=== regfile_dbg_access ===
**regfile_dbg_access: signal wires on met3**

(2 px per um)
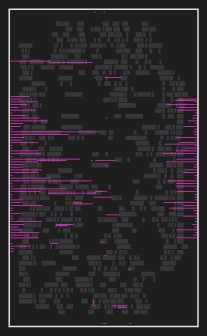
**regfile_dbg_access: cell placement**

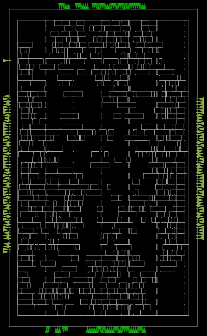
**regfile_dbg_access: drive-strength map**

(3 px per um)
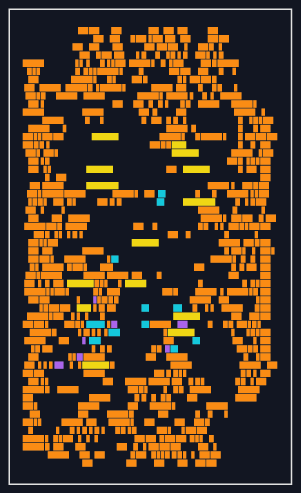
File: src/rtl/regfile_dbg_access.sv
// regfile_dbg_access: debug-host initiator for the GPR file.
// Debug reads and writes are arbitrated against core writeback, and
// regfile write port / read port 2 are shared with the core.
// Core writeback has priority, but only for a bounded number of cycles.
//
// Ports:
//   clk, rst_n          clock, synchronous active-low reset
//   dbg_req_*           request channel (valid/ready, write, addr, wdata)
//   dbg_rsp_*           response channel (valid/ready, rdata, err)
//   core_we/waddr/wdata core writeback request
//   core_stall          core must hold its pipeline and writeback
//   rf_we/waddr/wdata   regfile write port
//   rf_rsel/raddr/rdata regfile read port 2 (this block owns it when rsel=1)
//
// Optional macro REGFILE_DBG_X0_ERR_EN: debug writes to x0 respond err=1.
module regfile_dbg_access #(
    parameter int MAX_WAIT = 4,
    parameter int DATA_W   = 32,
    parameter int ADDR_W   = 5
) (
    input  logic              clk,
    input  logic              rst_n,
    input  logic              dbg_req_valid,
    output logic              dbg_req_ready,
    input  logic              dbg_req_write,
    input  logic [ADDR_W-1:0] dbg_req_addr,
    input  logic [DATA_W-1:0] dbg_req_wdata,
    output logic              dbg_rsp_valid,
    input  logic              dbg_rsp_ready,
    output logic [DATA_W-1:0] dbg_rsp_rdata,
    output logic              dbg_rsp_err,
    input  logic              core_we,
    input  logic [ADDR_W-1:0] core_waddr,
    input  logic [DATA_W-1:0] core_wdata,
    output logic              core_stall,
    output logic              rf_we,
    output logic [ADDR_W-1:0] rf_waddr,
    output logic [DATA_W-1:0] rf_wdata,
    output logic              rf_rsel,
    output logic [ADDR_W-1:0] rf_raddr,
    input  logic [DATA_W-1:0] rf_rdata
);

    // Counter must be able to hold MAX_WAIT; keep at least one bit.
    localparam int CW = (MAX_WAIT > 0) ? $clog2(MAX_WAIT + 1) : 1;
    localparam logic [CW-1:0] WAIT_MAX = CW'(MAX_WAIT);

`ifdef REGFILE_DBG_X0_ERR_EN
    localparam logic X0_ERR = 1'b1;
`else
    localparam logic X0_ERR = 1'b0;
`endif

    typedef enum logic [1:0] {
        IDLE = 2'd0,
        PEND = 2'd1,
        RESP = 2'd2
    } state_t;

    state_t            state;
    logic [CW-1:0]     wait_cnt;
    logic              cap_write;
    logic [ADDR_W-1:0] cap_addr;
    logic [DATA_W-1:0] cap_wdata;

    logic addr_zero;
    logic wait_done;
    logic dbg_rd;
    logic wr_pend;
    logic dbg_wr;

    assign addr_zero = (cap_addr == '0);
    assign wait_done = (wait_cnt == WAIT_MAX);

    // Read cycle: owns read port 2 and freezes the core for one cycle.
    assign dbg_rd  = (state == PEND) && !cap_write;
    // A real (non-x0) debug write is waiting for the write port.
    assign wr_pend = (state == PEND) && cap_write && !addr_zero;
    // Debug write issues when the core is idle or its patience ran out.
    assign dbg_wr  = wr_pend && (wait_done || !core_we);

    assign dbg_req_ready = (state == IDLE);
    assign dbg_rsp_valid = (state == RESP);

    // Stall depends only on registered state, never on core_we.
    assign core_stall = dbg_rd || (wr_pend && wait_done);
    assign rf_rsel    = dbg_rd;
    assign rf_raddr   = cap_addr;

    assign rf_we    = dbg_wr || (core_we && !core_stall);
    assign rf_waddr = dbg_wr ? cap_addr  : core_waddr;
    assign rf_wdata = dbg_wr ? cap_wdata : core_wdata;

    always_ff @(posedge clk) begin
        if (!rst_n) begin
            state         <= IDLE;
            wait_cnt      <= '0;
            cap_write     <= 1'b0;
            cap_addr      <= '0;
            cap_wdata     <= '0;
            dbg_rsp_rdata <= '0;
            dbg_rsp_err   <= 1'b0;
        end else begin
            unique case (state)
                IDLE: begin
                    if (dbg_req_valid) begin
                        cap_write <= dbg_req_write;
                        cap_addr  <= dbg_req_addr;
                        cap_wdata <= dbg_req_wdata;
                        wait_cnt  <= '0;
                        state     <= PEND;
                    end
                end
                PEND: begin
                    if (!cap_write) begin
                        dbg_rsp_rdata <= addr_zero ? '0 : rf_rdata;
                        dbg_rsp_err   <= 1'b0;
                        wait_cnt      <= '0;
                        state         <= RESP;
                    end else if (addr_zero) begin
                        dbg_rsp_rdata <= '0;
                        dbg_rsp_err   <= X0_ERR;
                        wait_cnt      <= '0;
                        state         <= RESP;
                    end else if (dbg_wr) begin
                        dbg_rsp_rdata <= '0;
                        dbg_rsp_err   <= 1'b0;
                        wait_cnt      <= '0;
                        state         <= RESP;
                    end else begin
                        wait_cnt <= wait_cnt + 1'b1;
                    end
                end
                RESP: begin
                    if (dbg_rsp_ready) begin
                        state <= IDLE;
                    end
                end
                default: begin
                    state <= IDLE;
                end
            endcase
        end
    end

endmodule

File: config.mk
export PLATFORM = sky130hd
export DESIGN_NAME = regfile_dbg_access
export DESIGN_NICKNAME = d
export VERILOG_FILES = /design/src/rtl/regfile_dbg_access.sv
export SDC_FILE = /design/constraint.sdc
export NUM_CORES = 1
export LEC_CHECK = 0
export ABC_AREA = 1
export CAP_MARGIN = 10
export CORE_ASPECT_RATIO = 1.75
export CORE_MARGIN = 4
export CORE_UTILIZATION = 25
export DETAILED_ROUTE_END_ITERATION = 8
export HOLD_SLACK_MARGIN = 0.08
export SLEW_MARGIN = 20
export SYNTH_ARGS = -nofsm -noshare
export SYNTH_HDL_FRONTEND = slang
export SYNTH_SLANG_ARGS = --single-unit
File: constraint.sdc
create_clock -name clk -period 3.9 [get_ports clk]
set_clock_uncertainty 0.05 [all_clocks]
set_input_delay 0.975 -clock clk [delete_from_list [all_inputs] [get_ports clk]]
set_output_delay 0.975 -clock clk [all_outputs]
set_load 0.01 [all_outputs]
==> impl_metrics.yaml <==
# flow metrics
sta:
  finalCritPeriodShare_pct: 95.1
  relSlewSlack_pct: 66.1
min_path:
  holdPathStages: 2
  whs_endpoint: "cap_wdata[15]"
worst_setup_path:
  reg2reg_from: "wait_cnt[0]"
  worst_path_largest_cell_delay_ps: 580
  end_kind: "output port"
  cp_max_fo: 21
  cp.required_ps: 2870
  worstReg2RegEnd: "dbg_rsp_rdata[4]"
final_layout:
  seq_cells: 75
  seqCellArea_mm2: 0.00150
  sh_comb_area_pct: 24.0
  nMultiInputCombCells: 283
  clock_area_share_pct: 5.91
  buf_share_pct: 35.7
  fillers: 1268
  final_cell_mix: "190 x clkdlybuf4s50_1, 111 x nand2_1, 75 x dfxtp_1"
  nClkBuffers: 11
  area.combinational_mm2: 0.00133
placement:
  dp_worst_setup_slack_ps: 188
synthesis:
  synth.most_common_cell: "nand2_1"
  yosysUniqueCellTypes: 25
  avgSynthCellArea_um2: 7.32
  async_flop_share_pct: 0
  ys.flops: 75
  synth_nets: 552
  synth_top_cell_by_area: "dfxtp_1"
  synth_seq_share_pct: 46.8
  ys.flop_type: "dfxtp_1"
  netlist_area_mm2: 0.00321
  edf_count: 0
  synthCells: 438
  top_area_share_pct: 46.8
global_route:
  top_usage_layer: "met2"
  grt_max_degree: 37
  antenna_found_initial: 2
  use_met2_pct: 24.4
run_status:
  status: "finished, final reports clean"
floorplan:
  die_w_um: 93.6
  tapCellCount: 168
  row_count: 54
  die_y_um: 158
  ioPinCount: 192
routing:
  drt_iter0_markers: 88
  dr_wl_met2_um: 5270
clock_tree:
  cts_buffers: 9
  clock_sinks: 75
  cts_max_path_buffers: 2
  holdBufCountCts: 0
  insertion_delay_ps: 320
  post-cts-setup-buffer-count: 0
power:
  combPwrFrac_pct: 19.4
  switching_share_pct: 23.7
  p_clk_share_pct: 41.5
  power.largest_group: "clock"
  p_seq_share_pct: 39.1
  internal_power_mw: 1.64
run:
  drv_cap: 0
  warnings: 27
About 'signal wires on met3' of regfile_dbg_access:
The wires run mostly horizontal. The longest straight run is 44.4 um. The layer holds 9.7% of the routed length. 123 nets have wire on it.
vias post-DR: 3421
Post-Route WL: 10500 um
met3 Resource Use GR: 5.94%

About 'cell placement' of regfile_dbg_access:
post-route core utilization: 44.2%
sequential portion of the cell area: 27.2%

About 'drive-strength map' of regfile_dbg_access:
Key: orange = x1 and smaller [cells 589]; yellow = x6 and larger [cells 14]; purple = x2 [cells 7]; cyan = x3 and x4 [cells 11]
Buffers excl. clock: 198
Layout area overhead: 72.4%
Finished Cell Area: 0.00553 mm2
setup ws final: 193 ps

cells by family after synthesis:
kind of cell	Yosys count	synth area share (%)
compound gates	153	24.0
simple gates	126	16.2
buf+inv	80	11.8
flops	75	46.8
fa+ha+maj	2	0.780
xor+xnor	1	0.273
other cells	1	0.117
registers in the layout, summed over array words and instances, names as in the netlist:
register and count:
cap_write 1, dbg_rsp_rdata 32, rf_raddr 5, state 2, wait_cnt 3, cap_wdata 32

=== bmp_word_unpacker_flat ===
**config.mk**
```make
export PLATFORM = sky130hd
export DESIGN_NAME = bmp_word_unpacker_flat
export DESIGN_NICKNAME = d
export VERILOG_FILES = /design/src/rtl/bmp_word_unpacker_if.sv /design/src/rtl/bmp_word_unpacker.sv /design/src/flat_wrapper.sv
export SDC_FILE = /design/constraint.sdc
export NUM_CORES = 1
export LEC_CHECK = 0
export CAP_MARGIN = 20
export CORE_UTILIZATION = 48
export DETAILED_ROUTE_END_ITERATION = 8
export PLACE_DENSITY = 0.82
export RECOVER_POWER = 25
export SKIP_CTS_REPAIR_TIMING = 1
export SYNTH_ARGS = -nofsm -noshare
export SYNTH_HDL_FRONTEND = slang
export SYNTH_SLANG_ARGS = --single-unit
```
**constraint.sdc**
```tcl
create_clock -name clk -period 3.25 [get_ports clk]
set_input_delay 0.65 -clock clk [delete_from_list [all_inputs] [get_ports clk]]
set_output_delay 0.65 -clock clk [all_outputs]
set_load 0.02 [all_outputs]
```
**src/rtl/bmp_word_unpacker_if.sv**
```systemverilog
// ---------------------------------------------------------------------------
// bmp_word_unpacker_if
// Handshake bundle for the BMP word unpacker.
//   Word side : in_valid, in_data (DATA_BUS_SIZE bits, 4 file bytes per
//               32-bit word, byte 4k+i in bits [8i+7:8i]), in_ready
//   Pixel side: pix_valid, pix_data (8 bits), pix_ready, pix_last
// Modports:
//   slave  - the unpacker (consumes words, produces pixel bytes)
//   master - the environment (produces words, consumes pixel bytes)
// ---------------------------------------------------------------------------
interface bmp_word_unpacker_if #(
   parameter int DATA_BUS_SIZE = 32
);
   logic                     in_valid;
   logic [DATA_BUS_SIZE-1:0] in_data;
   logic                     in_ready;
   logic                     pix_valid;
   logic [7:0]               pix_data;
   logic                     pix_ready;
   logic                     pix_last;

   modport slave (
      input  in_valid, in_data, pix_ready,
      output in_ready, pix_valid, pix_data, pix_last
   );

   modport master (
      output in_valid, in_data, pix_ready,
      input  in_ready, pix_valid, pix_data, pix_last
   );
endinterface

```
**src/rtl/bmp_word_unpacker.sv**
```systemverilog
// ---------------------------------------------------------------------------
// bmp_word_unpacker
// Receive end of the BMP word stream. Buffers one input word, walks its
// bytes one per cycle, parses the 30-byte BMP header, discards the gap up to
// data_start and presents pixel bytes on a valid/ready port. Padding bytes
// that follow the last file byte in the final word are dropped.
//
// Ports
//   clk, rst_n   clock (rising edge) / asynchronous active-low reset
//   bus          bmp_word_unpacker_if.slave: word input + pixel output
//   hdr_valid    header fields stable (set after byte 29, cleared on done)
//   file_size    bytes 5..2     data_start bytes 13..10
//   p_width      bytes 21..18   p_height   bytes 25..22
//   bit_count    bytes 29..28
//   done         one-cycle pulse after the last file byte is consumed
//   hdr_err      sticky header error, cleared only by reset
//
// Optional build macro
//   BMP_SIG_CHECK_EN : bytes 0,1 must read "BM"; a mismatch enters the
//                      error state as soon as byte 1 is consumed.
// ---------------------------------------------------------------------------
module bmp_word_unpacker #(
   parameter int DATA_BUS_SIZE = 32,
   parameter int CNT_W         = 32,
   parameter int HDR_LEN       = 30
) (
   input  logic              clk,
   input  logic              rst_n,
   bmp_word_unpacker_if.slave bus,
   output logic              hdr_valid,
   output logic [CNT_W-1:0]  file_size,
   output logic [CNT_W-1:0]  data_start,
   output logic [CNT_W-1:0]  p_width,
   output logic [CNT_W-1:0]  p_height,
   output logic [15:0]       bit_count,
   output logic              done,
   output logic              hdr_err
);

   localparam int BPW   = DATA_BUS_SIZE / 8;
   localparam int IDX_W = (BPW > 1) ? $clog2(BPW) : 1;
   localparam logic [IDX_W-1:0] IDX_LAST = IDX_W'(BPW - 1);

   typedef enum logic [2:0] {S_HDR, S_SKIP, S_PIX, S_DONE, S_ERR} state_t;

   state_t                   state_q, state_d;
   logic                     run_q, run_d;
   logic [DATA_BUS_SIZE-1:0] buf_q, buf_d;
   logic                     buf_full_q, buf_full_d;
   logic [IDX_W-1:0]         idx_q, idx_d;
   logic [CNT_W-1:0]         byte_cnt_q, byte_cnt_d;
   logic [CNT_W-1:0]         file_size_q, file_size_d;
   logic [CNT_W-1:0]         data_start_q, data_start_d;
   logic [CNT_W-1:0]         p_width_q, p_width_d;
   logic [CNT_W-1:0]         p_height_q, p_height_d;
   logic [15:0]              bit_count_q, bit_count_d;
   logic                     hdr_valid_q, hdr_valid_d;
   logic                     hdr_err_q, hdr_err_d;
`ifdef BMP_SIG_CHECK_EN
   logic                     sig0_ok_q, sig0_ok_d;
`endif

   logic [7:0] cur_byte;
   logic [4:0] hdr_pos;
   logic       pix_valid_w;
   logic       pix_last_w;
   logic       consume;
   logic       last_in_word;
   logic       in_ready_w;
   logic       load;

   // Replace byte lane 'lane' of a little-endian header field.
   function automatic logic [CNT_W-1:0] put_byte(input logic [CNT_W-1:0] v,
                                                 input int lane,
                                                 input logic [7:0] b);
      logic [CNT_W-1:0] r;
      r = v;
      for (int i = 0; i < CNT_W; i++) begin
         if ((i / 8) == lane) r[i] = b[3'(i % 8)];
      end
      return r;
   endfunction

   // Byte currently addressed inside the word buffer.
   always_comb begin
      cur_byte = 8'h00;
      for (int i = 0; i < BPW; i++) begin
         if (idx_q == IDX_W'(i)) cur_byte = buf_q[8*i +: 8];
      end
   end

   // Header offsets only matter while byte_cnt < HDR_LEN, so 5 bits suffice.
   assign hdr_pos      = byte_cnt_q[4:0];
   assign last_in_word = (idx_q == IDX_LAST);
   assign pix_valid_w  = (state_q == S_PIX) & buf_full_q;
   assign pix_last_w   = pix_valid_w & (byte_cnt_q == (file_size_q - CNT_W'(1)));

   always_comb begin
      unique case (state_q)
         S_HDR, S_SKIP: consume = buf_full_q;
         S_PIX:         consume = pix_valid_w & bus.pix_ready;
         default:       consume = 1'b0;
      endcase
   end

   // run_q keeps in_ready low through reset and the first cycle after it.
   // The final pixel byte never refills the buffer: DONE clears it, so a
   // word accepted on that edge would belong to the next file and be lost.
   always_comb begin
      unique case (state_q)
         S_ERR:   in_ready_w = run_q;
         S_DONE:  in_ready_w = 1'b0;
         S_PIX:   in_ready_w = run_q & (~buf_full_q | (consume & last_in_word & ~pix_last_w));
         default: in_ready_w = run_q & (~buf_full_q | (consume & last_in_word));
      endcase
   end

   assign load = bus.in_valid & in_ready_w;

   always_comb begin
      state_d      = state_q;
      run_d        = 1'b1;
      buf_d        = buf_q;
      buf_full_d   = buf_full_q;
      idx_d        = idx_q;
      byte_cnt_d   = byte_cnt_q;
      file_size_d  = file_size_q;
      data_start_d = data_start_q;
      p_width_d    = p_width_q;
      p_height_d   = p_height_q;
      bit_count_d  = bit_count_q;
      hdr_valid_d  = hdr_valid_q;
      hdr_err_d    = hdr_err_q;
`ifdef BMP_SIG_CHECK_EN
      sig0_ok_d    = sig0_ok_q;
`endif

      // Word buffer: advance on consume, refill on accept.
      if (consume) begin
         byte_cnt_d = byte_cnt_q + CNT_W'(1);
         if (last_in_word) begin
            idx_d      = '0;
            buf_full_d = 1'b0;
         end else begin
            idx_d = idx_q + IDX_W'(1);
         end
      end
      if (load) begin
         buf_d      = bus.in_data;
         buf_full_d = 1'b1;
         idx_d      = '0;
      end

      unique case (state_q)
         S_HDR: begin
            if (consume) begin
               case (hdr_pos)
`ifdef BMP_SIG_CHECK_EN
                  5'd0: sig0_ok_d = (cur_byte == 8'h42);
                  5'd1: begin
                     if (!(sig0_ok_q && (cur_byte == 8'h4D))) begin
                        state_d     = S_ERR;
                        hdr_err_d   = 1'b1;
                        buf_full_d  = 1'b0;
                        idx_d       = '0;
                     end
                  end
`endif
                  5'd2, 5'd3, 5'd4, 5'd5:
                     file_size_d = put_byte(file_size_q, int'(hdr_pos) - 2, cur_byte);
                  5'd10, 5'd11, 5'd12, 5'd13:
                     data_start_d = put_byte(data_start_q, int'(hdr_pos) - 10, cur_byte);
                  5'd18, 5'd19, 5'd20, 5'd21:
                     p_width_d = put_byte(p_width_q, int'(hdr_pos) - 18, cur_byte);
                  5'd22, 5'd23, 5'd24, 5'd25:
                     p_height_d = put_byte(p_height_q, int'(hdr_pos) - 22, cur_byte);
                  5'd28: bit_count_d[7:0] = cur_byte;
                  5'd29: begin
                     bit_count_d[15:8] = cur_byte;
                     if ((file_size_q < CNT_W'(HDR_LEN)) ||
                         (data_start_q < CNT_W'(HDR_LEN)) ||
                         (data_start_q >= file_size_q)) begin
                        state_d    = S_ERR;
                        hdr_err_d  = 1'b1;
                        buf_full_d = 1'b0;
                        idx_d      = '0;
                     end else begin
                        hdr_valid_d = 1'b1;
                        state_d     = (data_start_q == CNT_W'(HDR_LEN)) ? S_PIX : S_SKIP;
                     end
                  end
                  default: ;
               endcase
            end
         end
         S_SKIP: begin
            // Leave on the edge that consumes byte data_start-1 so the first
            // pixel is presented without a bubble.
            if (consume && ((byte_cnt_q + CNT_W'(1)) == data_start_q)) state_d = S_PIX;
         end
         S_PIX: begin
            if (consume && pix_last_w) state_d = S_DONE;
         end
         S_DONE: begin
            state_d     = S_HDR;
            hdr_valid_d = 1'b0;
            byte_cnt_d  = '0;
            buf_d       = '0;
            buf_full_d  = 1'b0;
            idx_d       = '0;
         end
         S_ERR: begin
            buf_d      = buf_q;
            buf_full_d = 1'b0;
            idx_d      = '0;
         end
         default: state_d = S_ERR;
      endcase
   end

   always_ff @(posedge clk or negedge rst_n) begin
      if (!rst_n) begin
         state_q      <= S_HDR;
         run_q        <= 1'b0;
         buf_q        <= '0;
         buf_full_q   <= 1'b0;
         idx_q        <= '0;
         byte_cnt_q   <= '0;
         file_size_q  <= '0;
         data_start_q <= '0;
         p_width_q    <= '0;
         p_height_q   <= '0;
         bit_count_q  <= '0;
         hdr_valid_q  <= 1'b0;
         hdr_err_q    <= 1'b0;
`ifdef BMP_SIG_CHECK_EN
         sig0_ok_q    <= 1'b0;
`endif
      end else begin
         state_q      <= state_d;
         run_q        <= run_d;
         buf_q        <= buf_d;
         buf_full_q   <= buf_full_d;
         idx_q        <= idx_d;
         byte_cnt_q   <= byte_cnt_d;
         file_size_q  <= file_size_d;
         data_start_q <= data_start_d;
         p_width_q    <= p_width_d;
         p_height_q   <= p_height_d;
         bit_count_q  <= bit_count_d;
         hdr_valid_q  <= hdr_valid_d;
         hdr_err_q    <= hdr_err_d;
`ifdef BMP_SIG_CHECK_EN
         sig0_ok_q    <= sig0_ok_d;
`endif
      end
   end

   assign bus.in_ready  = in_ready_w;
   assign bus.pix_valid = pix_valid_w;
   assign bus.pix_data  = pix_valid_w ? cur_byte : 8'h00;
   assign bus.pix_last  = pix_last_w;
   assign hdr_valid     = hdr_valid_q;
   assign file_size     = file_size_q;
   assign data_start    = data_start_q;
   assign p_width       = p_width_q;
   assign p_height      = p_height_q;
   assign bit_count     = bit_count_q;
   assign done          = (state_q == S_DONE);
   assign hdr_err       = hdr_err_q;

endmodule

```
**src/flat_wrapper.sv**
```systemverilog
// flat-port wrapper written by rule: the top's interface ports become plain ports
module bmp_word_unpacker_flat 
#(
   parameter int DATA_BUS_SIZE = 32,
   parameter int CNT_W         = 32,
   parameter int HDR_LEN       = 30
)
  (clk, rst_n, hdr_valid, file_size, data_start, p_width, p_height, bit_count, done, hdr_err, bus_in_valid, bus_in_data, bus_pix_ready, bus_in_ready, bus_pix_valid, bus_pix_data, bus_pix_last);
  bmp_word_unpacker_if #(.DATA_BUS_SIZE(DATA_BUS_SIZE)) bus_i ();
  input  logic clk;
  input  logic rst_n;
  output logic hdr_valid;
  output logic [CNT_W-1:0] file_size;
  output logic [CNT_W-1:0] data_start;
  output logic [CNT_W-1:0] p_width;
  output logic [CNT_W-1:0] p_height;
  output logic [15:0] bit_count;
  output logic done;
  output logic hdr_err;
  input wire logic [$bits(bus_i.in_valid)-1:0] bus_in_valid;
  input wire logic [$bits(bus_i.in_data)-1:0] bus_in_data;
  input wire logic [$bits(bus_i.pix_ready)-1:0] bus_pix_ready;
  output wire logic [$bits(bus_i.in_ready)-1:0] bus_in_ready;
  output wire logic [$bits(bus_i.pix_valid)-1:0] bus_pix_valid;
  output wire logic [$bits(bus_i.pix_data)-1:0] bus_pix_data;
  output wire logic [$bits(bus_i.pix_last)-1:0] bus_pix_last;
  assign bus_i.in_valid = bus_in_valid;
  assign bus_i.in_data = bus_in_data;
  assign bus_i.pix_ready = bus_pix_ready;
  assign bus_in_ready = bus_i.in_ready;
  assign bus_pix_valid = bus_i.pix_valid;
  assign bus_pix_data = bus_i.pix_data;
  assign bus_pix_last = bus_i.pix_last;
  bmp_word_unpacker #(.DATA_BUS_SIZE(DATA_BUS_SIZE), .CNT_W(CNT_W), .HDR_LEN(HDR_LEN)) u_core (.clk(clk), .rst_n(rst_n), .bus(bus_i), .hdr_valid(hdr_valid), .file_size(file_size), .data_start(data_start), .p_width(p_width), .p_height(p_height), .bit_count(bit_count), .done(done), .hdr_err(hdr_err));
endmodule
```
**bmp_word_unpacker_flat: placed cells, one colour a class**

(3 px per um)
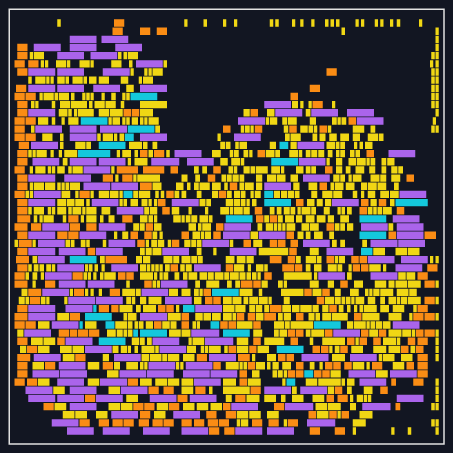
Key: purple = registers [cells 153]; cyan = clock drivers and dummy loads [cells 32]; orange = remaining buffers and delay cells [cells 265]; yellow = remaining logic cells [cells 840]
sequential portion of the cell area: 30.2%
Rows: 51
Core Footprint: 0.0197 mm2
post-route core utilization: 64.7%
Finished Cell Area: 0.0127 mm2

**bmp_word_unpacker_flat: cell placement**

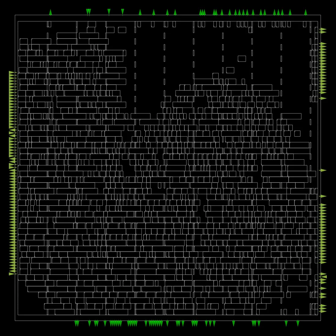
Flops: 153
Non-Filler Instances: 1555
Tap Count: 265
Filler Cells Inserted: 1545

==> impl_metrics.yaml <==
# flow metrics
power:
  clk-power_mw: 2.04
  combPwrFrac_pct: 37.0
  p_seq_share_pct: 33.7
  power.switching_mw: 2.70
floorplan:
  ioPinCount: 194
  die_w_um: 144
  initial_core_util_pct: 49.5
global_route:
  grt_pass1_vias: 8463
  top_usage_layer: "met2"
  antenna_found_initial: 0
  grt.overflow.total: 0
  grt_max_degree: 66
worst_setup_path:
  r2r_cells: 9
  cp_max_fo: 5
  worstPathArrival_ps: 3100
  reg2reg_from: "u_core.byte_cnt_q[0]"
  end_kind: "output port"
  worstSetupStartpointType: "register"
run_status:
  violations: "capacitance limit, slew limit, setup timing"
  status: "complete, but fails checks"
sta:
  setup_tns_ps: -955
  relSlewSlack_pct: -11.1
  setup_violations: 2
  final.setup.worst_slack_ps: -502
  slew_viol_final: 65
synthesis:
  netlist_area_mm2: 0.00974
  synthCells: 1063
  synthTopCellsByArea: "dfrtp_1 39%, mux2_2 8.0%, buf_4 4.9%"
  ys.flop_type: "dfrtp_1"
  yosys-dominant-comb-family: "simple AND/OR/NAND/NOR gates"
  synth_top_cell_by_area: "dfrtp_1"
  avgSynthCellArea_um2: 9.16
  ys.flops: 153
clock_tree:
  cts_tree: "built"
  path_clk_slew_ps: 70
  insertion_delay_ps: 430
  cts-root-buf: "clkbuf_16"
run:
  drv_cap: 1
final_layout:
  inv_count: 70
  nClkBuffers: 19
  drive_gt1_share_pct: 22.4
  antennaDiodeCount: 0
  synthToLayoutAreaGrowth_pct: 30.5
  clock_area_share_pct: 4.65
  lay_top_count: "dfrtp_1"
  sh_comb_area_pct: 41.7
placement:
  placed_area_mm2: 0.0118
  hpwl_um: 20800
routing:
  dr_wl_met2_um: 14000
  viasPerCell: 5.64
  wl_per_cell_um: 18.7
==> Yosys cell counts, drive strengths merged (17+ instances only) <==
library cell and number:
o21ai 61, a21oi 45, xnor2 29, nand3 27
dfrtp 153, nor3 24, nand2 97, mux2 69
clkbuf 47, mux2i 36, xor2 17, buf 86
nand4 24, nor2 67, ha 29, inv 70
==> worst max-delay path, stage by stage, from the launching register on <==
cell and delay, ps:
dfrtp_2 440, inv_2 100, ha_4 150, or3b_4 410, buf_6 140, o31ai_2 190, nand2_1 90, a211o_1 310
o41ai_4 470, a21o_1 190, a21boi_2 60, buf_6 130

=== wb_spi_master ===
**wb_spi_master: drive-strength map**

(2 px per um)
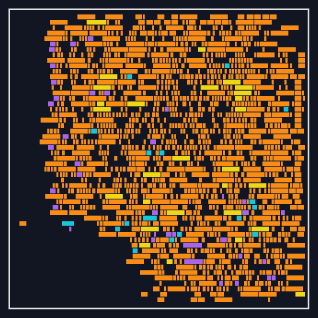
**wb_spi_master: signal wires on met3**

(2 px per um)
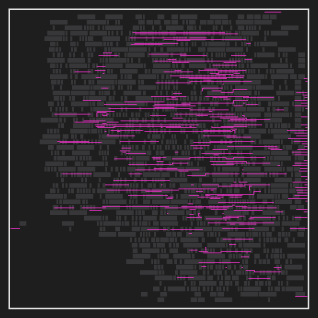
### config.mk
export PLATFORM = sky130hd
export DESIGN_NAME = wb_spi_master
export DESIGN_NICKNAME = d
export VERILOG_FILES = /design/src/rtl/wb_spi_master.sv
export SDC_FILE = /design/constraint.sdc
export NUM_CORES = 1
export LEC_CHECK = 0
export ABC_AREA = 1
export ABC_CLOCK_PERIOD_IN_PS = 8400
export CAP_MARGIN = 20
export CORE_MARGIN = 1
export CORE_UTILIZATION = 48
export DETAILED_ROUTE_END_ITERATION = 12
export PLACE_DENSITY = 0.79
export SYNTH_ARGS = -nofsm -noshare
export SYNTH_HDL_FRONTEND = slang
export SYNTH_SLANG_ARGS = --single-unit
### constraint.sdc
create_clock -name CLK_I -period 8.4 [get_ports CLK_I]
set_clock_uncertainty 0.15 [all_clocks]
set_input_delay 2.52 -clock CLK_I [delete_from_list [all_inputs] [get_ports CLK_I]]
set_output_delay 2.52 -clock CLK_I [all_outputs]
set_load 0.05 [all_outputs]
### src/rtl/wb_spi_master.sv
`default_nettype none
// ============================================================================
// Module : wb_spi_master
// Wishbone-slave SPI master with a clock-enable divider and configurable mode,
// length, bit order and chip selects.
// Rev    : 1.0
// ============================================================================
module wb_spi_master #(
    parameter int MAX_LEN   = 32,
    parameter int NUM_CS    = 4,
    parameter int DIV_W     = 16,
    parameter int DIV_RESET = 3
) (
    input  logic              CLK_I,
    input  logic              RST_N_I,
    input  logic [7:0]        ADR_I,
    input  logic [31:0]       DAT_I,
    output logic [31:0]       DAT_O,
    input  logic              WE_I,
    input  logic              STB_I,
    input  logic              CYC_I,
    output logic              ACK_O,
    output logic              IRQ_O,
    output logic              SPI_CLK,
    output logic              SPI_MOSI,
    input  logic              SPI_MISO,
    output logic [NUM_CS-1:0] SPI_CS_N
);

    localparam logic [1:0] c_idle  = 2'd0;
    localparam logic [1:0] c_lead  = 2'd1;
    localparam logic [1:0] c_shift = 2'd2;
    localparam logic [1:0] c_trail = 2'd3;

    localparam logic [2:0] c_a_ctrl   = 3'd0;
    localparam logic [2:0] c_a_div    = 3'd1;
    localparam logic [2:0] c_a_ss     = 3'd2;
    localparam logic [2:0] c_a_tx     = 3'd3;
    localparam logic [2:0] c_a_rx     = 3'd4;
    localparam logic [2:0] c_a_status = 3'd5;

    localparam logic [4:0] c_len_max = 5'(MAX_LEN - 1);

    logic [1:0]        r_state;
    logic [DIV_W-1:0]  r_cnt;
    logic [5:0]        r_edge;
    logic              r_cpol, r_cpha, r_lsb, r_auto_cs, r_ie;
    logic [4:0]        r_len;
    logic [DIV_W-1:0]  r_div;
    logic [NUM_CS-1:0] r_ss;
    logic [31:0]       r_tx;
    logic [31:0]       r_rx_sh;
    logic [31:0]       r_rx;
    logic              r_done;
    logic              r_ack;
    logic [31:0]       r_dat;
    logic              r_sclk;
    logic              r_mosi;

    logic        w_busy, w_acc, w_wr, w_cfg_wr, w_ctrl_wr, w_go, w_done_clr;
    logic [2:0]  w_adr;
    logic [4:0]  w_len_in, w_first_idx, w_bit_n, w_idx_cur, w_idx_nxt;
    logic        w_half_end, w_sample, w_last_bit;
    logic [31:0] w_rdata;
    logic        w_unused;

    assign w_busy      = (r_state != c_idle);
    assign w_acc       = STB_I & CYC_I & ~r_ack;
    assign w_wr        = w_acc & WE_I;
    assign w_adr       = ADR_I[4:2];
    assign w_cfg_wr    = w_wr & ~w_busy;
    assign w_ctrl_wr   = w_cfg_wr & (w_adr == c_a_ctrl);
    assign w_go        = w_ctrl_wr & DAT_I[0];
    assign w_done_clr  = w_wr & (w_adr == c_a_status) & DAT_I[1];
    assign w_len_in    = (DAT_I[12:8] > c_len_max) ? c_len_max : DAT_I[12:8];
    assign w_first_idx = DAT_I[3] ? 5'd0 : w_len_in;
    assign w_unused    = &{1'b0, ADR_I[7:5], ADR_I[1:0]};

    // Even SHIFT half-periods end on a leading edge, odd ones on a trailing edge.
    assign w_half_end = (r_cnt == '0);
    assign w_bit_n    = r_edge[5:1];
    assign w_sample   = ~r_edge[0] ^ r_cpha;
    assign w_last_bit = (w_bit_n == r_len);
    assign w_idx_cur  = r_lsb ? w_bit_n : (r_len - w_bit_n);
    assign w_idx_nxt  = r_lsb ? (w_bit_n + 5'd1) : (r_len - w_bit_n - 5'd1);

    always_comb begin
        w_rdata = 32'd0;
        case (w_adr)
            c_a_ctrl:   w_rdata = {19'd0, r_len, 2'b00, r_ie, r_auto_cs, r_lsb, r_cpha, r_cpol, 1'b0};
            c_a_div:    w_rdata = 32'(r_div);
            c_a_ss:     w_rdata = 32'(r_ss);
            c_a_tx:     w_rdata = r_tx;
            c_a_rx:     w_rdata = r_rx;
            c_a_status: w_rdata = {30'd0, r_done, w_busy};
            default:    w_rdata = 32'd0;
        endcase
    end

    always_ff @(posedge CLK_I or negedge RST_N_I) begin
        if (!RST_N_I) begin
            r_ack     <= 1'b0;
            r_dat     <= 32'd0;
            r_cpol    <= 1'b0;
            r_cpha    <= 1'b0;
            r_lsb     <= 1'b0;
            r_auto_cs <= 1'b0;
            r_ie      <= 1'b0;
            r_len     <= 5'd0;
            r_div     <= DIV_W'(DIV_RESET);
            r_ss      <= '0;
            r_tx      <= 32'd0;
        end else begin
            r_ack <= w_acc;
            if (w_acc) r_dat <= w_rdata;
            if (w_cfg_wr) begin
                case (w_adr)
                    c_a_ctrl: begin
                        r_cpol    <= DAT_I[1];
                        r_cpha    <= DAT_I[2];
                        r_lsb     <= DAT_I[3];
                        r_auto_cs <= DAT_I[4];
                        r_ie      <= DAT_I[5];
                        r_len     <= w_len_in;
                    end
                    c_a_div: r_div <= DAT_I[DIV_W-1:0];
                    c_a_ss:  r_ss  <= DAT_I[NUM_CS-1:0];
                    c_a_tx:  r_tx  <= DAT_I;
                    default: ;
                endcase
            end
        end
    end

    always_ff @(posedge CLK_I or negedge RST_N_I) begin
        if (!RST_N_I) begin
            r_state <= c_idle;
            r_cnt   <= '0;
            r_edge  <= 6'd0;
            r_rx_sh <= 32'd0;
            r_rx    <= 32'd0;
            r_done  <= 1'b0;
            r_sclk  <= 1'b0;
            r_mosi  <= 1'b0;
        end else begin
            if (w_done_clr) r_done <= 1'b0;
            case (r_state)
                c_idle: begin
                    r_sclk <= w_ctrl_wr ? DAT_I[1] : r_cpol;
                    if (w_go) begin
                        r_state <= c_lead;
                        r_cnt   <= r_div;
                        r_rx_sh <= 32'd0;
                        if (!DAT_I[2]) r_mosi <= r_tx[w_first_idx];
                    end
                end
                c_lead: begin
                    if (w_half_end) begin
                        r_state <= c_shift;
                        r_cnt   <= r_div;
                        r_edge  <= 6'd0;
                    end else begin
                        r_cnt <= r_cnt - 1'b1;
                    end
                end
                c_shift: begin
                    if (w_half_end) begin
                        r_sclk <= ~r_sclk;
                        r_cnt  <= r_div;
                        if (w_sample)
                            r_rx_sh[w_idx_cur] <= SPI_MISO;
                        else if (r_cpha)
                            r_mosi <= r_tx[w_idx_cur];
                        else if (!w_last_bit)
                            r_mosi <= r_tx[w_idx_nxt];
                        if (r_edge == {r_len, 1'b1})
                            r_state <= c_trail;
                        else
                            r_edge <= r_edge + 6'd1;
                    end else begin
                        r_cnt <= r_cnt - 1'b1;
                    end
                end
                c_trail: begin
                    if (w_half_end) begin
                        r_state <= c_idle;
                        r_done  <= 1'b1;
                        r_rx    <= r_rx_sh;
                    end else begin
                        r_cnt <= r_cnt - 1'b1;
                    end
                end
                default: r_state <= c_idle;
            endcase
        end
    end

    assign ACK_O    = r_ack;
    assign DAT_O    = r_dat;
    assign IRQ_O    = r_done & r_ie;
    assign SPI_CLK  = r_sclk;
    assign SPI_MOSI = r_mosi;
    assign SPI_CS_N = (r_auto_cs & ~w_busy) ? {NUM_CS{1'b1}} : ~r_ss;

endmodule
`default_nettype wire

==> impl_metrics.yaml <==
# flow metrics
run_status:
  status: "finished, final reports clean"
sta:
  hold_viol: 0
  worstMarginPinSlew_ps: 1070
  finalCritPeriodShare_pct: 63.5
  hold_slack_ps: 325
  fmax_mhz: 187
  min_period_ps: 5340
  setup_violations: 0
synthesis:
  ys_area_mm2: 0.0104
  xor_area_share_pct: 1.01
  synthCells: 1457
  async_flop_share_pct: 100
  ys_sh_simple_pct: 29.1
  yosys-dominant-comb-family: "simple AND/OR/NAND/NOR gates"
  ys.flops: 186
  synthTopCellsByCount: "536 x nand2_1, 184 x dfrtp_1, 156 x inv_1, 154 x o21ai_0, 104 x nor2_1"
  top_area_share_pct: 44.4
  yosys_warnings: 0
  ys.flop_type: "dfrtp_1"
power:
  leakagePower_nw: 5.68
  power.largest_group: "registers"
  power.switching_uw: 490
  p_seq_share_pct: 49.6
  ir_drop_uv: 129
  combPwrFrac_pct: 6.9
  internal_power_mw: 1.34
min_path:
  hp-start: "r_rx_sh[3]"
  hold_path_class: "register to register"
  holdPathStages: 2
placement:
  hpwl_um: 21000
  port_buffers: 80
  dp_worst_setup_slack_ps: 2660
global_route:
  use_met2_pct: 42.2
  top_usage_layer: "met2"
  grtUsageMet1_pct: 39.6
  antenna_found_initial: 0
  grt_pass1_vias: 9099
clock_tree:
  cts_max_path_buffers: 2
  post_cts_resized: 0
  post-cts-setup-buffer-count: 0
  cts_tree: "built"
  clock_sinks: 186
worst_setup_path:
  crit_family: "simple AND/OR/NAND/NOR gates"
  cpMaxStageDelayCell: "clkdlybuf4s50_1"
  worstPathArrival_ps: 5540
  cp_cell_sequence: "clkdlybuf4s50_1 > inv_1 > nor2_1 > nand2_1 > nor2_2 > nand3_2 > o21ai_2 > inv_2 > a211oi_4 > buf_4 > nand3_4 > o21ai_0"
  worstSetupStartpointType: "input port"
  cp_max_fo: 33
  worst_path_largest_cell_delay_ps: 450
  worstReg2RegEnd: "SPI_MOSI"
  cp.required_ps: 8600
floorplan:
  ioPinCount: 86
  die_w_um: 149
routing:
  wl_per_cell_um: 16.7
  ant_nets: 0
  drc: 0
  drt_iter0_markers: 1123
  viasPerCell: 5.53
  wl_um: 30000
  wl_met3_um: 2780
final_layout:
  post-route-util_pct: 56.6
  drive_gt1_share_pct: 5.38
  final_cell_mix: "536 x nand2_1, 184 x dfrtp_1, 156 x inv_1"
run:
  warnings: 37
About 'drive-strength map' of wb_spi_master:
Key: orange = x1 and smaller [cells 1441]; cyan = x3 and x4 [cells 17]; purple = x2 [cells 37]; yellow = x6 and larger [cells 28]
Finished Cell Area: 0.0119 mm2
Layout area overhead: 15.2%
Buffers excl. clock: 90
setup ws final: 3060 ps

About 'signal wires on met3' of wb_spi_master:
200 nets have wire on it. The wires run mostly horizontal. The layer carries 2780 um of wire.

## cell type report
cell class	instances	area, um2
clock inverters	15	155
flip-flops and latches	186	4660
repair buffers	90	900
fillers	1951	9150
well taps	275	344
inverters	162	608
multi-input cells	1053	4850
clock buffers	17	425
## worst max-delay path by stage
stage / end / slack, ps / start
floorplan: SPI_CS_N[0] / 4180 / r_state[0]
global placement: r_rx_sh[1] / 2700 / CYC_I
detailed placement: r_rx_sh[1] / 2660 / ADR_I[3]
CTS: r_rx_sh[1] / 3070 / CYC_I
global route: r_rx_sh[1] / 2820 / CYC_I
finish: r_rx_sh[1] / 3060 / CYC_I

=== tt_um_led_jellyant ===
**tt_um_led_jellyant: sequential cells coloured by netlist name**

(4 px per um) Other sequential cells in the stronger grey, the rest of the logic in the fainter grey.
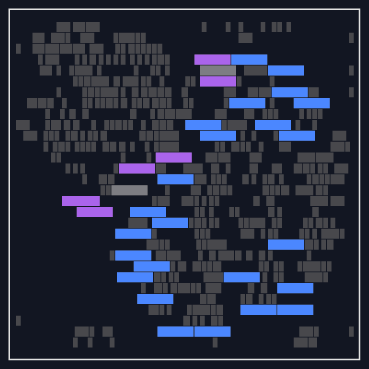
**tt_um_led_jellyant: drive-strength map**

(4 px per um)
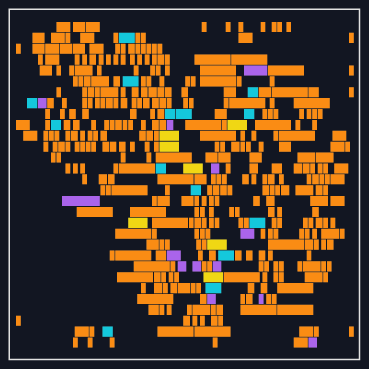
<file path="src/rtl/tt_um_led_jellyant.sv">
// LED pattern generator: prescaled tick drives a blink LED and a 6-bit
// rotate/bounce/count pattern; bit 0 is a free-running inverter.
module tt_um_led_jellyant #(
  parameter int unsigned PRESCALE_W = 24
) (
  input  logic       clk,
  input  logic       rst_n,
  input  logic       ena,
  input  logic [7:0] ui_in,
  input  logic [7:0] uio_in,
  output logic [7:0] uo_out,
  output logic [7:0] uio_out,
  output logic [7:0] uio_oe
);

  typedef enum logic [1:0] {
    MODE_OFF    = 2'b00,
    MODE_ROTATE = 2'b01,
    MODE_BOUNCE = 2'b10,
    MODE_COUNT  = 2'b11
  } mode_e;

  mode_e                 mode;
  logic [2:0]            speed;
  logic                  advance;
  logic                  tick;
  logic [PRESCALE_W-1:0] cnt;
  logic [PRESCALE_W-1:0] all_ones;
  logic [PRESCALE_W-1:0] terminal;
  logic                  blink;
  logic [5:0]            pat;
  logic [5:0]            pat_nxt;
  logic                  dir;
  logic                  dir_nxt;
  logic                  pat_onehot;
  logic                  unused_uio;

  assign mode     = mode_e'(ui_in[5:4]);
  assign speed    = ui_in[3:1];
  assign advance  = ena & ~ui_in[6];

  // All-ones shifted right by s is exactly 2^(W-s)-1.
  assign all_ones = '1;
  assign terminal = all_ones >> speed;

  // >= rather than == so a speed change that lowers T mid-count still fires.
  assign tick     = advance & (cnt >= terminal);

  always_ff @(posedge clk or posedge rst_n) begin
    if (rst_n) begin
      cnt   <= '0;
      blink <= 1'b0;
      pat   <= 6'b000001;
      dir   <= 1'b0;
    end else if (advance) begin
      if (tick) begin
        cnt   <= '0;
        blink <= ~blink;
        pat   <= pat_nxt;
        dir   <= dir_nxt;
      end else begin
        cnt   <= cnt + PRESCALE_W'(1);
      end
    end
  end

  assign pat_onehot = (pat != '0) && ((pat & (pat - 6'd1)) == '0);

  always_comb begin
    pat_nxt = pat;
    dir_nxt = dir;
    unique case (mode)
      MODE_OFF: begin
        pat_nxt = pat;
      end
      MODE_ROTATE: begin
        if (!pat_onehot) begin
          pat_nxt = 6'b000001;
          dir_nxt = 1'b0;
        end else begin
          pat_nxt = {pat[4:0], pat[5]};
        end
      end
      MODE_BOUNCE: begin
        if (!pat_onehot) begin
          pat_nxt = 6'b000001;
          dir_nxt = 1'b0;
        end else if (pat == 6'b100000) begin
          pat_nxt = 6'b010000;
          dir_nxt = 1'b1;
        end else if (pat == 6'b000001) begin
          pat_nxt = 6'b000010;
          dir_nxt = 1'b0;
        end else if (dir) begin
          pat_nxt = pat >> 1;
        end else begin
          pat_nxt = pat << 1;
        end
      end
      MODE_COUNT: begin
        pat_nxt = pat + 6'd1;
      end
    endcase
  end

  assign uo_out[0]   = ~ui_in[0];
  assign uo_out[1]   = blink;
  assign uo_out[7:2] = ((mode == MODE_OFF) ? 6'b000000 : pat) ^ {6{ui_in[7]}};

  assign uio_out     = '0;
  assign uio_oe      = '0;
  assign unused_uio  = ^uio_in;

endmodule

</file>
<file path="config.mk">
export PLATFORM = sky130hd
export DESIGN_NAME = tt_um_led_jellyant
export DESIGN_NICKNAME = d
export VERILOG_FILES = /design/src/rtl/tt_um_led_jellyant.sv
export SDC_FILE = /design/constraint.sdc
export NUM_CORES = 1
export LEC_CHECK = 0
export ABC_AREA = 1
export CAP_MARGIN = 20
export CORE_MARGIN = 1
export CORE_UTILIZATION = 36
export CTS_CLUSTER_DIAMETER = 40
export DETAILED_ROUTE_END_ITERATION = 8
export GPL_TIMING_DRIVEN = 1
export SYNTH_ARGS = -nofsm -noshare
export SYNTH_HDL_FRONTEND = slang
export SYNTH_SLANG_ARGS = --single-unit
</file>
<file path="constraint.sdc">
create_clock -name clk -period 2.3 [get_ports clk]
set_input_delay 0.23 -clock clk [delete_from_list [all_inputs] [get_ports clk]]
set_output_delay 0.23 -clock clk [all_outputs]
set_load 0.02 [all_outputs]
</file>
==> impl_metrics.yaml <==
# flow metrics
power:
  comb_cell_power_mw: 1.00
  p_clk_share_pct: 20.7
  power.switching_uw: 956
  leakagePower_nw: 1.47
  ir_drop_uv: 323
  powerDensity_mw_per_mm2: 766
  seq-power_uw: 794
  power.largest_group: "combinational logic"
synthesis:
  synth_top_cell_by_area: "dfrtp_1"
  ys.flop_type: "dfrtp_1"
  synthTopCellsByArea: "dfrtp_1 30%, nand2_1 15%, nor2_1 9.2%"
  synthCells: 388
  async_flop_share_pct: 100
  yosys-dominant-comb-family: "simple AND/OR/NAND/NOR gates"
  ys_area_mm2: 0.00261
  synth_seq_share_pct: 30.7
  edf_count: 0
  ys_sh_aoi_pct: 5.17
  ys_sh_simple_pct: 38.8
placement:
  placed_area_mm2: 0.00286
  gp_routability_congestion: 0.936
clock_tree:
  post-cts-setup-buffer-count: 0
  holdBufCountCts: 0
  cts-root-buf: "clkbuf_8"
  cts_buffers: 5
  cts_max_path_buffers: 2
  cts_tree: "built"
routing:
  vias: 2331
  wl_per_cell_um: 10.8
  ant_nets: 0
  viasPerCell: 4.57
  highest_layer: "met4"
  wl_met3_um: 195
  dr_wl_met2_um: 2560
floorplan:
  dieArea_mm2: 0.00761
  die_w_um: 87.2
  tapCellCount: 96
  row_count: 30
min_path:
  hold_path_class: "input port to asynchronous set/reset pin"
global_route:
  antenna_found_initial: 0
  grt_usage_pct: 16.2
  gr-usage-met3_pct: 2.84
final_layout:
  nMultiInputCombCells: 302
  top_register: "cnt"
  inv_count: 46
  seqCellArea_um2: 802
  design_area_mm2: 0.00296
  fillers: 745
  largest_reg_flops: 24
  seq_cells: 32
  buf_share_pct: 8.12
  largest_class: "multi-input combinational cells"
  area.combinational_mm2: 0.00152
  fin_nets: 443
  antennaDiodeCount: 0
worst_setup_path:
  worst_path_largest_cell_delay_ps: 620
  reg2reg_slack_ps: 400
  critPathCapture: "uo_out[5]"
  cp_num_cells: 4
  critical_path_class: "register to output port"
  worstSetupStartpointType: "register"
sta:
  grt_setup_unrepaired: "false"
  finalCritPeriodShare_pct: 93.8
  setup_tns_ps: 0
  fmax_mhz: 463
  slew_viol_final: 0
run_status:
  status: "finished, final reports clean"
run:
  drv_cap: 0
Notes on 'sequential cells coloured by netlist name' of tt_um_led_jellyant above:
Key: purple = `pat` [placed flops 6]; blue = `cnt` [placed flops 24]
Another 2 sequential cells are not coloured.

Notes on 'drive-strength map' of tt_um_led_jellyant above:
Key: yellow = x6 and larger [cells 7]; orange = x1 and smaller [cells 380]; purple = x2 [cells 13]; cyan = x3 and x4 [cells 14]

[tightest hold or removal path, delay by kind of cell]
| kind | cells | cell delay [ps] |
|---|---|---|
| buffers and inverters | 3 | 790 |
[per-stage QoR]
stage	setup WS, ps	std cells	power, mW	hold WS, ps
3_3_place_gp	69.6	502	1.79	489
2_1_floorplan	649	403	1.56	345
5_1_grt	77.0	510	2.46	408
3_5_place_dp	30.8	502	1.80	499
6_report	142	510	2.27	325
4_1_cts	85.8	510	2.28	339

=== alu_sequencer ===
## src/rtl/alu_sequencer.sv

```systemverilog
`default_nettype none
// ============================================================================
//  Module   : alu_sequencer
//  Brief    : Issues one operation at a time to an external combinational ALU,
//             waits out the ALU-reported extra cycles and commits the result
//             and PSW flags. Supports abort and direct flag loads.
//  Revision : 1.0  initial release
// ============================================================================

package alu_sequencer_pkg;

    typedef enum logic [2:0] {
        ALU_ADD  = 3'd0,
        ALU_ADDC = 3'd1,
        ALU_SUB  = 3'd2,
        ALU_AND  = 3'd3,
        ALU_OR   = 3'd4,
        ALU_XOR  = 3'd5,
        ALU_ROL  = 3'd6,
        ALU_SHL  = 3'd7
    } alu_operation_e;

    typedef struct packed {
        logic s;   // sign
        logic z;   // zero
        logic ac;  // auxiliary (nibble) carry
        logic ov;  // signed overflow
        logic cy;  // carry
    } flags_t;

endpackage

module alu_sequencer
    import alu_sequencer_pkg::*;
(
    input  logic           clk,
    input  logic           reset_n,
    input  logic           start,
    input  alu_operation_e op,
    input  logic [15:0]    op_a,
    input  logic [15:0]    op_b,
    input  logic           op_wide,
    input  logic           abort,
    input  logic           flags_wr,
    input  flags_t         flags_wr_data,
    output alu_operation_e alu_op,
    output logic [15:0]    alu_ta,
    output logic [15:0]    alu_tb,
    output logic           alu_wide,
    output flags_t         alu_flags_in,
    input  logic [15:0]    alu_result,
    input  logic [9:0]     alu_cycles,
    input  flags_t         alu_flags,
    output logic           busy,
    output logic           done,
    output logic [15:0]    result,
    output flags_t         flags
);

    typedef enum logic [1:0] {
        S_IDLE = 2'd0,
        S_EXEC = 2'd1,
        S_WAIT = 2'd2,
        S_DONE = 2'd3
    } state_e;

    state_e         state_q,      state_d;
    alu_operation_e op_q,         op_d;
    logic [15:0]    ta_q,         ta_d;
    logic [15:0]    tb_q,         tb_d;
    logic           wide_q,       wide_d;
    logic [9:0]     cnt_q,        cnt_d;
    logic [15:0]    pend_res_q,   pend_res_d;
    flags_t         pend_flg_q,   pend_flg_d;
    logic [15:0]    result_q,     result_d;
    flags_t         flags_q,      flags_d;

    // State and datapath registers; reset wins over every other input.
    always_ff @(posedge clk) begin
        if (!reset_n) begin
            state_q    <= S_IDLE;
            op_q       <= ALU_ADD;
            ta_q       <= 16'h0000;
            tb_q       <= 16'h0000;
            wide_q     <= 1'b0;
            cnt_q      <= 10'd0;
            pend_res_q <= 16'h0000;
            pend_flg_q <= '0;
            result_q   <= 16'h0000;
            flags_q    <= '0;
        end else begin
            state_q    <= state_d;
            op_q       <= op_d;
            ta_q       <= ta_d;
            tb_q       <= tb_d;
            wide_q     <= wide_d;
            cnt_q      <= cnt_d;
            pend_res_q <= pend_res_d;
            pend_flg_q <= pend_flg_d;
            result_q   <= result_d;
            flags_q    <= flags_d;
        end
    end

    // Next-state logic: accept/latch, capture ALU output, count down, commit.
    always_comb begin
        state_d    = state_q;
        op_d       = op_q;
        ta_d       = ta_q;
        tb_d       = tb_q;
        wide_d     = wide_q;
        cnt_d      = cnt_q;
        pend_res_d = pend_res_q;
        pend_flg_d = pend_flg_q;
        result_d   = result_q;
        flags_d    = flags_q;

        case (state_q)
            S_IDLE, S_DONE: begin
                // Direct flag load lands before EXEC, so a same-cycle start
                // presents the new flags to the ALU.
                if (flags_wr) begin
                    flags_d = flags_wr_data;
                end
                if (start) begin
                    op_d    = op;
                    ta_d    = op_a;
                    tb_d    = op_b;
                    wide_d  = op_wide;
                    state_d = S_EXEC;
                end else begin
                    state_d = S_IDLE;
                end
            end
            S_EXEC: begin
                if (abort) begin
                    state_d = S_IDLE;
                end else begin
                    pend_res_d = alu_result;
                    pend_flg_d = alu_flags;
                    cnt_d      = alu_cycles;
                    if (alu_cycles == 10'd0) begin
                        // Zero-latency op: commit straight from the ALU since
                        // the pending registers are only being written now.
                        state_d  = S_DONE;
                        result_d = alu_result;
                        flags_d  = alu_flags;
                    end else begin
                        state_d = S_WAIT;
                    end
                end
            end
            S_WAIT: begin
                if (abort) begin
                    state_d = S_IDLE;
                end else begin
                    cnt_d = cnt_q - 10'd1;
                    if (cnt_q == 10'd1) begin
                        state_d  = S_DONE;
                        result_d = pend_res_q;
                        flags_d  = pend_flg_q;
                    end
                end
            end
            default: begin
                state_d = S_IDLE;
            end
        endcase
    end

    assign busy         = (state_q == S_EXEC) || (state_q == S_WAIT);
    assign done         = (state_q == S_DONE);
    assign alu_op       = op_q;
    assign alu_ta       = ta_q;
    assign alu_tb       = tb_q;
    assign alu_wide     = wide_q;
    assign alu_flags_in = flags_q;
    assign result       = result_q;
    assign flags        = flags_q;

endmodule
`default_nettype wire

```

## config.mk

```make
export PLATFORM = sky130hd
export DESIGN_NAME = alu_sequencer
export DESIGN_NICKNAME = d
export VERILOG_FILES = /design/src/rtl/alu_sequencer.sv
export SDC_FILE = /design/constraint.sdc
export NUM_CORES = 1
export LEC_CHECK = 0
export ABC_CLOCK_PERIOD_IN_PS = 2200
export CAP_MARGIN = 20
export CORE_UTILIZATION = 41
export CTS_CLUSTER_DIAMETER = 50
export DETAILED_ROUTE_END_ITERATION = 10
export HOLD_SLACK_MARGIN = 0.1
export PLACE_DENSITY = 0.76
export SLEW_MARGIN = 10
export SYNTH_ARGS = -nofsm -noshare
export SYNTH_HDL_FRONTEND = slang
export SYNTH_SLANG_ARGS = --single-unit
```

## constraint.sdc

```tcl
create_clock -name clk -period 2.2 [get_ports clk]
set_input_delay 0.44 -clock clk [delete_from_list [all_inputs] [get_ports clk]]
set_output_delay 0.44 -clock clk [all_outputs]
set_load 0.02 [all_outputs]
```

==> impl_metrics.yaml <==
# flow metrics
run_status:
  status: "finished, final reports clean"
power:
  seq-power_mw: 1.77
  comb_cell_power_uw: 747
  power_mw: 3.62
  internal_power_mw: 2.55
  switching_share_pct: 29.7
synthesis:
  yosys-dominant-comb-family: "AND-OR/OR-AND gates"
  synthCells: 487
sta:
  relSlewSlack_pct: 69.7
  final.setup.worst_slack_ps: 103
  slew_viol_final: 0
  worstMarginPinSlew_ps: 455
global_route:
  gr-usage-met3_pct: 7.80
  grt.overflow.total: 0
worst_setup_path:
  critPathCapture: "busy"
  reg2reg_slack_ps: 110
routing:
  vias: 3895
final_layout:
  largest_class: "multi-input combinational cells"
  inv_count: 9
min_path:
  hp-start: "alu_tb[2]"
floorplan:
  initial_core_util_pct: 42.4
placement:
  dp_worst_setup_slack_ps: -56.2
[registers in the layout, summed over array words and instances (netlist names)]
signal        flops
alu_ta           16
cnt_q            10
alu_tb           16
pend_res_q       16
alu_flags_in      5
alu_wide          1
state_q           2
result           16
alu_op            3
pend_flg_q        5
[per-stage QoR]
stage	instances	hold slack (ps)	setup TNS [ps]	utilization, %	cell area (um2)
after floorplan	487	432	0	-	4160
after global placement	740	437	-557	58.2	5720
after detailed placement	740	445	-818	58.2	5720
after CTS	756	458	0	60.2	5910
after global routing	756	473	0	60.2	5910
final	756	455	0	60.2	5910
**alu_sequencer: cell placement**

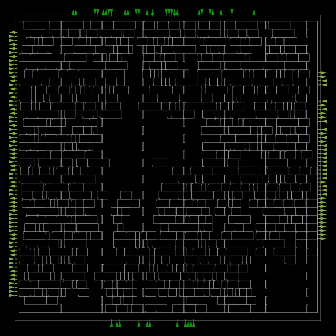
sequential portion of the cell area: 30.5%
post-route core utilization: 60.2%
Rows: 36
Tap Count: 133


=== csr_file ===
**csr_file: cell placement**

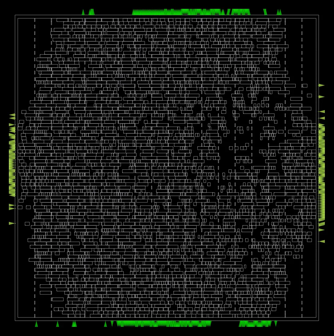
**csr_file: signal wires on met3**

(1 px per um)
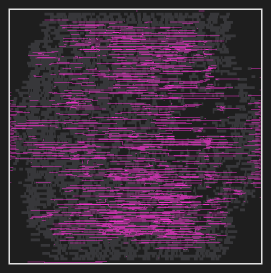
**src/rtl/csr_file.sv**
```systemverilog
// Architectural CSR file: registered reads, masked writes, trap/ertn updates, constant timer.
// Read latency 1 cycle, writes visible next edge; no backpressure, every request is accepted.
module csr_file #(
    parameter logic [31:0] TID_RESET = 32'h0,
    parameter int          TVAL_W    = 32
) (
    input  logic        Clk,
    input  logic        Rest,
    input  logic        ReadCsrAble,
    input  logic [13:0] ReadCsrAddr,
    output logic [31:0] ReadCsrDate,
    output logic        ReadCsrValid,
    input  logic        WriteCsrAble,
    input  logic [13:0] WriteCsrAddr,
    input  logic [31:0] WriteCsrDate,
    input  logic [31:0] WriteCsrMask,
    input  logic        TrapAble,
    input  logic [5:0]  TrapEcode,
    input  logic [31:0] TrapPc,
    input  logic        ErtnAble,
    input  logic [7:0]  HwIntIn,
    output logic [31:0] CrmdData,
    output logic [31:0] EraDate,
    output logic [31:0] EstatDate,
    output logic [31:0] EentryDate,
    output logic [9:0]  AsidDate,
    output logic [18:0] TlbEhiDate,
    output logic [5:0]  TlbIndex,
    output logic        IntPending
);

    localparam logic [13:0] A_CRMD    = 14'h00;
    localparam logic [13:0] A_PRMD    = 14'h01;
    localparam logic [13:0] A_ECFG    = 14'h04;
    localparam logic [13:0] A_ESTAT   = 14'h05;
    localparam logic [13:0] A_ERA     = 14'h06;
    localparam logic [13:0] A_EENTRY  = 14'h0C;
    localparam logic [13:0] A_TLBIDX  = 14'h10;
    localparam logic [13:0] A_TLBEHI  = 14'h11;
    localparam logic [13:0] A_TLBELO0 = 14'h12;
    localparam logic [13:0] A_TLBELO1 = 14'h13;
    localparam logic [13:0] A_ASID    = 14'h18;
    localparam logic [13:0] A_SAVE0   = 14'h30;
    localparam logic [13:0] A_SAVE1   = 14'h31;
    localparam logic [13:0] A_SAVE2   = 14'h32;
    localparam logic [13:0] A_SAVE3   = 14'h33;
    localparam logic [13:0] A_TID     = 14'h40;
    localparam logic [13:0] A_TCFG    = 14'h41;
    localparam logic [13:0] A_TVAL    = 14'h42;
    localparam logic [13:0] A_TICLR   = 14'h44;

    localparam logic [31:0] TCFG_WM = 32'hFFFF_FFFF >> (32 - TVAL_W);

    typedef enum logic {T_IDLE, T_RUN} tstate_t;

    logic [31:0] crmd, prmd, ecfg, estat, era, eentry;
    logic [31:0] tlbidx, tlbehi, tlbelo0, tlbelo1, asid, tid, tcfg;
    logic [31:0] save [4];
    logic [TVAL_W-1:0] tval, tval_d;
    tstate_t     tstate, tstate_d;

    logic [31:0] crmd_d, prmd_d, ecfg_d, estat_d, era_d;
    logic [31:0] wr_mask, wr_bits, tcfg_new, rd_val;
    logic        tcfg_hit, ticlr_hit, ti_set;

    function automatic logic [31:0] wmask_of(input logic [13:0] a);
        case (a)
            A_CRMD:                       return 32'h0000_01FF;
            A_PRMD:                       return 32'h0000_0007;
            A_ECFG:                       return 32'h0000_1BFF;
            A_ESTAT:                      return 32'h0000_0003;
            A_ERA:                        return 32'hFFFF_FFFF;
            A_EENTRY:                     return 32'hFFFF_FFC0;
            A_TLBIDX:                     return 32'hBF00_003F;
            A_TLBEHI:                     return 32'hFFFF_E000;
            A_TLBELO0, A_TLBELO1:         return 32'hFFFF_FF7F;
            A_ASID:                       return 32'h0000_03FF;
            A_SAVE0, A_SAVE1, A_SAVE2,
            A_SAVE3, A_TID:               return 32'hFFFF_FFFF;
            A_TCFG:                       return TCFG_WM;
            A_TICLR:                      return 32'h0000_0001;
            default:                      return 32'h0;
        endcase
    endfunction

    function automatic logic [31:0] merge(input logic [31:0] old, input logic [31:0] m,
                                          input logic [31:0] bits);
        return (old & ~m) | bits;
    endfunction

    assign wr_mask   = WriteCsrMask & wmask_of(WriteCsrAddr);
    assign wr_bits   = WriteCsrDate & wr_mask;
    assign tcfg_hit  = WriteCsrAble && (WriteCsrAddr == A_TCFG);
    assign ticlr_hit = WriteCsrAble && (WriteCsrAddr == A_TICLR) && wr_bits[0];
    assign tcfg_new  = merge(tcfg, wr_mask, wr_bits);

    // Timer: a TCFG write overrides whatever the counter was about to do this cycle.
    always_comb begin
        tstate_d = tstate;
        tval_d   = tval;
        ti_set   = 1'b0;
        if (tstate == T_RUN) begin
            if (tval != '0) begin
                tval_d = tval - 1'b1;
                ti_set = (tval == TVAL_W'(1));
            end else if (tcfg[1]) begin
                tval_d = {tcfg[TVAL_W-1:2], 2'b00};
            end else begin
                tstate_d = T_IDLE;
            end
        end
        if (tcfg_hit) begin
            if (tcfg_new[0]) begin
                tstate_d = T_RUN;
                tval_d   = {tcfg_new[TVAL_W-1:2], 2'b00};
            end else begin
                tstate_d = T_IDLE;
                tval_d   = tval;
            end
        end
    end

    // CSR write first, then ertn, then trap layered on top so the higher priority wins per field.
    always_comb begin
        crmd_d  = crmd;
        prmd_d  = prmd;
        ecfg_d  = ecfg;
        estat_d = estat;
        era_d   = era;
        if (WriteCsrAble) begin
            case (WriteCsrAddr)
                A_CRMD:  crmd_d  = merge(crmd, wr_mask, wr_bits);
                A_PRMD:  prmd_d  = merge(prmd, wr_mask, wr_bits);
                A_ECFG:  ecfg_d  = merge(ecfg, wr_mask, wr_bits);
                A_ESTAT: estat_d = merge(estat, wr_mask, wr_bits);
                A_ERA:   era_d   = merge(era, wr_mask, wr_bits);
                default: ;
            endcase
        end
        estat_d[9:2] = HwIntIn;
        if (ticlr_hit) estat_d[11] = 1'b0;
        if (ti_set)    estat_d[11] = 1'b1;
        if (TrapAble) begin
            prmd_d[2:0]    = crmd[2:0];
            crmd_d[2:0]    = 3'b000;
            era_d          = TrapPc;
            estat_d[21:16] = TrapEcode;
        end else if (ErtnAble) begin
            crmd_d[2:0] = prmd[2:0];
            if (estat[21:16] == 6'h3F) begin
                crmd_d[3] = 1'b0;
                crmd_d[4] = 1'b1;
            end
        end
    end

    always_comb begin
        rd_val = 32'h0;
        case (ReadCsrAddr)
            A_CRMD:    rd_val = crmd;
            A_PRMD:    rd_val = prmd;
            A_ECFG:    rd_val = ecfg;
            A_ESTAT:   rd_val = estat;
            A_ERA:     rd_val = era;
            A_EENTRY:  rd_val = eentry;
            A_TLBIDX:  rd_val = tlbidx;
            A_TLBEHI:  rd_val = tlbehi;
            A_TLBELO0: rd_val = tlbelo0;
            A_TLBELO1: rd_val = tlbelo1;
            A_ASID:    rd_val = asid;
            A_SAVE0, A_SAVE1, A_SAVE2, A_SAVE3: rd_val = save[ReadCsrAddr[1:0]];
            A_TID:     rd_val = tid;
            A_TCFG:    rd_val = tcfg;
            A_TVAL:    rd_val = 32'(tval);
            default:   rd_val = 32'h0;
        endcase
    end

    always_ff @(posedge Clk or posedge Rest) begin
        if (Rest) begin
            crmd         <= 32'h8;
            prmd         <= '0;
            ecfg         <= '0;
            estat        <= '0;
            era          <= '0;
            tval         <= '0;
            tstate       <= T_IDLE;
            ReadCsrValid <= 1'b0;
            ReadCsrDate  <= '0;
        end else begin
            crmd         <= crmd_d;
            prmd         <= prmd_d;
            ecfg         <= ecfg_d;
            estat        <= estat_d;
            era          <= era_d;
            tval         <= tval_d;
            tstate       <= tstate_d;
            ReadCsrValid <= ReadCsrAble;
            if (ReadCsrAble) ReadCsrDate <= rd_val;
        end
    end

    always_ff @(posedge Clk or posedge Rest) begin
        if (Rest) begin
            eentry  <= '0;
            tlbidx  <= '0;
            tlbehi  <= '0;
            tlbelo0 <= '0;
            tlbelo1 <= '0;
            asid    <= '0;
            tid     <= TID_RESET;
            tcfg    <= '0;
            for (int i = 0; i < 4; i++) save[i] <= '0;
        end else if (WriteCsrAble) begin
            case (WriteCsrAddr)
                A_EENTRY:  eentry  <= merge(eentry, wr_mask, wr_bits);
                A_TLBIDX:  tlbidx  <= merge(tlbidx, wr_mask, wr_bits);
                A_TLBEHI:  tlbehi  <= merge(tlbehi, wr_mask, wr_bits);
                A_TLBELO0: tlbelo0 <= merge(tlbelo0, wr_mask, wr_bits);
                A_TLBELO1: tlbelo1 <= merge(tlbelo1, wr_mask, wr_bits);
                A_ASID:    asid    <= merge(asid, wr_mask, wr_bits);
                A_SAVE0, A_SAVE1, A_SAVE2, A_SAVE3:
                    save[WriteCsrAddr[1:0]] <= merge(save[WriteCsrAddr[1:0]], wr_mask, wr_bits);
                A_TID:     tid     <= merge(tid, wr_mask, wr_bits);
                A_TCFG:    tcfg    <= tcfg_new;
                default: ;
            endcase
        end
    end

    assign CrmdData   = crmd;
    assign EraDate    = era;
    assign EstatDate  = estat;
    assign EentryDate = eentry;
    assign AsidDate   = asid[9:0];
    assign TlbEhiDate = tlbehi[31:13];
    assign TlbIndex   = tlbidx[5:0];
    assign IntPending = (|(estat[12:0] & ecfg[12:0])) & crmd[2];

endmodule

```
**config.mk**
```make
export PLATFORM = sky130hd
export DESIGN_NAME = csr_file
export DESIGN_NICKNAME = d
export VERILOG_FILES = /design/src/rtl/csr_file.sv
export SDC_FILE = /design/constraint.sdc
export NUM_CORES = 2
export LEC_CHECK = 0
export CORE_AREA = 2 2 249 251
export DETAILED_ROUTE_END_ITERATION = 6
export DIE_AREA = 0 0 251 253
export PLACE_DENSITY = 0.72
export SETUP_SLACK_MARGIN = 0.2
export SYNTH_ARGS = -nofsm -noshare
export SYNTH_HDL_FRONTEND = slang
export SYNTH_SLANG_ARGS = --single-unit
```
**constraint.sdc**
```tcl
create_clock -name Clk -period 29.1 [get_ports Clk]
set_input_delay 5.82 -clock Clk [delete_from_list [all_inputs] [get_ports Clk]]
set_output_delay 5.82 -clock Clk [all_outputs]
set_load 0.02 [all_outputs]
```
==> impl_metrics.yaml <==
# flow metrics
floorplan:
  initial_core_util_pct: 49.4
  dieArea_mm2: 0.0635
  tapCellCount: 790
  ioPinCount: 341
  die_y_um: 253
synthesis:
  ys_sh_mux_pct: 16.2
  synthCells: 2921
  synth.most_common_cell: "dfrtp_1"
  ys_sh_simple_pct: 12.7
  ys_sh_aoi_pct: 14.5
  ys_area_mm2: 0.0301
  yosys_warnings: 0
  netlist_area_mm2: 0.0301
  ys.flop_type: "dfrtp_1"
  synth_seq_share_pct: 50.6
placement:
  placedCellCount: 3743
  placed_area_mm2: 0.0336
  dp_worst_setup_slack_ps: 19170
final_layout:
  drive_gt1_share_pct: 15.9
  largest_class: "registers"
  clock_area_share_pct: 6.02
  signal_buffers: 402
  fin_nets: 3170
  antennaDiodeCount: 2
  design_area_mm2: 0.0357
  sh_comb_area_pct: 37.3
worst_setup_path:
  end_kind: "register"
  cp_max_fo: 15
  reg2reg_slack_ps: 25190
  critical_path_class: "input port to register"
  cp_cell_sequence: "clkdlybuf4s50_1 > or4b_2 > nor4_1 > and2_1 > nand2_1 > nor2_1 > mux2_2"
run:
  drv_cap: 1
global_route:
  grt_pass1_wl_um: 175000
  use_met2_pct: 53.7
  grtUsageMet1_pct: 52.6
  grt_pass1_vias: 25500
sta:
  min_period_ps: 9400
  finalCritPeriodShare_pct: 32.3
  setup_violations: 0
  fmax_mhz: 106
routing:
  wl_um: 120000
  wirelength_met1_um: 47900
  wl_per_cell_um: 31.2
  wl_met3_um: 16500
  vias: 25600
clock_tree:
  cts-root-buf: "clkbuf_16"
  cts_max_path_buffers: 3
  insertion_delay_ps: 610
  h-tree-depth: 3
power:
  power_mw: 1.84
  combPwrFrac_pct: 6.8
  clk-power_uw: 850
min_path:
  hold_path_class: "register to register"
run_status:
  status: "complete, but fails checks"
  violations: "capacitance limit"
Notes on 'cell placement' of csr_file above:
Rows: 91
post-route core utilization: 58.5%
Filler Cells Inserted: 5030

Notes on 'signal wires on met3' of csr_file above:
The layer carries 16500 um of wire. The wires run mostly horizontal. The longest straight run is 157 um.

[worst min-delay path by stage]
stage                     startpoint        to  slack [ps]  cells past startpoint
final                       register  register         370                      0
after detailed placement    register  register         360                      0
after CTS                   register  register         380                      0
after global routing        register  register         380                      0
after floorplan             register  register         420                      1
after global placement      register  register         360                      0
[worst reg2reg max path, cell delays in order, from the launching register on]
cell	delay, ps
dfrtp_1	510
or4_1	740
or4_1	630
or3_1	590
nor2_2	790
a21oi_1	100
o21ai_0	310
a21oi_2	100

=== gate_model_bist ===
## src/rtl/gate_model_bist_pkg.sv

```systemverilog
// Shared types and shift-register step functions for the gate-model BIST wrapper.
// Contents:
//   state_e     : run sequencer states (IDLE, RUN, FLUSH, DONE)
//   STEP_MAX_W  : widest shift register the step functions handle
//   lfsr_step   : one Fibonacci-style LFSR advance (shift left, parity of taps into bit 0)
//   misr_step   : one MISR advance (LFSR advance XOR parallel response word)
package gate_model_bist_pkg;

  typedef enum logic [1:0] {
    ST_IDLE  = 2'd0,
    ST_RUN   = 2'd1,
    ST_FLUSH = 2'd2,
    ST_DONE  = 2'd3
  } state_e;

  localparam int unsigned STEP_MAX_W = 64;

  // Operands are zero-extended to STEP_MAX_W; only the low w bits are meaningful
  // and bits at or above w in the result are forced to zero.
  function automatic logic [STEP_MAX_W-1:0] lfsr_step(
    input logic [STEP_MAX_W-1:0] s,
    input logic [STEP_MAX_W-1:0] poly,
    input int unsigned           w
  );
    logic [STEP_MAX_W-1:0] r;
    r    = '0;
    r[0] = ^(s & poly);
    for (int unsigned i = 1; i < STEP_MAX_W; i++) begin
      if (i < w) r[i] = s[i-1];
    end
    return r;
  endfunction

  function automatic logic [STEP_MAX_W-1:0] misr_step(
    input logic [STEP_MAX_W-1:0] s,
    input logic [STEP_MAX_W-1:0] poly,
    input logic [STEP_MAX_W-1:0] par,
    input int unsigned           w
  );
    return lfsr_step(s, poly, w) ^ par;
  endfunction

endpackage

```

## src/rtl/gm_lfsr_core.sv

```systemverilog
// Loadable shift-register core used both as pattern LFSR and as response MISR.
// Ports:
//   clk, rst_n   : clock, synchronous active-low reset (state cleared to 0)
//   load_i       : load load_val_i (has priority over en_i)
//   load_val_i   : W-bit value to load
//   en_i         : advance one step, XORing par_i into the shifted word
//   par_i        : W-bit parallel input (tie to 0 for a plain LFSR)
//   state_o      : current register contents
// W must not exceed STEP_MAX_W.
module gm_lfsr_core
  import gate_model_bist_pkg::*;
#(
  parameter int unsigned W    = 16,
  parameter logic [W-1:0] POLY = 1
) (
  input  logic         clk,
  input  logic         rst_n,
  input  logic         load_i,
  input  logic [W-1:0] load_val_i,
  input  logic         en_i,
  input  logic [W-1:0] par_i,
  output logic [W-1:0] state_o
);

  logic [W-1:0]            state_q, state_d;
  logic [STEP_MAX_W-1:0]   state_ext, poly_ext, par_ext, step_ext;
  logic                    unused_step;

  always_comb begin
    state_ext        = '0;
    poly_ext         = '0;
    par_ext          = '0;
    state_ext[W-1:0] = state_q;
    poly_ext[W-1:0]  = POLY;
    par_ext[W-1:0]   = par_i;
    step_ext         = misr_step(state_ext, poly_ext, par_ext, W);
  end

  // Upper bits of the widened step result are always zero.
  assign unused_step = ^step_ext;

  always_comb begin
    state_d = state_q;
    if (load_i) begin
      state_d = load_val_i;
    end else if (en_i) begin
      state_d = step_ext[W-1:0];
    end
  end

  always_ff @(posedge clk) begin
    if (!rst_n) begin
      state_q <= '0;
    end else begin
      state_q <= state_d;
    end
  end

  assign state_o = state_q;

endmodule

```

## src/rtl/gate_model_bist.sv

```systemverilog
// BIST wrapper for one combinational gate model: an LFSR drives pseudo-random
// patterns into the model, a MISR compacts its responses, and the final signature
// is compared against a golden value.
// Ports:
//   clk, rst_n    : clock, synchronous active-low reset
//   start_i       : start a run (only honoured in IDLE)
//   abort_i       : abandon any run and return to IDLE (highest priority)
//   num_pat_i     : number of patterns, latched on start
//   seed_i        : LFSR seed, latched on start (0 is replaced by 1)
//   golden_i      : expected signature, sampled in DONE
//   pat_o         : registered pattern to the model inputs
//   resp_i        : model outputs, RESP_LAT clocks behind pat_o
//   busy_o        : high in RUN/FLUSH/DONE
//   done_o        : one-cycle pulse when a run completes
//   sig_o         : final signature
//   sig_valid_o   : sig_o/pass_o valid
//   pass_o        : signature matched golden_i
module gate_model_bist
  import gate_model_bist_pkg::*;
#(
  parameter int unsigned       N_IN      = 23,
  parameter int unsigned       N_OUT     = 10,
  parameter int unsigned       MISR_W    = 16,
  parameter logic [N_IN-1:0]   LFSR_POLY = 23'h420000,
  parameter logic [MISR_W-1:0] MISR_POLY = 16'hB400,
  parameter int unsigned       CNT_W     = 16,
  parameter int unsigned       RESP_LAT  = 0
) (
  input  logic              clk,
  input  logic              rst_n,
  input  logic              start_i,
  input  logic              abort_i,
  input  logic [CNT_W-1:0]  num_pat_i,
  input  logic [N_IN-1:0]   seed_i,
  input  logic [MISR_W-1:0] golden_i,
  output logic [N_IN-1:0]   pat_o,
  input  logic [N_OUT-1:0]  resp_i,
  output logic              busy_o,
  output logic              done_o,
  output logic [MISR_W-1:0] sig_o,
  output logic              sig_valid_o,
  output logic              pass_o
);

  // Delay line needs at least one bit to be declarable; unused when RESP_LAT == 0.
  localparam int unsigned DLW = (RESP_LAT == 0) ? 1 : RESP_LAT;

  state_e              state_q, state_d;
  logic [CNT_W-1:0]    cnt_q, cnt_d;
  logic [DLW-1:0]      dl_q, dl_d;
  logic [MISR_W-1:0]   sig_q, sig_d;
  logic                pass_q, pass_d;
  logic                valid_q, valid_d;

  logic                lfsr_load, lfsr_en;
  logic                misr_load, misr_en;
  logic                run_tok;
  logic                capture;
  logic                pending;
  logic [N_IN-1:0]     seed_fix;
  logic [N_IN-1:0]     lfsr_state;
  logic [MISR_W-1:0]   misr_state;
  logic [MISR_W-1:0]   resp_ext;

  assign seed_fix = (seed_i == '0) ? {{(N_IN-1){1'b0}}, 1'b1} : seed_i;

  always_comb begin
    resp_ext             = '0;
    resp_ext[N_OUT-1:0]  = resp_i;
  end

  // Tokens still in flight other than the one leaving the line this edge.
  always_comb begin
    pending = 1'b0;
    for (int unsigned i = 0; i + 1 < DLW; i++) begin
      pending = pending | dl_q[i];
    end
  end

  always_comb begin
    state_d   = state_q;
    cnt_d     = cnt_q;
    sig_d     = sig_q;
    pass_d    = pass_q;
    valid_d   = valid_q;
    lfsr_load = 1'b0;
    lfsr_en   = 1'b0;
    misr_load = 1'b0;
    run_tok   = 1'b0;

    unique case (state_q)
      ST_IDLE: begin
        if (start_i) begin
          lfsr_load = 1'b1;
          misr_load = 1'b1;
          cnt_d     = num_pat_i;
          valid_d   = 1'b0;
          state_d   = (num_pat_i == '0) ? ST_FLUSH : ST_RUN;
        end
      end
      ST_RUN: begin
        lfsr_en = 1'b1;
        run_tok = 1'b1;
        cnt_d   = cnt_q - CNT_W'(1);
        // With zero latency the last capture coincides with the last pattern,
        // so FLUSH would only add a dead cycle.
        if (cnt_q == CNT_W'(1)) begin
          state_d = (RESP_LAT == 0) ? ST_DONE : ST_FLUSH;
        end
      end
      ST_FLUSH: begin
        if (!pending) state_d = ST_DONE;
      end
      ST_DONE: begin
        sig_d   = misr_state;
        pass_d  = (misr_state == golden_i);
        valid_d = 1'b1;
        state_d = ST_IDLE;
      end
      default: state_d = ST_IDLE;
    endcase

    if (abort_i) begin
      state_d   = ST_IDLE;
      cnt_d     = cnt_q;
      sig_d     = sig_q;
      valid_d   = 1'b0;
      pass_d    = (state_q == ST_IDLE) ? pass_q : 1'b0;
      lfsr_load = 1'b0;
      lfsr_en   = 1'b0;
      misr_load = 1'b0;
      run_tok   = 1'b0;
    end
  end

  always_comb begin
    dl_d    = dl_q;
    dl_d[0] = (RESP_LAT != 0) && run_tok;
    for (int unsigned i = 1; i < DLW; i++) begin
      dl_d[i] = dl_q[i-1];
    end
    if (abort_i) dl_d = '0;
  end

  assign capture = (RESP_LAT == 0) ? run_tok : dl_q[DLW-1];
  assign misr_en = capture && !abort_i;

  always_ff @(posedge clk) begin
    if (!rst_n) begin
      state_q <= ST_IDLE;
      cnt_q   <= '0;
      dl_q    <= '0;
      sig_q   <= '0;
      pass_q  <= 1'b0;
      valid_q <= 1'b0;
    end else begin
      state_q <= state_d;
      cnt_q   <= cnt_d;
      dl_q    <= dl_d;
      sig_q   <= sig_d;
      pass_q  <= pass_d;
      valid_q <= valid_d;
    end
  end

  gm_lfsr_core #(
    .W    (N_IN),
    .POLY (LFSR_POLY)
  ) u_lfsr (
    .clk        (clk),
    .rst_n      (rst_n),
    .load_i     (lfsr_load),
    .load_val_i (seed_fix),
    .en_i       (lfsr_en),
    .par_i      ('0),
    .state_o    (lfsr_state)
  );

  gm_lfsr_core #(
    .W    (MISR_W),
    .POLY (MISR_POLY)
  ) u_misr (
    .clk        (clk),
    .rst_n      (rst_n),
    .load_i     (misr_load),
    .load_val_i ('0),
    .en_i       (misr_en),
    .par_i      (resp_ext),
    .state_o    (misr_state)
  );

  assign pat_o       = lfsr_state;
  assign busy_o      = (state_q != ST_IDLE);
  assign done_o      = (state_q == ST_DONE) && !abort_i;
  assign sig_o       = sig_q;
  assign sig_valid_o = valid_q;
  assign pass_o      = pass_q;

endmodule
```

## config.mk

```make
export PLATFORM = sky130hd
export DESIGN_NAME = gate_model_bist
export DESIGN_NICKNAME = d
export VERILOG_FILES = /design/src/rtl/gate_model_bist_pkg.sv /design/src/rtl/gm_lfsr_core.sv /design/src/rtl/gate_model_bist.sv
export SDC_FILE = /design/constraint.sdc
export NUM_CORES = 1
export LEC_CHECK = 0
export ABC_AREA = 1
export CORE_ASPECT_RATIO = 0.8
export CORE_UTILIZATION = 35
export DETAILED_ROUTE_END_ITERATION = 8
export HOLD_SLACK_MARGIN = 0.12
export PLACE_DENSITY = 0.67
export SYNTH_ARGS = -nofsm -noshare
export SYNTH_HDL_FRONTEND = slang
export SYNTH_SLANG_ARGS = --single-unit
```

## constraint.sdc

```tcl
create_clock -name clk -period 1.9 [get_ports clk]
set_input_delay 0.57 -clock clk [delete_from_list [all_inputs] [get_ports clk]]
set_output_delay 0.57 -clock clk [all_outputs]
set_load 0.01 [all_outputs]
```

**gate_model_bist: signal wires on met3**

(2 px per um)
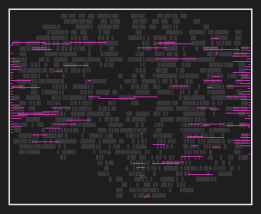
103 nets have wire on it. The layer carries 747 um of wire. The layer holds 6.4% of the routed length. The wires run mostly horizontal. The longest straight run is 20.5 um.
Post-Route WL: 11700 um
vias post-DR: 4266
met3 Resource Use GR: 4.54%

==> impl_metrics.yaml <==
# flow metrics
run_status:
  status: "finished, final reports clean"
worst_setup_path:
  worstPathArrival_ps: 1280
  worst_path_largest_cell_delay_ps: 560
  worstSetupStartpointType: "register"
  cpMaxStageDelayCell: "clkdlybuf4s50_1"
  end_kind: "output port"
  reg2reg_from: "state_q[1]"
final_layout:
  nMultiInputCombCells: 408
  seq_cells: 75
  largest_reg_flops: 23
  sh_comb_area_pct: 35.4
  clock_area_share_pct: 6.01
  area.combinational_mm2: 0.00201
  synthToLayoutAreaGrowth_pct: 44.6
  drive_gt1_share_pct: 8.45
  largest_class: "multi-input combinational cells"
floorplan:
  tapCellCount: 144
  ioPinCount: 112
synthesis:
  ys.flops: 75
  edf_count: 0
  ys.flop_type: "dfxtp_1"
  synthCells: 591
  ys_area_mm2: 0.00393
  synth_seq_share_pct: 38.2
  yosys_warnings: 0
  synthTopCellsByArea: "dfxtp_1 38%, nand2_1 13%, inv_1 7.6%"
  yosysCellCount: 591
  ys_sh_mux_pct: 0
  xor_area_share_pct: 4.01
global_route:
  grt_usage_pct: 20.1
  top_usage_layer: "met2"
placement:
  port_buffers: 111
  gp_routability_congestion: 0.881
routing:
  wirelength_met1_um: 5360
  drt_iter0_markers: 330
power:
  power.largest_group: "clock"
  leakagePower_nw: 2.45
  combPwrFrac_pct: 20.1
  power.switching_mw: 1.24
  switching_share_pct: 26.8
  powerDensity_mw_per_mm2: 815
  p_seq_share_pct: 37.6
sta:
  final.setup.worst_slack_ps: 46.3
  setup_tns_ps: 0
  slew_viol_final: 0
  fmax_mhz: 539
run:
  warnings: 29
clock_tree:
  post_cts_resized: 5
  cts_max_path_buffers: 2
  cts_tree: "built"
  post-cts-setup-buffer-count: 0
  insertion_delay_ps: 330
  holdBufCountCts: 0
**gate_model_bist: placed cells, one colour a class**

(4 px per um)
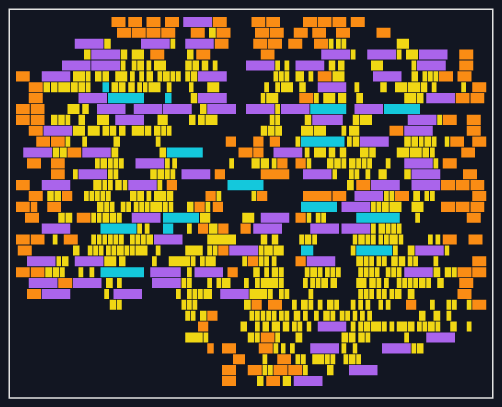
Key: cyan = clock drivers and dummy loads [cells 16]; purple = registers [cells 75]; yellow = remaining logic cells [cells 493]; orange = remaining buffers and delay cells [cells 138]
Rows: 34
post-route core utilization: 52.2%
Core Footprint: 0.0109 mm2
sequential portion of the cell area: 26.4%

-- stage by stage --
stage	area (um2)	total power, mW	std cells	hold slack [ps]
finish	5690	4.63	866	479
global route	5690	4.84	866	497
CTS	5690	4.67	866	478
detailed placement	5350	2.70	850	469
global placement	5350	2.67	850	464
floorplan	3930	2.26	591	457
-- path summary, 6_finish.rpt --
path | endpoint | slack (ps) | cells after the start
setup / recovery | pat_o[0] | 50 | 1
hold / removal | cnt_q[15] | 480 | 2
setup reg to reg | cnt_q[13] | 180 | 12
hold reg to reg | cnt_q[15] | 480 | 2

=== demux_conductual ===
**demux_conductual: drive-strength map**

(6 px per um)
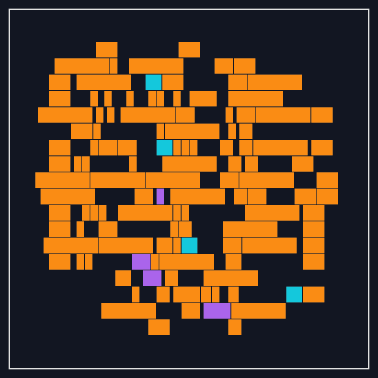
**config.mk**
```make
export PLATFORM = sky130hd
export DESIGN_NAME = demux_conductual
export DESIGN_NICKNAME = d
export VERILOG_FILES = /design/src/rtl/demux_conductual.sv
export SDC_FILE = /design/constraint.sdc
export NUM_CORES = 1
export LEC_CHECK = 0
export CAP_MARGIN = 20
export CORE_MARGIN = 4
export CORE_UTILIZATION = 40
export CTS_CLUSTER_SIZE = 40
export DETAILED_ROUTE_END_ITERATION = 7
export PLACE_DENSITY = 0.65
export SYNTH_ARGS = -nofsm -noshare
export SYNTH_HDL_FRONTEND = slang
export SYNTH_SLANG_ARGS = --single-unit
export TNS_END_PERCENT = 20
```
**constraint.sdc**
```tcl
create_clock -name clk -period 3.5 [get_ports clk]
set_input_delay 0.7 -clock clk [delete_from_list [all_inputs] [get_ports clk]]
set_output_delay 0.7 -clock clk [all_outputs]
set_load 0.02 [all_outputs]
```
**src/rtl/demux_conductual.sv**
```systemverilog
// -----------------------------------------------------------------------------
// demux_conductual
//
// Purpose:
//   Splits a time-multiplexed word stream into two lanes. The first qualified
//   word of a pair is held internally (lane 0). The second qualified word
//   (lane 1) completes the pair. Both words are then presented together on
//   data_out_0 and data_out_1 with a one-cycle valid_out pulse. If a lane 0
//   word waits too long for its partner, it is discarded and err_timeout
//   pulses for one cycle.
//
// Ports:
//   clk         in   1      rising-edge clock for all state
//   reset_L     in   1      asynchronous active-low reset
//   data_in     in   WIDTH  multiplexed stream: lane 0 word, then lane 1 word
//   valid_in    in   1      data_in qualifier
//   data_out_0  out  WIDTH  reconstructed lane 0 word (held between pairs)
//   data_out_1  out  WIDTH  reconstructed lane 1 word (held between pairs)
//   valid_out   out  1      one-cycle pulse: a new pair is on the outputs
//   err_timeout out  1      one-cycle pulse: a partial pair was discarded
//   pair_count  out  8      pairs delivered since reset, wraps 255 -> 0
//
// Parameters:
//   WIDTH    lane data width in bits
//   TIMEOUT  idle cycles tolerated in LANE1 before the held word is dropped
//            (legal range 1..15; the idle counter is 4 bits wide)
// -----------------------------------------------------------------------------
module demux_conductual #(
  parameter int WIDTH   = 4,
  parameter int TIMEOUT = 4
) (
  input  logic             clk,
  input  logic             reset_L,
  input  logic [WIDTH-1:0] data_in,
  input  logic             valid_in,
  output logic [WIDTH-1:0] data_out_0,
  output logic [WIDTH-1:0] data_out_1,
  output logic             valid_out,
  output logic             err_timeout,
  output logic [7:0]       pair_count
);

  typedef enum logic {
    LANE0 = 1'b0,
    LANE1 = 1'b1
  } state_t;

  // Idle count at which the next empty edge in LANE1 triggers the timeout.
  localparam logic [3:0] IDLE_LAST = 4'(TIMEOUT - 1);

  state_t           state_q, state_d;
  logic [WIDTH-1:0] hold_q,  hold_d;
  logic [3:0]       idle_q,  idle_d;
  logic [WIDTH-1:0] out0_q,  out0_d;
  logic [WIDTH-1:0] out1_q,  out1_d;
  logic             vld_q,   vld_d;
  logic             err_q,   err_d;
  logic [7:0]       cnt_q,   cnt_d;

  // Next-state and registered-output logic for the two-lane FSM.
  always_comb begin
    state_d = state_q;
    hold_d  = hold_q;
    idle_d  = 4'd0;        // counter is held at 0 unless waiting in LANE1
    out0_d  = out0_q;
    out1_d  = out1_q;
    vld_d   = 1'b0;
    err_d   = 1'b0;
    cnt_d   = cnt_q;

    case (state_q)
      LANE0: begin
        if (valid_in) begin
          hold_d  = data_in;
          state_d = LANE1;
        end else begin
          state_d = LANE0;
        end
      end

      LANE1: begin
        // A valid word always wins, even on the edge that would time out.
        if (valid_in) begin
          out0_d  = hold_q;
          out1_d  = data_in;
          vld_d   = 1'b1;
          cnt_d   = cnt_q + 8'd1;
          state_d = LANE0;
        end else if (idle_q == IDLE_LAST) begin
          hold_d  = {WIDTH{1'b0}};
          err_d   = 1'b1;
          state_d = LANE0;
        end else begin
          idle_d  = idle_q + 4'd1;
          state_d = LANE1;
        end
      end

      default: begin
        state_d = LANE0;
        hold_d  = {WIDTH{1'b0}};
      end
    endcase
  end

  // State and output registers with asynchronous active-low reset.
  always_ff @(posedge clk or negedge reset_L) begin
    if (!reset_L) begin
      state_q <= LANE0;
      hold_q  <= {WIDTH{1'b0}};
      idle_q  <= 4'd0;
      out0_q  <= {WIDTH{1'b0}};
      out1_q  <= {WIDTH{1'b0}};
      vld_q   <= 1'b0;
      err_q   <= 1'b0;
      cnt_q   <= 8'd0;
    end else begin
      state_q <= state_d;
      hold_q  <= hold_d;
      idle_q  <= idle_d;
      out0_q  <= out0_d;
      out1_q  <= out1_d;
      vld_q   <= vld_d;
      err_q   <= err_d;
      cnt_q   <= cnt_d;
    end
  end

  assign data_out_0  = out0_q;
  assign data_out_1  = out1_q;
  assign valid_out   = vld_q;
  assign err_timeout = err_q;
  assign pair_count  = cnt_q;

endmodule

```
==> impl_metrics.yaml <==
# flow metrics
run_status:
  status: "finished, final reports clean"
worst_setup_path:
  cp_max_fo: 5
  worst_path_largest_cell_delay_ps: 640
clock_tree:
  holdBufCountCts: 0
  post_cts_resized: 0
  path_clk_slew_ps: 140
  clock_sinks: 27
sta:
  setup_violations: 0
  hold_viol: 0
  clock_skew_ps: 1.49
synthesis:
  synth.most_common_cell: "nand2_1"
  yosysUniqueCellTypes: 22
final_layout:
  inv_count: 1
  nMultiInputCombCells: 64
  lay_top_count: "nand2_1"
  final_cell_count_no_fill: 151
  fin_nets: 131
  fillers: 241
  area.combinational_um2: 375
routing:
  vias: 762
  wl_met3_um: 132
  drt_iter0_markers: 10
placement:
  hpwl_um: 1450
  placedCellCount: 147
power:
  powerDensity_mw_per_mm2: 627
floorplan:
  tapCellCount: 30
  die_y_um: 59.7
  ioPinCount: 25
  row_count: 18
global_route:
  grt_usage_pct: 12.8
  gr-usage-met3_pct: 2.59
## Picture notes: 'drive-strength map' of demux_conductual
Key: cyan = x3 and x4 [cells 4]; purple = x2 [cells 4]; orange = x1 and smaller [cells 113]
Layout area overhead: 28.0%
Buffers excl. clock: 25
setup ws final: 1380 ps

[cells by family (layout without fill, tap and decap cells)]
| group | Yosys count | after routing | share of synthesized area (%) |
|---|---|---|---|
| adders and majority gates | 2 | 2 | 2.34 |
| DFF | 27 | 27 | 63.3 |
| and+or+nand+nor | 47 | 47 | 21.0 |
| buffers and inverters | 3 | 30 | 1.52 |
| AOI/OAI and AO/OA | 7 | 7 | 5.28 |
| xor gates and xnor gates | 8 | 8 | 6.57 |
[report_power, final]
part	total, mW	switching (mW)	internal, mW
logic	0.288	0.146	0.143
registers	0.436	0.0581	0.378
clock network	0.133	0.0880	0.0446
total	0.857	0.292	0.565

=== pipeline_ctrl ===
**pipeline_ctrl: sequential cells coloured by netlist name**

(3 px per um) Other sequential cells in the stronger grey, the rest of the logic in the fainter grey.
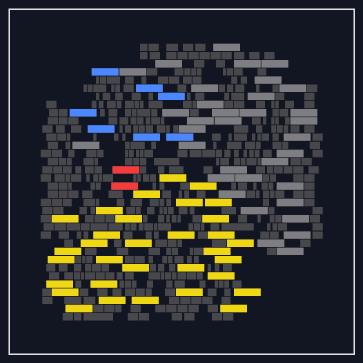
### src/rtl/cpu_types_pkg.sv
// Shared CPU types and constants.
// Holds the word and register-index types used across the datapath,
// the instruction field positions for rs/rt, and the state encoding
// of the pipeline stall/flush sequencer.
package cpu_types_pkg;

  typedef logic [31:0] word_t;
  typedef logic [4:0]  regbits_t;

  // Source register fields inside an R/I-type instruction word
  localparam int RS_MSB = 25;
  localparam int RS_LSB = 21;
  localparam int RT_MSB = 20;
  localparam int RT_LSB = 16;

  typedef enum logic [1:0] {
    RUN    = 2'd0,
    MWAIT  = 2'd1,
    HALTED = 2'd2
  } pctrl_state_t;

endpackage

### src/rtl/sat_counter.sv
// Saturating up-counter.
// Ports:
//   CLK   - rising-edge clock
//   nRST  - asynchronous active-low reset, clears the count
//   clr   - synchronous clear; when inc is also high the count restarts at 1
//   inc   - increment request, ignored once the count is all-ones
//   count - current count value
module sat_counter #(
  parameter int W = 8
) (
  input  logic         CLK,
  input  logic         nRST,
  input  logic         clr,
  input  logic         inc,
  output logic [W-1:0] count
);

  logic [W-1:0] count_q, count_d;

  // Clear wins over increment but still counts the clearing cycle,
  // so a new run of events starts at 1 rather than 0.
  always_comb begin
    count_d = count_q;
    if (clr) begin
      count_d    = '0;
      count_d[0] = inc;
    end else if (inc && (count_q != '1)) begin
      count_d = count_q + 1'b1;
    end
  end

  always_ff @(posedge CLK or negedge nRST) begin
    if (!nRST) count_q <= '0;
    else       count_q <= count_d;
  end

  assign count = count_q;

endmodule

### src/rtl/pipeline_ctrl.sv
// Stall/flush sequencer for the 5-stage pipeline.
// Produces PC and pipeline-latch enables and bubble (flush) controls from
// cache handshakes, load-use hazards, EX/MEM redirects and HALT.
// Ports:
//   CLK, nRST                  - clock and asynchronous active-low reset
//   ihit, dhit                 - icache / dcache completion
//   dREN_out_3, dWEN_out_3     - EX/MEM holds a load / store
//   MemRead_out_2, wsel_out_2  - ID/EX load flag and destination register
//   instr_out_1                - IF/ID instruction word (rs/rt fields)
//   redirect_out_3             - taken branch/jump in EX/MEM
//   halt_out_4                 - HALT in MEM/WB
//   pc_en, *_en                - load enables for PC and latches
//   *_flush                    - latch loads a bubble, overriding its enable
//   halt, mem_timeout          - sticky status flags
//   stall_count, flush_count   - saturating performance counters
module pipeline_ctrl
  import cpu_types_pkg::*;
#(
  parameter int CNT_W    = 32,
  parameter int MAX_WAIT = 64
) (
  input  logic             CLK,
  input  logic             nRST,
  input  logic             ihit,
  input  logic             dhit,
  input  logic             dREN_out_3,
  input  logic             dWEN_out_3,
  input  logic             MemRead_out_2,
  input  regbits_t         wsel_out_2,
  input  word_t            instr_out_1,
  input  logic             redirect_out_3,
  input  logic             halt_out_4,
  output logic             pc_en,
  output logic             ifid_en,
  output logic             idex_en,
  output logic             exmem_en,
  output logic             memwb_en,
  output logic             ifid_flush,
  output logic             idex_flush,
  output logic             exmem_flush,
  output logic             halt,
  output logic             mem_timeout,
  output logic [CNT_W-1:0] stall_count,
  output logic [CNT_W-1:0] flush_count
);

  localparam int WAIT_W = $clog2(MAX_WAIT + 1);
  localparam logic [WAIT_W-1:0] WAIT_MAX = WAIT_W'(MAX_WAIT);

  pctrl_state_t state_q, state_d;
  logic         halt_q, halt_d;
  logic         mem_timeout_q, mem_timeout_d;

  logic              mem_wait, load_use;
  logic              stall_event, flush_event;
  logic              wait_clr, wait_inc;
  logic [WAIT_W-1:0] wait_cnt, wait_next;
  regbits_t          rs, rt;

  logic unused_instr_bits;
  assign unused_instr_bits = ^{instr_out_1[31:26], instr_out_1[15:0]};

  assign rs       = instr_out_1[RS_MSB:RS_LSB];
  assign rt       = instr_out_1[RT_MSB:RT_LSB];
  assign mem_wait = (dREN_out_3 | dWEN_out_3) & ~dhit;
  // $zero as a destination never creates a real dependency
  assign load_use = MemRead_out_2 && (wsel_out_2 != '0) &&
                    ((wsel_out_2 == rs) || (wsel_out_2 == rt));

  // Priority table for the enables/flushes; earlier rows mask later ones,
  // so a memory freeze holds a pending redirect until dhit arrives.
  always_comb begin
    pc_en       = 1'b0;
    ifid_en     = 1'b0;
    idex_en     = 1'b0;
    exmem_en    = 1'b0;
    memwb_en    = 1'b0;
    ifid_flush  = 1'b0;
    idex_flush  = 1'b0;
    exmem_flush = 1'b0;
    stall_event = 1'b0;
    flush_event = 1'b0;
    if ((state_q == HALTED) || halt_out_4) begin
      // everything held
    end else if (mem_wait) begin
      stall_event = 1'b1;
    end else if (redirect_out_3) begin
      {pc_en, ifid_en, idex_en, exmem_en, memwb_en} = '1;
      {ifid_flush, idex_flush, exmem_flush}         = '1;
      flush_event = 1'b1;
    end else if (load_use) begin
      {idex_en, exmem_en, memwb_en} = '1;
      idex_flush  = 1'b1;
      stall_event = 1'b1;
    end else if (!ihit) begin
      {ifid_en, idex_en, exmem_en, memwb_en} = '1;
      ifid_flush  = 1'b1;
      stall_event = 1'b1;
    end else begin
      {pc_en, ifid_en, idex_en, exmem_en, memwb_en} = '1;
    end
  end

  // Memory-wait tracking FSM; HALTED only leaves through reset.
  always_comb begin
    state_d = state_q;
    unique case (state_q)
      RUN: begin
        if (halt_out_4)    state_d = HALTED;
        else if (mem_wait) state_d = MWAIT;
      end
      MWAIT: begin
        if (halt_out_4)     state_d = HALTED;
        else if (!mem_wait) state_d = RUN;
      end
      HALTED:  state_d = HALTED;
      default: state_d = RUN;
    endcase
  end

  // The wait counter restarts on every entry into MWAIT and counts the
  // entry edge itself. The timeout flag looks at the counter's next value
  // so it rises on the same edge the count reaches MAX_WAIT.
  always_comb begin
    wait_clr  = (state_q != MWAIT);
    wait_inc  = (state_d == MWAIT) && mem_wait && (wait_cnt != WAIT_MAX);
    wait_next = wait_cnt;
    if (wait_clr) begin
      wait_next    = '0;
      wait_next[0] = wait_inc;
    end else if (wait_inc) begin
      wait_next = wait_cnt + 1'b1;
    end
    mem_timeout_d = mem_timeout_q | (wait_next == WAIT_MAX);
    halt_d        = halt_q | (state_d == HALTED);
  end

  always_ff @(posedge CLK or negedge nRST) begin
    if (!nRST) begin
      state_q       <= RUN;
      halt_q        <= 1'b0;
      mem_timeout_q <= 1'b0;
    end else begin
      state_q       <= state_d;
      halt_q        <= halt_d;
      mem_timeout_q <= mem_timeout_d;
    end
  end

  assign halt        = halt_q;
  assign mem_timeout = mem_timeout_q;

  sat_counter #(.W(WAIT_W)) u_wait_cnt (
    .CLK   (CLK),
    .nRST  (nRST),
    .clr   (wait_clr),
    .inc   (wait_inc),
    .count (wait_cnt)
  );

  sat_counter #(.W(CNT_W)) u_stall_cnt (
    .CLK   (CLK),
    .nRST  (nRST),
    .clr   (1'b0),
    .inc   (stall_event),
    .count (stall_count)
  );

  sat_counter #(.W(CNT_W)) u_flush_cnt (
    .CLK   (CLK),
    .nRST  (nRST),
    .clr   (1'b0),
    .inc   (flush_event),
    .count (flush_count)
  );

endmodule

### config.mk
export PLATFORM = sky130hd
export DESIGN_NAME = pipeline_ctrl
export DESIGN_NICKNAME = d
export VERILOG_FILES = /design/src/rtl/cpu_types_pkg.sv /design/src/rtl/sat_counter.sv /design/src/rtl/pipeline_ctrl.sv
export SDC_FILE = /design/constraint.sdc
export NUM_CORES = 1
export LEC_CHECK = 0
export CAP_MARGIN = 25
export CORE_MARGIN = 10
export CORE_UTILIZATION = 45
export CTS_CLUSTER_DIAMETER = 30
export CTS_CLUSTER_SIZE = 40
export DETAILED_ROUTE_END_ITERATION = 16
export GPL_TIMING_DRIVEN = 0
export MAX_ROUTING_LAYER = met4
export PLACE_DENSITY = 0.76
export SYNTH_ARGS = -nofsm -noshare
export SYNTH_HDL_FRONTEND = slang
export SYNTH_SLANG_ARGS = --single-unit
### constraint.sdc
create_clock -name CLK -period 4.1 [get_ports CLK]
set_input_delay 0.41 -clock CLK [delete_from_list [all_inputs] [get_ports CLK]]
set_output_delay 0.41 -clock CLK [all_outputs]
set_load 0.005 [all_outputs]
==> impl_metrics.yaml <==
# flow metrics
routing:
  vias: 3314
  wl_um: 9840
  ant_nets: 0
  drc: 0
  wl_per_cell_um: 16.2
  wirelength_met1_um: 4270
  drt_pass1_iterations: 4
  wl_met3_um: 700
clock_tree:
  h-tree-depth: 3
  cts-root-buf: "clkbuf_8"
  cts_buffers: 9
  insertion_delay_ps: 340
  clock_sinks: 75
  holdBufCountCts: 1
  cts_tree: "built"
  path_clk_slew_ps: 80
placement:
  placedCellCount: 594
  placed_area_mm2: 0.00515
  dp_worst_setup_slack_ps: 1050
  port_buffers: 97
worst_setup_path:
  worst_path_largest_cell_delay_ps: 580
  cpMaxStageDelayCell: "clkdlybuf4s50_1"
  cp_max_fo: 3
  critical_path_class: "input port to output port"
  r2r_cells: 8
  cp.required_ps: 3690
  reg2reg_from: "u_stall_cnt.count[0]"
synthesis:
  ys_sh_aoi_pct: 4.21
  top_area_share_pct: 46.7
  yosysUniqueCellTypes: 54
  yosysCellCount: 388
  xor_area_share_pct: 16.9
  synth_nets: 438
  yosys-dominant-comb-family: "simple AND/OR/NAND/NOR gates"
run:
  drv_cap: 0
sta:
  setup_tns_ps: 0
  grt_setup_unrepaired: "false"
  hold_slack_ps: 421
  setup_violations: 0
  fmax_mhz: 331
  hold_viol: 0
run_status:
  status: "finished, final reports clean"
final_layout:
  area.combinational_mm2: 0.00204
  fillers: 709
  final_cell_mix: "96 x clkdlybuf4s50_1, 75 x dfrtp_1, 48 x xnor2_1"
power:
  power_mw: 1.44
  combPwrFrac_pct: 8.9
  ir_drop_uv: 166
  internal_power_mw: 1.10
  leakagePower_nw: 2.24
global_route:
  use_met2_pct: 24.0
  grt_max_degree: 69
  grt_pass1_vias: 3359
floorplan:
  ioPinCount: 120
  dieArea_mm2: 0.0131
  die_y_um: 114
min_path:
  hold_path_class: "input port to asynchronous set/reset pin"
About 'sequential cells coloured by netlist name' of pipeline_ctrl:
Key: yellow = `u_stall_cnt.count` [placed flops 32]; red = `state_q` [placed flops 2]; blue = `u_wait_cnt.count` [placed flops 7]

registers in the layout (all words and copies together), names as in the netlist:
| name | cells |
|---|---|
| mem_timeout | 1 |
| u_stall_cnt.count | 32 |
| u_wait_cnt.count | 7 |
| u_flush_cnt.count | 32 |
| halt | 1 |
| state_q | 2 |
synth_stat cells (all sizes together) (5+ instances only):
cell and count:
xnor2 50, and4 7, nand3b 6, nand2 26
xor2 26, nor3 23, and3 14, or2 5
and2 6, a21oi 8, dfrtp 75, nor2 27
nand3 29, o21ai 5, nand4 21, nor4 5
buf 10

=== mul3_serial ===
**mul3_serial: signal wires on met3**

(1 px per um)
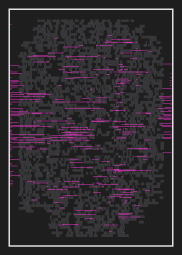
**mul3_serial: drive-strength map**

(1.5 px per um)
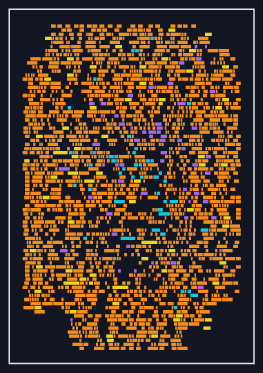
### src/rtl/mul3_pkg.sv
// mul3_pkg: shared constants and state encoding for the serial
// three-operand multiplier.
//   MUL3_WIDTH : default operand width (product is 2*MUL3_WIDTH bits)
//   MUL3_ITERS : shift-add steps per multiply phase
//   MUL3_CNT_W : width of the per-phase iteration counter
//   state_t    : FSM state encoding, also driven onto the fsm_state debug port
package mul3_pkg;

    localparam int MUL3_WIDTH = 32;
    localparam int MUL3_ITERS = 32;
    localparam int MUL3_CNT_W = $clog2(MUL3_ITERS);

    typedef enum logic [1:0] {
        IDLE   = 2'd0,
        MUL_AB = 2'd1,
        MUL_PC = 2'd2,
        DONE   = 2'd3
    } state_t;

endpackage

### src/rtl/mul_step.sv
// mul_step: one radix-2 shift-add multiply step, purely combinational.
// The same instance serves both the a*b phase and the (a*b)*c phase.
// Ports:
//   acc        : running partial product (2*WIDTH)
//   mcand      : multiplicand, shifted left each step (2*WIDTH)
//   mplier     : multiplier, shifted right each step (WIDTH)
//   acc_nxt    : acc + mcand when mplier LSB is set, else acc (mod 2^(2*WIDTH))
//   mcand_nxt  : mcand << 1 (top bit discarded)
//   mplier_nxt : mplier >> 1
module mul_step
    import mul3_pkg::*;
#(
    parameter int WIDTH = MUL3_WIDTH
) (
    input  logic [2*WIDTH-1:0] acc,
    input  logic [2*WIDTH-1:0] mcand,
    input  logic [WIDTH-1:0]   mplier,
    output logic [2*WIDTH-1:0] acc_nxt,
    output logic [2*WIDTH-1:0] mcand_nxt,
    output logic [WIDTH-1:0]   mplier_nxt
);

    assign acc_nxt    = mplier[0] ? (acc + mcand) : acc;
    assign mcand_nxt  = {mcand[2*WIDTH-2:0], 1'b0};
    assign mplier_nxt = {1'b0, mplier[WIDTH-1:1]};

endmodule

### src/rtl/mul3_serial.sv
// mul3_serial: serial multiplier computing the low 2*WIDTH bits of a*b*c.
// Two back-to-back shift-add phases of MUL3_ITERS steps each give a fixed
// latency of 64 cycles from the capture edge to Done_Flag.
//
// Handshake (responder side): in IDLE a sampled valid_data=1 captures a, b, c
// and starts. Done_Flag rises with producto valid and holds until ack=1 is
// sampled in DONE; that edge clears Done_Flag and returns to IDLE. valid_data
// is ignored outside IDLE and ack outside DONE, so IDLE always lasts at
// least one cycle between transactions. ack may be driven combinationally
// from Done_Flag.
//
// Ports:
//   clk        : clock, rising edge
//   reset      : synchronous active-high reset, priority over everything
//   a, b, c    : operands, sampled only at the capture edge
//   valid_data : start request / operands valid
//   ack        : result acknowledge
//   producto   : registered product, held until the next completion
//   Done_Flag  : registered result-valid flag
//   fsm_state  : current FSM state (debug visibility)
module mul3_serial
    import mul3_pkg::*;
#(
    parameter int WIDTH = MUL3_WIDTH
) (
    input  logic               clk,
    input  logic               reset,
    input  logic [WIDTH-1:0]   a,
    input  logic [WIDTH-1:0]   b,
    input  logic [WIDTH-1:0]   c,
    input  logic               valid_data,
    input  logic               ack,
    output logic [2*WIDTH-1:0] producto,
    output logic               Done_Flag,
    output logic [1:0]         fsm_state
);

    localparam int PW = 2 * WIDTH;
    localparam logic [MUL3_CNT_W-1:0] LAST_CNT = MUL3_CNT_W'(MUL3_ITERS - 1);

    state_t                state_q, state_d;
    logic [MUL3_CNT_W-1:0] cnt_q, cnt_d;
    logic [PW-1:0]         acc_q, acc_d;
    logic [PW-1:0]         mcand_q, mcand_d;
    logic [WIDTH-1:0]      mplier_q, mplier_d;
    logic [WIDTH-1:0]      c_q, c_d;
    logic [PW-1:0]         prod_q, prod_d;
    logic                  done_q, done_d;

    logic [PW-1:0]         step_acc;
    logic [PW-1:0]         step_mcand;
    logic [WIDTH-1:0]      step_mplier;

    mul_step #(.WIDTH(WIDTH)) u_step (
        .acc        (acc_q),
        .mcand      (mcand_q),
        .mplier     (mplier_q),
        .acc_nxt    (step_acc),
        .mcand_nxt  (step_mcand),
        .mplier_nxt (step_mplier)
    );

    always_ff @(posedge clk) begin
        if (reset) begin
            state_q  <= IDLE;
            cnt_q    <= '0;
            acc_q    <= '0;
            mcand_q  <= '0;
            mplier_q <= '0;
            c_q      <= '0;
            prod_q   <= '0;
            done_q   <= 1'b0;
        end else begin
            state_q  <= state_d;
            cnt_q    <= cnt_d;
            acc_q    <= acc_d;
            mcand_q  <= mcand_d;
            mplier_q <= mplier_d;
            c_q      <= c_d;
            prod_q   <= prod_d;
            done_q   <= done_d;
        end
    end

    always_comb begin
        state_d  = state_q;
        cnt_d    = cnt_q;
        acc_d    = acc_q;
        mcand_d  = mcand_q;
        mplier_d = mplier_q;
        c_d      = c_q;
        prod_d   = prod_q;
        done_d   = done_q;

        case (state_q)
            IDLE: begin
                if (valid_data) begin
                    acc_d    = '0;
                    mcand_d  = {{WIDTH{1'b0}}, a};
                    mplier_d = b;
                    c_d      = c;
                    cnt_d    = '0;
                    state_d  = MUL_AB;
                end
            end
            MUL_AB: begin
                // Counter wraps 31 -> 0 so the next phase starts at zero.
                cnt_d = cnt_q + 1'b1;
                if (cnt_q == LAST_CNT) begin
                    // Final step result is a*b; it becomes the new multiplicand.
                    acc_d    = '0;
                    mcand_d  = step_acc;
                    mplier_d = c_q;
                    state_d  = MUL_PC;
                end else begin
                    acc_d    = step_acc;
                    mcand_d  = step_mcand;
                    mplier_d = step_mplier;
                end
            end
            MUL_PC: begin
                cnt_d = cnt_q + 1'b1;
                if (cnt_q == LAST_CNT) begin
                    prod_d  = step_acc;
                    done_d  = 1'b1;
                    state_d = DONE;
                end else begin
                    acc_d    = step_acc;
                    mcand_d  = step_mcand;
                    mplier_d = step_mplier;
                end
            end
            DONE: begin
                if (ack) begin
                    done_d  = 1'b0;
                    state_d = IDLE;
                end
            end
            default: state_d = IDLE;
        endcase
    end

    assign producto  = prod_q;
    assign Done_Flag = done_q;
    assign fsm_state = state_q;

endmodule

### config.mk
export PLATFORM = sky130hd
export DESIGN_NAME = mul3_serial
export DESIGN_NICKNAME = d
export VERILOG_FILES = /design/src/rtl/mul3_pkg.sv /design/src/rtl/mul_step.sv /design/src/rtl/mul3_serial.sv
export SDC_FILE = /design/constraint.sdc
export NUM_CORES = 1
export LEC_CHECK = 0
export CAP_MARGIN = 30
export CORE_ASPECT_RATIO = 1.5
export CORE_MARGIN = 8
export CORE_UTILIZATION = 47
export CTS_BUF_LIST = sky130_fd_sc_hd__clkbuf_8
export DETAILED_ROUTE_END_ITERATION = 16
export GPL_TIMING_DRIVEN = 1
export PLACE_DENSITY = 0.68
export SLEW_MARGIN = 10
export SYNTH_ARGS = -nofsm -noshare
export SYNTH_HDL_FRONTEND = slang
export SYNTH_SLANG_ARGS = --single-unit
### constraint.sdc
create_clock -name clk -period 4.1 [get_ports clk]
set_input_delay 0.41 -clock clk [delete_from_list [all_inputs] [get_ports clk]]
set_output_delay 0.41 -clock clk [all_outputs]
set_load 0.02 [all_outputs]
==> impl_metrics.yaml <==
# flow metrics
run_status:
  status: "finished, final reports clean"
global_route:
  grt_usage_pct: 25.5
synthesis:
  async_flop_share_pct: 0
  synthTopCellsByCount: "264 x dfxtp_1, 237 x a21oi_1, 199 x nor2_1, 192 x nand2_1, 104 x clkbuf_1"
  avgSynthCellArea_um2: 7.97
  ys_area_mm2: 0.0151
  yosysUniqueCellTypes: 88
  synthTopCellsByArea: "dfxtp_1 35%, a21oi_1 7.9%, ha_1 5.8%"
  ys_sh_mux_pct: 2.56
  yosysCellCount: 1888
clock_tree:
  cts_tree: "built"
  clock_sinks: 264
  cts_buffers: 43
  path_clk_slew_ps: 60
placement:
  port_buffers: 166
power:
  p_seq_share_pct: 36.2
  ir_drop_uv: 390
  clk-power_mw: 2.57
  comb_cell_power_mw: 2.96
  powerDensity_mw_per_mm2: 485
worst_setup_path:
  r2r_cells: 13
  worst_path_largest_cell_delay_ps: 440
  reg2reg_slack_ps: 780
  cp_cell_sequence: "ha_1 > inv_1 > fa_1 > and2b_1 > o2111a_1 > o211ai_1 > and4bb_2 > o31ai_1 > a21oi_1 > xnor2_1 > mux2i_1 > o21ai_0 > and2_1"
  cp-startpoint: "mcand_q[0]"
  end_kind: "register"
final_layout:
  fin_nets: 2148
  inv_count: 31
  fillers: 2929
  largest_class: "multi-input combinational cells"
  final_cell_mix: "263 x dfxtp_1, 237 x a21oi_1, 197 x nor2_1"
sta:
  setup_violations: 0
floorplan:
  design.core.area_mm2: 0.0317
  ioPinCount: 167
  initial_core_util_pct: 47.4
min_path:
  hold_path_class: "input port to register"
  holdPathStages: 2
run:
  drv_cap: 0
routing:
  wl_um: 50000
  viasPerCell: 6.10
About 'signal wires on met3' of mul3_serial:
The layer carries 2740 um of wire. The layer holds 5.5% of the routed length.

About 'drive-strength map' of mul3_serial:
Key: orange = x1 and smaller [cells 1841]; cyan = x3 and x4 [cells 43]; purple = x2 [cells 57]; yellow = x6 and larger [cells 66]

-- layer usage --
| layer | share of wire [%] | global-route usage (%) | wire [um] | up-vias |
|---|---|---|---|---|
| li1 | - | - | - | 7111 |
| met1 | 40 | 28.8 | 19900 | 6996 |
| met2 | 50 | 44.6 | 24800 | 499 |
| met3 | 5.5 | 4.45 | 2740 | 154 |
| met4 | 5.1 | 13.5 | 2550 | 0 |
| met5 | 0 | 0 | 0 | - |
-- sequential cells by signal, summed over array words and instances (netlist names) --
signal and cells:
acc_q 64, mplier_q 32, c_q 32, producto 64, cnt_q 5, fsm_state 2
mcand_q 64, Done_Flag 1

=== ws_array_feeder_flat ===
**src/rtl/ws_array_feeder_if.sv**
```systemverilog
// Handshake and data bundle between the weight-stationary array feeder and its host/PE grid.
// start_reuse exists only when FEEDER_WREUSE_EN is defined.
interface ws_array_feeder_if #(
  parameter int SIZE = 8,
  parameter int ROWS = 4,
  parameter int COLS = 4
);
  logic                       start;
`ifdef FEEDER_WREUSE_EN
  logic                       start_reuse;
`endif
  logic                       w_valid;
  logic                       w_ready;
  logic [COLS*SIZE-1:0]       w_data;
  logic                       act_valid;
  logic                       act_ready;
  logic                       act_last;
  logic [ROWS*SIZE-1:0]       act_data;
  logic [ROWS*SIZE-1:0]       out_a;
  logic [ROWS-1:0]            out_a_valid;
  logic [ROWS*COLS*SIZE-1:0]  out_b;
  logic                       busy;
  logic                       done;

`ifdef FEEDER_WREUSE_EN
  modport slave (
    input  start, start_reuse, w_valid, w_data, act_valid, act_last, act_data,
    output w_ready, act_ready, out_a, out_a_valid, out_b, busy, done
  );
  modport master (
    output start, start_reuse, w_valid, w_data, act_valid, act_last, act_data,
    input  w_ready, act_ready, out_a, out_a_valid, out_b, busy, done
  );
`else
  modport slave (
    input  start, w_valid, w_data, act_valid, act_last, act_data,
    output w_ready, act_ready, out_a, out_a_valid, out_b, busy, done
  );
  modport master (
    output start, w_valid, w_data, act_valid, act_last, act_data,
    input  w_ready, act_ready, out_a, out_a_valid, out_b, busy, done
  );
`endif
endinterface

```
**src/rtl/ws_array_feeder.sv**
```systemverilog
// Weight-stationary array feeder: loads a weight bank, skews activations diagonally, drains with zeros.
// Optional FEEDER_WREUSE_EN adds start_reuse to restart streaming with the current weight bank.
//
// state  | meaning
// IDLE   | waiting for start (or start_reuse), skew lines flushing zeros
// LOAD_W | accepting one weight row per w_valid beat into the bank
// STREAM | accepting activation vectors, bubbles inject zeros
// DRAIN  | injecting zeros for ROWS+COLS-1 cycles, done on the last one
module ws_array_feeder #(
  parameter int SIZE = 8,
  parameter int ROWS = 4,
  parameter int COLS = 4
) (
  input  logic               clk,
  input  logic               reset,
  ws_array_feeder_if.slave   bus
);

  typedef enum logic [1:0] {IDLE, LOAD_W, STREAM, DRAIN} state_t;

  localparam int WCW = (ROWS > 1) ? $clog2(ROWS) : 1;
  localparam int DCW = $clog2(ROWS + COLS);
  localparam logic [WCW-1:0] W_LAST = WCW'(ROWS - 1);
  localparam logic [DCW-1:0] D_LAST = DCW'(ROWS + COLS - 2);

  state_t               state_q;
  logic [WCW-1:0]       w_cnt_q;
  logic [DCW-1:0]       d_cnt_q;
  logic [COLS*SIZE-1:0] bank_q [ROWS];
  logic                 act_fire;

  assign act_fire      = (state_q == STREAM) && bus.act_valid;
  assign bus.w_ready   = (state_q == LOAD_W);
  assign bus.act_ready = (state_q == STREAM);
  assign bus.busy      = (state_q != IDLE);
  assign bus.done      = (state_q == DRAIN) && (d_cnt_q == D_LAST);

  always_ff @(posedge clk) begin
    if (!reset) begin
      state_q <= IDLE;
      w_cnt_q <= '0;
      d_cnt_q <= '0;
      for (int r = 0; r < ROWS; r++) bank_q[r] <= '0;
    end else begin
      case (state_q)
        IDLE: begin
          if (bus.start) begin
            state_q <= LOAD_W;
            w_cnt_q <= '0;
          end
`ifdef FEEDER_WREUSE_EN
          else if (bus.start_reuse) begin
            state_q <= STREAM;
          end
`endif
        end
        LOAD_W: begin
          if (bus.w_valid) begin
            bank_q[w_cnt_q] <= bus.w_data;
            w_cnt_q         <= w_cnt_q + 1'b1;
            if (w_cnt_q == W_LAST) state_q <= STREAM;
          end
        end
        STREAM: begin
          if (bus.act_valid && bus.act_last) begin
            state_q <= DRAIN;
            d_cnt_q <= '0;
          end
        end
        DRAIN: begin
          if (d_cnt_q == D_LAST) state_q <= IDLE;
          else                   d_cnt_q <= d_cnt_q + 1'b1;
        end
        default: state_q <= IDLE;
      endcase
    end
  end

  // Lane r is an (r+1)-deep delay line; zeros shift in whenever no vector is accepted.
  for (genvar r = 0; r < ROWS; r++) begin : g_lane
    logic [SIZE-1:0] d_q [r+1];
    logic            v_q [r+1];

    always_ff @(posedge clk) begin
      if (!reset) begin
        for (int k = 0; k <= r; k++) begin
          d_q[k] <= '0;
          v_q[k] <= 1'b0;
        end
      end else begin
        d_q[0] <= act_fire ? bus.act_data[r*SIZE +: SIZE] : '0;
        v_q[0] <= act_fire;
        for (int k = 1; k <= r; k++) begin
          d_q[k] <= d_q[k-1];
          v_q[k] <= v_q[k-1];
        end
      end
    end

    assign bus.out_a[r*SIZE +: SIZE]           = d_q[r];
    assign bus.out_a_valid[r]                  = v_q[r];
    assign bus.out_b[r*COLS*SIZE +: COLS*SIZE] = bank_q[r];
  end

endmodule

```
**src/flat_wrapper.sv**
```systemverilog
// flat-port wrapper written by rule: the top's interface ports become plain ports
module ws_array_feeder_flat 
#(
  parameter int SIZE = 8,
  parameter int ROWS = 4,
  parameter int COLS = 4
)
  (clk, reset, bus_start, bus_w_valid, bus_w_data, bus_act_valid, bus_act_last, bus_act_data, bus_w_ready, bus_act_ready, bus_out_a, bus_out_a_valid, bus_out_b, bus_busy, bus_done);
  ws_array_feeder_if #(.SIZE(SIZE), .ROWS(ROWS), .COLS(COLS)) bus_i ();
  input  logic clk;
  input  logic reset;
  input wire logic [$bits(bus_i.start)-1:0] bus_start;
  input wire logic [$bits(bus_i.w_valid)-1:0] bus_w_valid;
  input wire logic [$bits(bus_i.w_data)-1:0] bus_w_data;
  input wire logic [$bits(bus_i.act_valid)-1:0] bus_act_valid;
  input wire logic [$bits(bus_i.act_last)-1:0] bus_act_last;
  input wire logic [$bits(bus_i.act_data)-1:0] bus_act_data;
  output wire logic [$bits(bus_i.w_ready)-1:0] bus_w_ready;
  output wire logic [$bits(bus_i.act_ready)-1:0] bus_act_ready;
  output wire logic [$bits(bus_i.out_a)-1:0] bus_out_a;
  output wire logic [$bits(bus_i.out_a_valid)-1:0] bus_out_a_valid;
  output wire logic [$bits(bus_i.out_b)-1:0] bus_out_b;
  output wire logic [$bits(bus_i.busy)-1:0] bus_busy;
  output wire logic [$bits(bus_i.done)-1:0] bus_done;
  assign bus_i.start = bus_start;
  assign bus_i.w_valid = bus_w_valid;
  assign bus_i.w_data = bus_w_data;
  assign bus_i.act_valid = bus_act_valid;
  assign bus_i.act_last = bus_act_last;
  assign bus_i.act_data = bus_act_data;
  assign bus_w_ready = bus_i.w_ready;
  assign bus_act_ready = bus_i.act_ready;
  assign bus_out_a = bus_i.out_a;
  assign bus_out_a_valid = bus_i.out_a_valid;
  assign bus_out_b = bus_i.out_b;
  assign bus_busy = bus_i.busy;
  assign bus_done = bus_i.done;
  ws_array_feeder #(.SIZE(SIZE), .ROWS(ROWS), .COLS(COLS)) u_core (.clk(clk), .reset(reset), .bus(bus_i));
endmodule
```
**config.mk**
```make
export PLATFORM = sky130hd
export DESIGN_NAME = ws_array_feeder_flat
export DESIGN_NICKNAME = d
export VERILOG_FILES = /design/src/rtl/ws_array_feeder_if.sv /design/src/rtl/ws_array_feeder.sv /design/src/flat_wrapper.sv
export SDC_FILE = /design/constraint.sdc
export NUM_CORES = 1
export LEC_CHECK = 0
export ABC_AREA = 1
export CAP_MARGIN = 20
export CORE_MARGIN = 4
export CORE_UTILIZATION = 48
export CTS_BUF_LIST = sky130_fd_sc_hd__clkbuf_4 sky130_fd_sc_hd__clkbuf_8
export CTS_CLUSTER_DIAMETER = 100
export DETAILED_ROUTE_END_ITERATION = 16
export PLACE_DENSITY = 0.89
export SLEW_MARGIN = 20
export SYNTH_ARGS = -nofsm -noshare
export SYNTH_HDL_FRONTEND = slang
export SYNTH_SLANG_ARGS = --single-unit
```
**constraint.sdc**
```tcl
create_clock -name clk -period 4.3 [get_ports clk]
set_clock_uncertainty 0.05 [all_clocks]
set_input_delay 1.075 -clock clk [delete_from_list [all_inputs] [get_ports clk]]
set_output_delay 1.075 -clock clk [all_outputs]
set_load 0.03 [all_outputs]
```
**ws_array_feeder_flat: sequential cells coloured by netlist name**

(3 px per um) Other sequential cells in the stronger grey, the rest of the logic in the fainter grey.
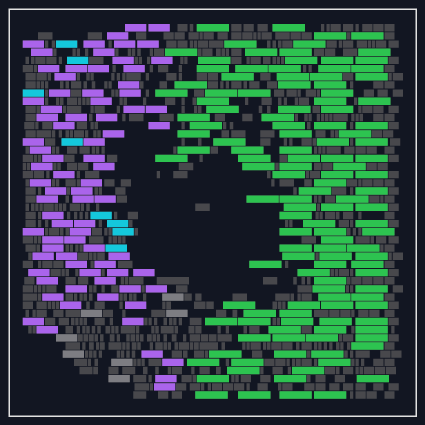
Key: cyan = `u_core.g_lane.v_q` [placed flops 8]; purple = `u_core.g_lane.d_q` [placed flops 80]; green = `u_core.bank_q` [placed flops 128]
Another 7 sequential cells are not coloured.

==> impl_metrics.yaml <==
# flow metrics
floorplan:
  row_count: 46
  die_w_um: 135
clock_tree:
  cts-root-buf: "clkbuf_8"
  path_clk_slew_ps: 60
  clock_sinks: 223
  cts_max_path_buffers: 3
  insertion_delay_ps: 490
run_status:
  status: "finished, final reports clean"
worst_setup_path:
  critPathCapture: "bus_done"
  worstSetupStartpointType: "register"
  cpMaxStageDelayCell: "clkdlybuf4s50_1"
  critical_path_class: "register to output port"
  cp_max_fo: 6
final_layout:
  post-route-util_pct: 68.2
  largest_class: "registers"
  nMultiInputCombCells: 283
  fillers: 1108
  signal_buffers: 244
  seqCellArea_mm2: 0.00575
routing:
  wl_per_cell_um: 15.8
  viasPerCell: 4.60
  drt_pass1_iterations: 5
  ant_nets: 0
power:
  seq-power_mw: 2.52
  ir_drop_uv: 316
  combPwrFrac_pct: 19.8
global_route:
  grt_pass1_vias: 5442
sta:
  setup_tns_ps: 0
  finalCritPeriodShare_pct: 75.3
synthesis:
  yosys-dominant-comb-family: "simple AND/OR/NAND/NOR gates"
  ys_sh_adder_pct: 1.29
placement:
  placedCellCount: 1103
  hpwl_um: 12500
-- worst max-delay path, delay by kind of cell, from the launching register on --
family	cells	cell delay [ps]
buffers and inverters	2	780
DFF	1	380
adders and majority gates	1	260
and+or+nand+nor	1	210
-- state kept, by name, indices dropped and copies added, names as in the netlist --
name	count
u_core.bank_q	128
u_core.g_lane.d_q	80
u_core.g_lane.v_q	8
u_core.d_cnt_q	3
u_core.state_q	2
u_core.w_cnt_q	2
-- metal layers --
metal  vias up  routed length, um  GRT usage, %
li1       2536                  -             -
met1      2488               6440          22.1
met2       295               9360          35.0
met3        29               2280          7.94
met4         0                329          7.28
met5         -                  0             0


## Gallery

Signal wires on met3.
shot_01.png
(2 px per um)
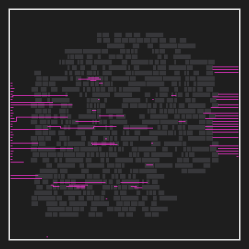
shot_02.png
(3 px per um)
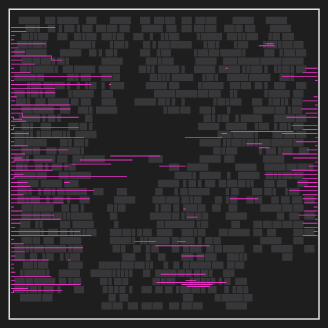
shot_03.png
(3 px per um)
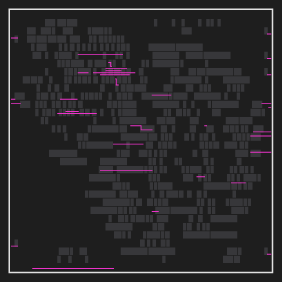
shot_04.png
(4 px per um)
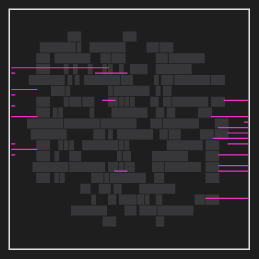
shot_05.png
(2 px per um)
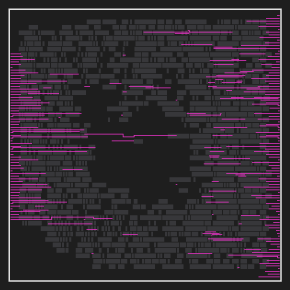
shot_06.png
(2 px per um)
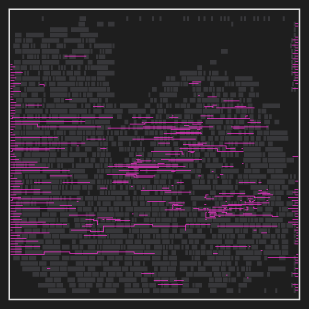
| picture | from |
|---|---|
| shot_03.png | tt_um_led_jellyant |
| shot_05.png | ws_array_feeder_flat |
| shot_04.png | demux_conductual |
| shot_02.png | alu_sequencer |
| shot_06.png | bmp_word_unpacker_flat |
| shot_01.png | pipeline_ctrl |
The one with the smallest die is shot_04.png.

Key to shot_06.png:
The wires run mostly horizontal. The layer holds 7.5% of the routed length.


==> screenshots <==
Placed cells, one colour a class.
Plate I
(3 px per um)
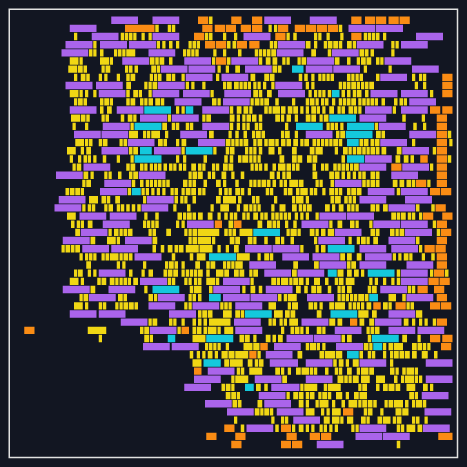
Plate II
(4 px per um)
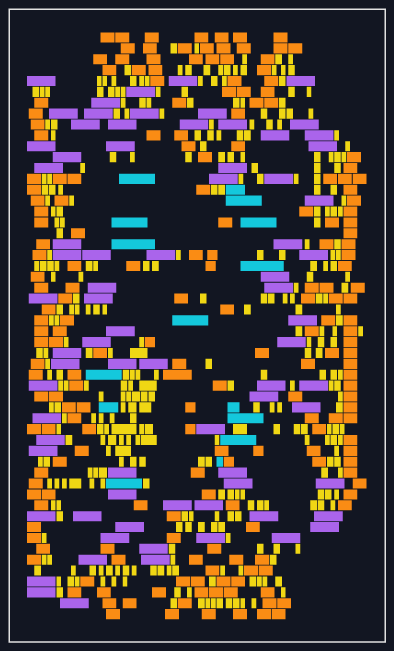
Plate III
(8 px per um)
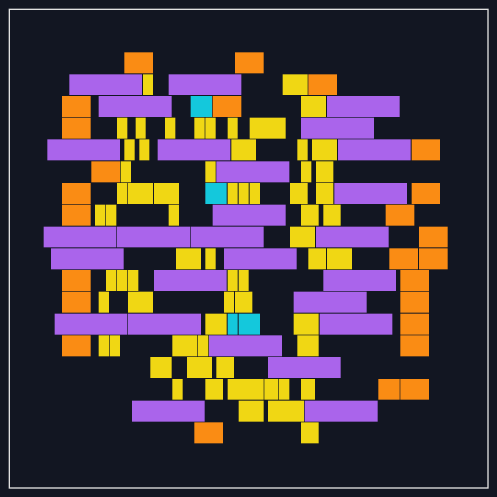
Plate IV
(2 px per um)
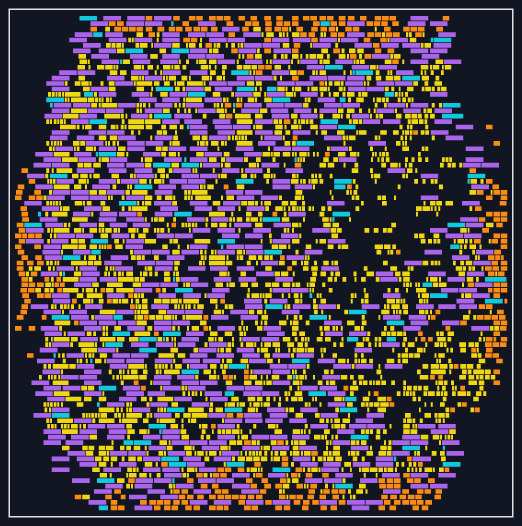
Plate V
(3 px per um)
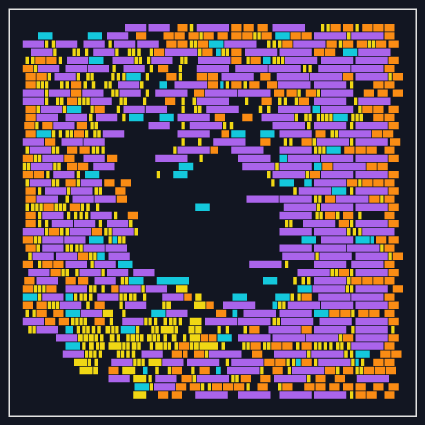
Plate VI
(4 px per um)
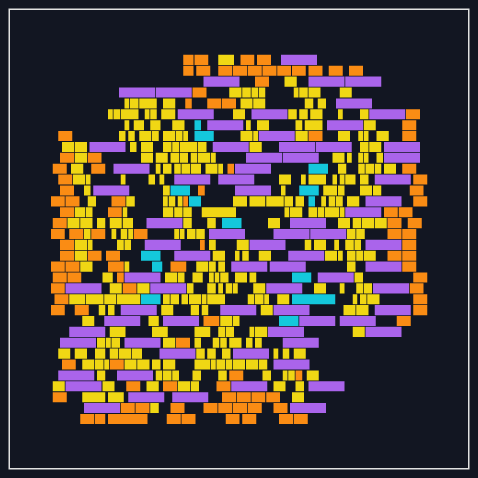
- lowest utilization: Plate II
- largest die: Plate IV
Plate IV is csr_file.
Plate V is ws_array_feeder_flat.
Plate II is regfile_dbg_access.
Plate I is wb_spi_master.
Plate VI is pipeline_ctrl.
Plate III is demux_conductual.

Key to Plate VI:
Key: cyan = clock drivers and dummy loads [cells 14]; purple = registers [cells 75]; orange = remaining buffers and delay cells [cells 111]; yellow = remaining logic cells [cells 301]

Power figures rest on the tool's default switching activity, not on a simulated workload.
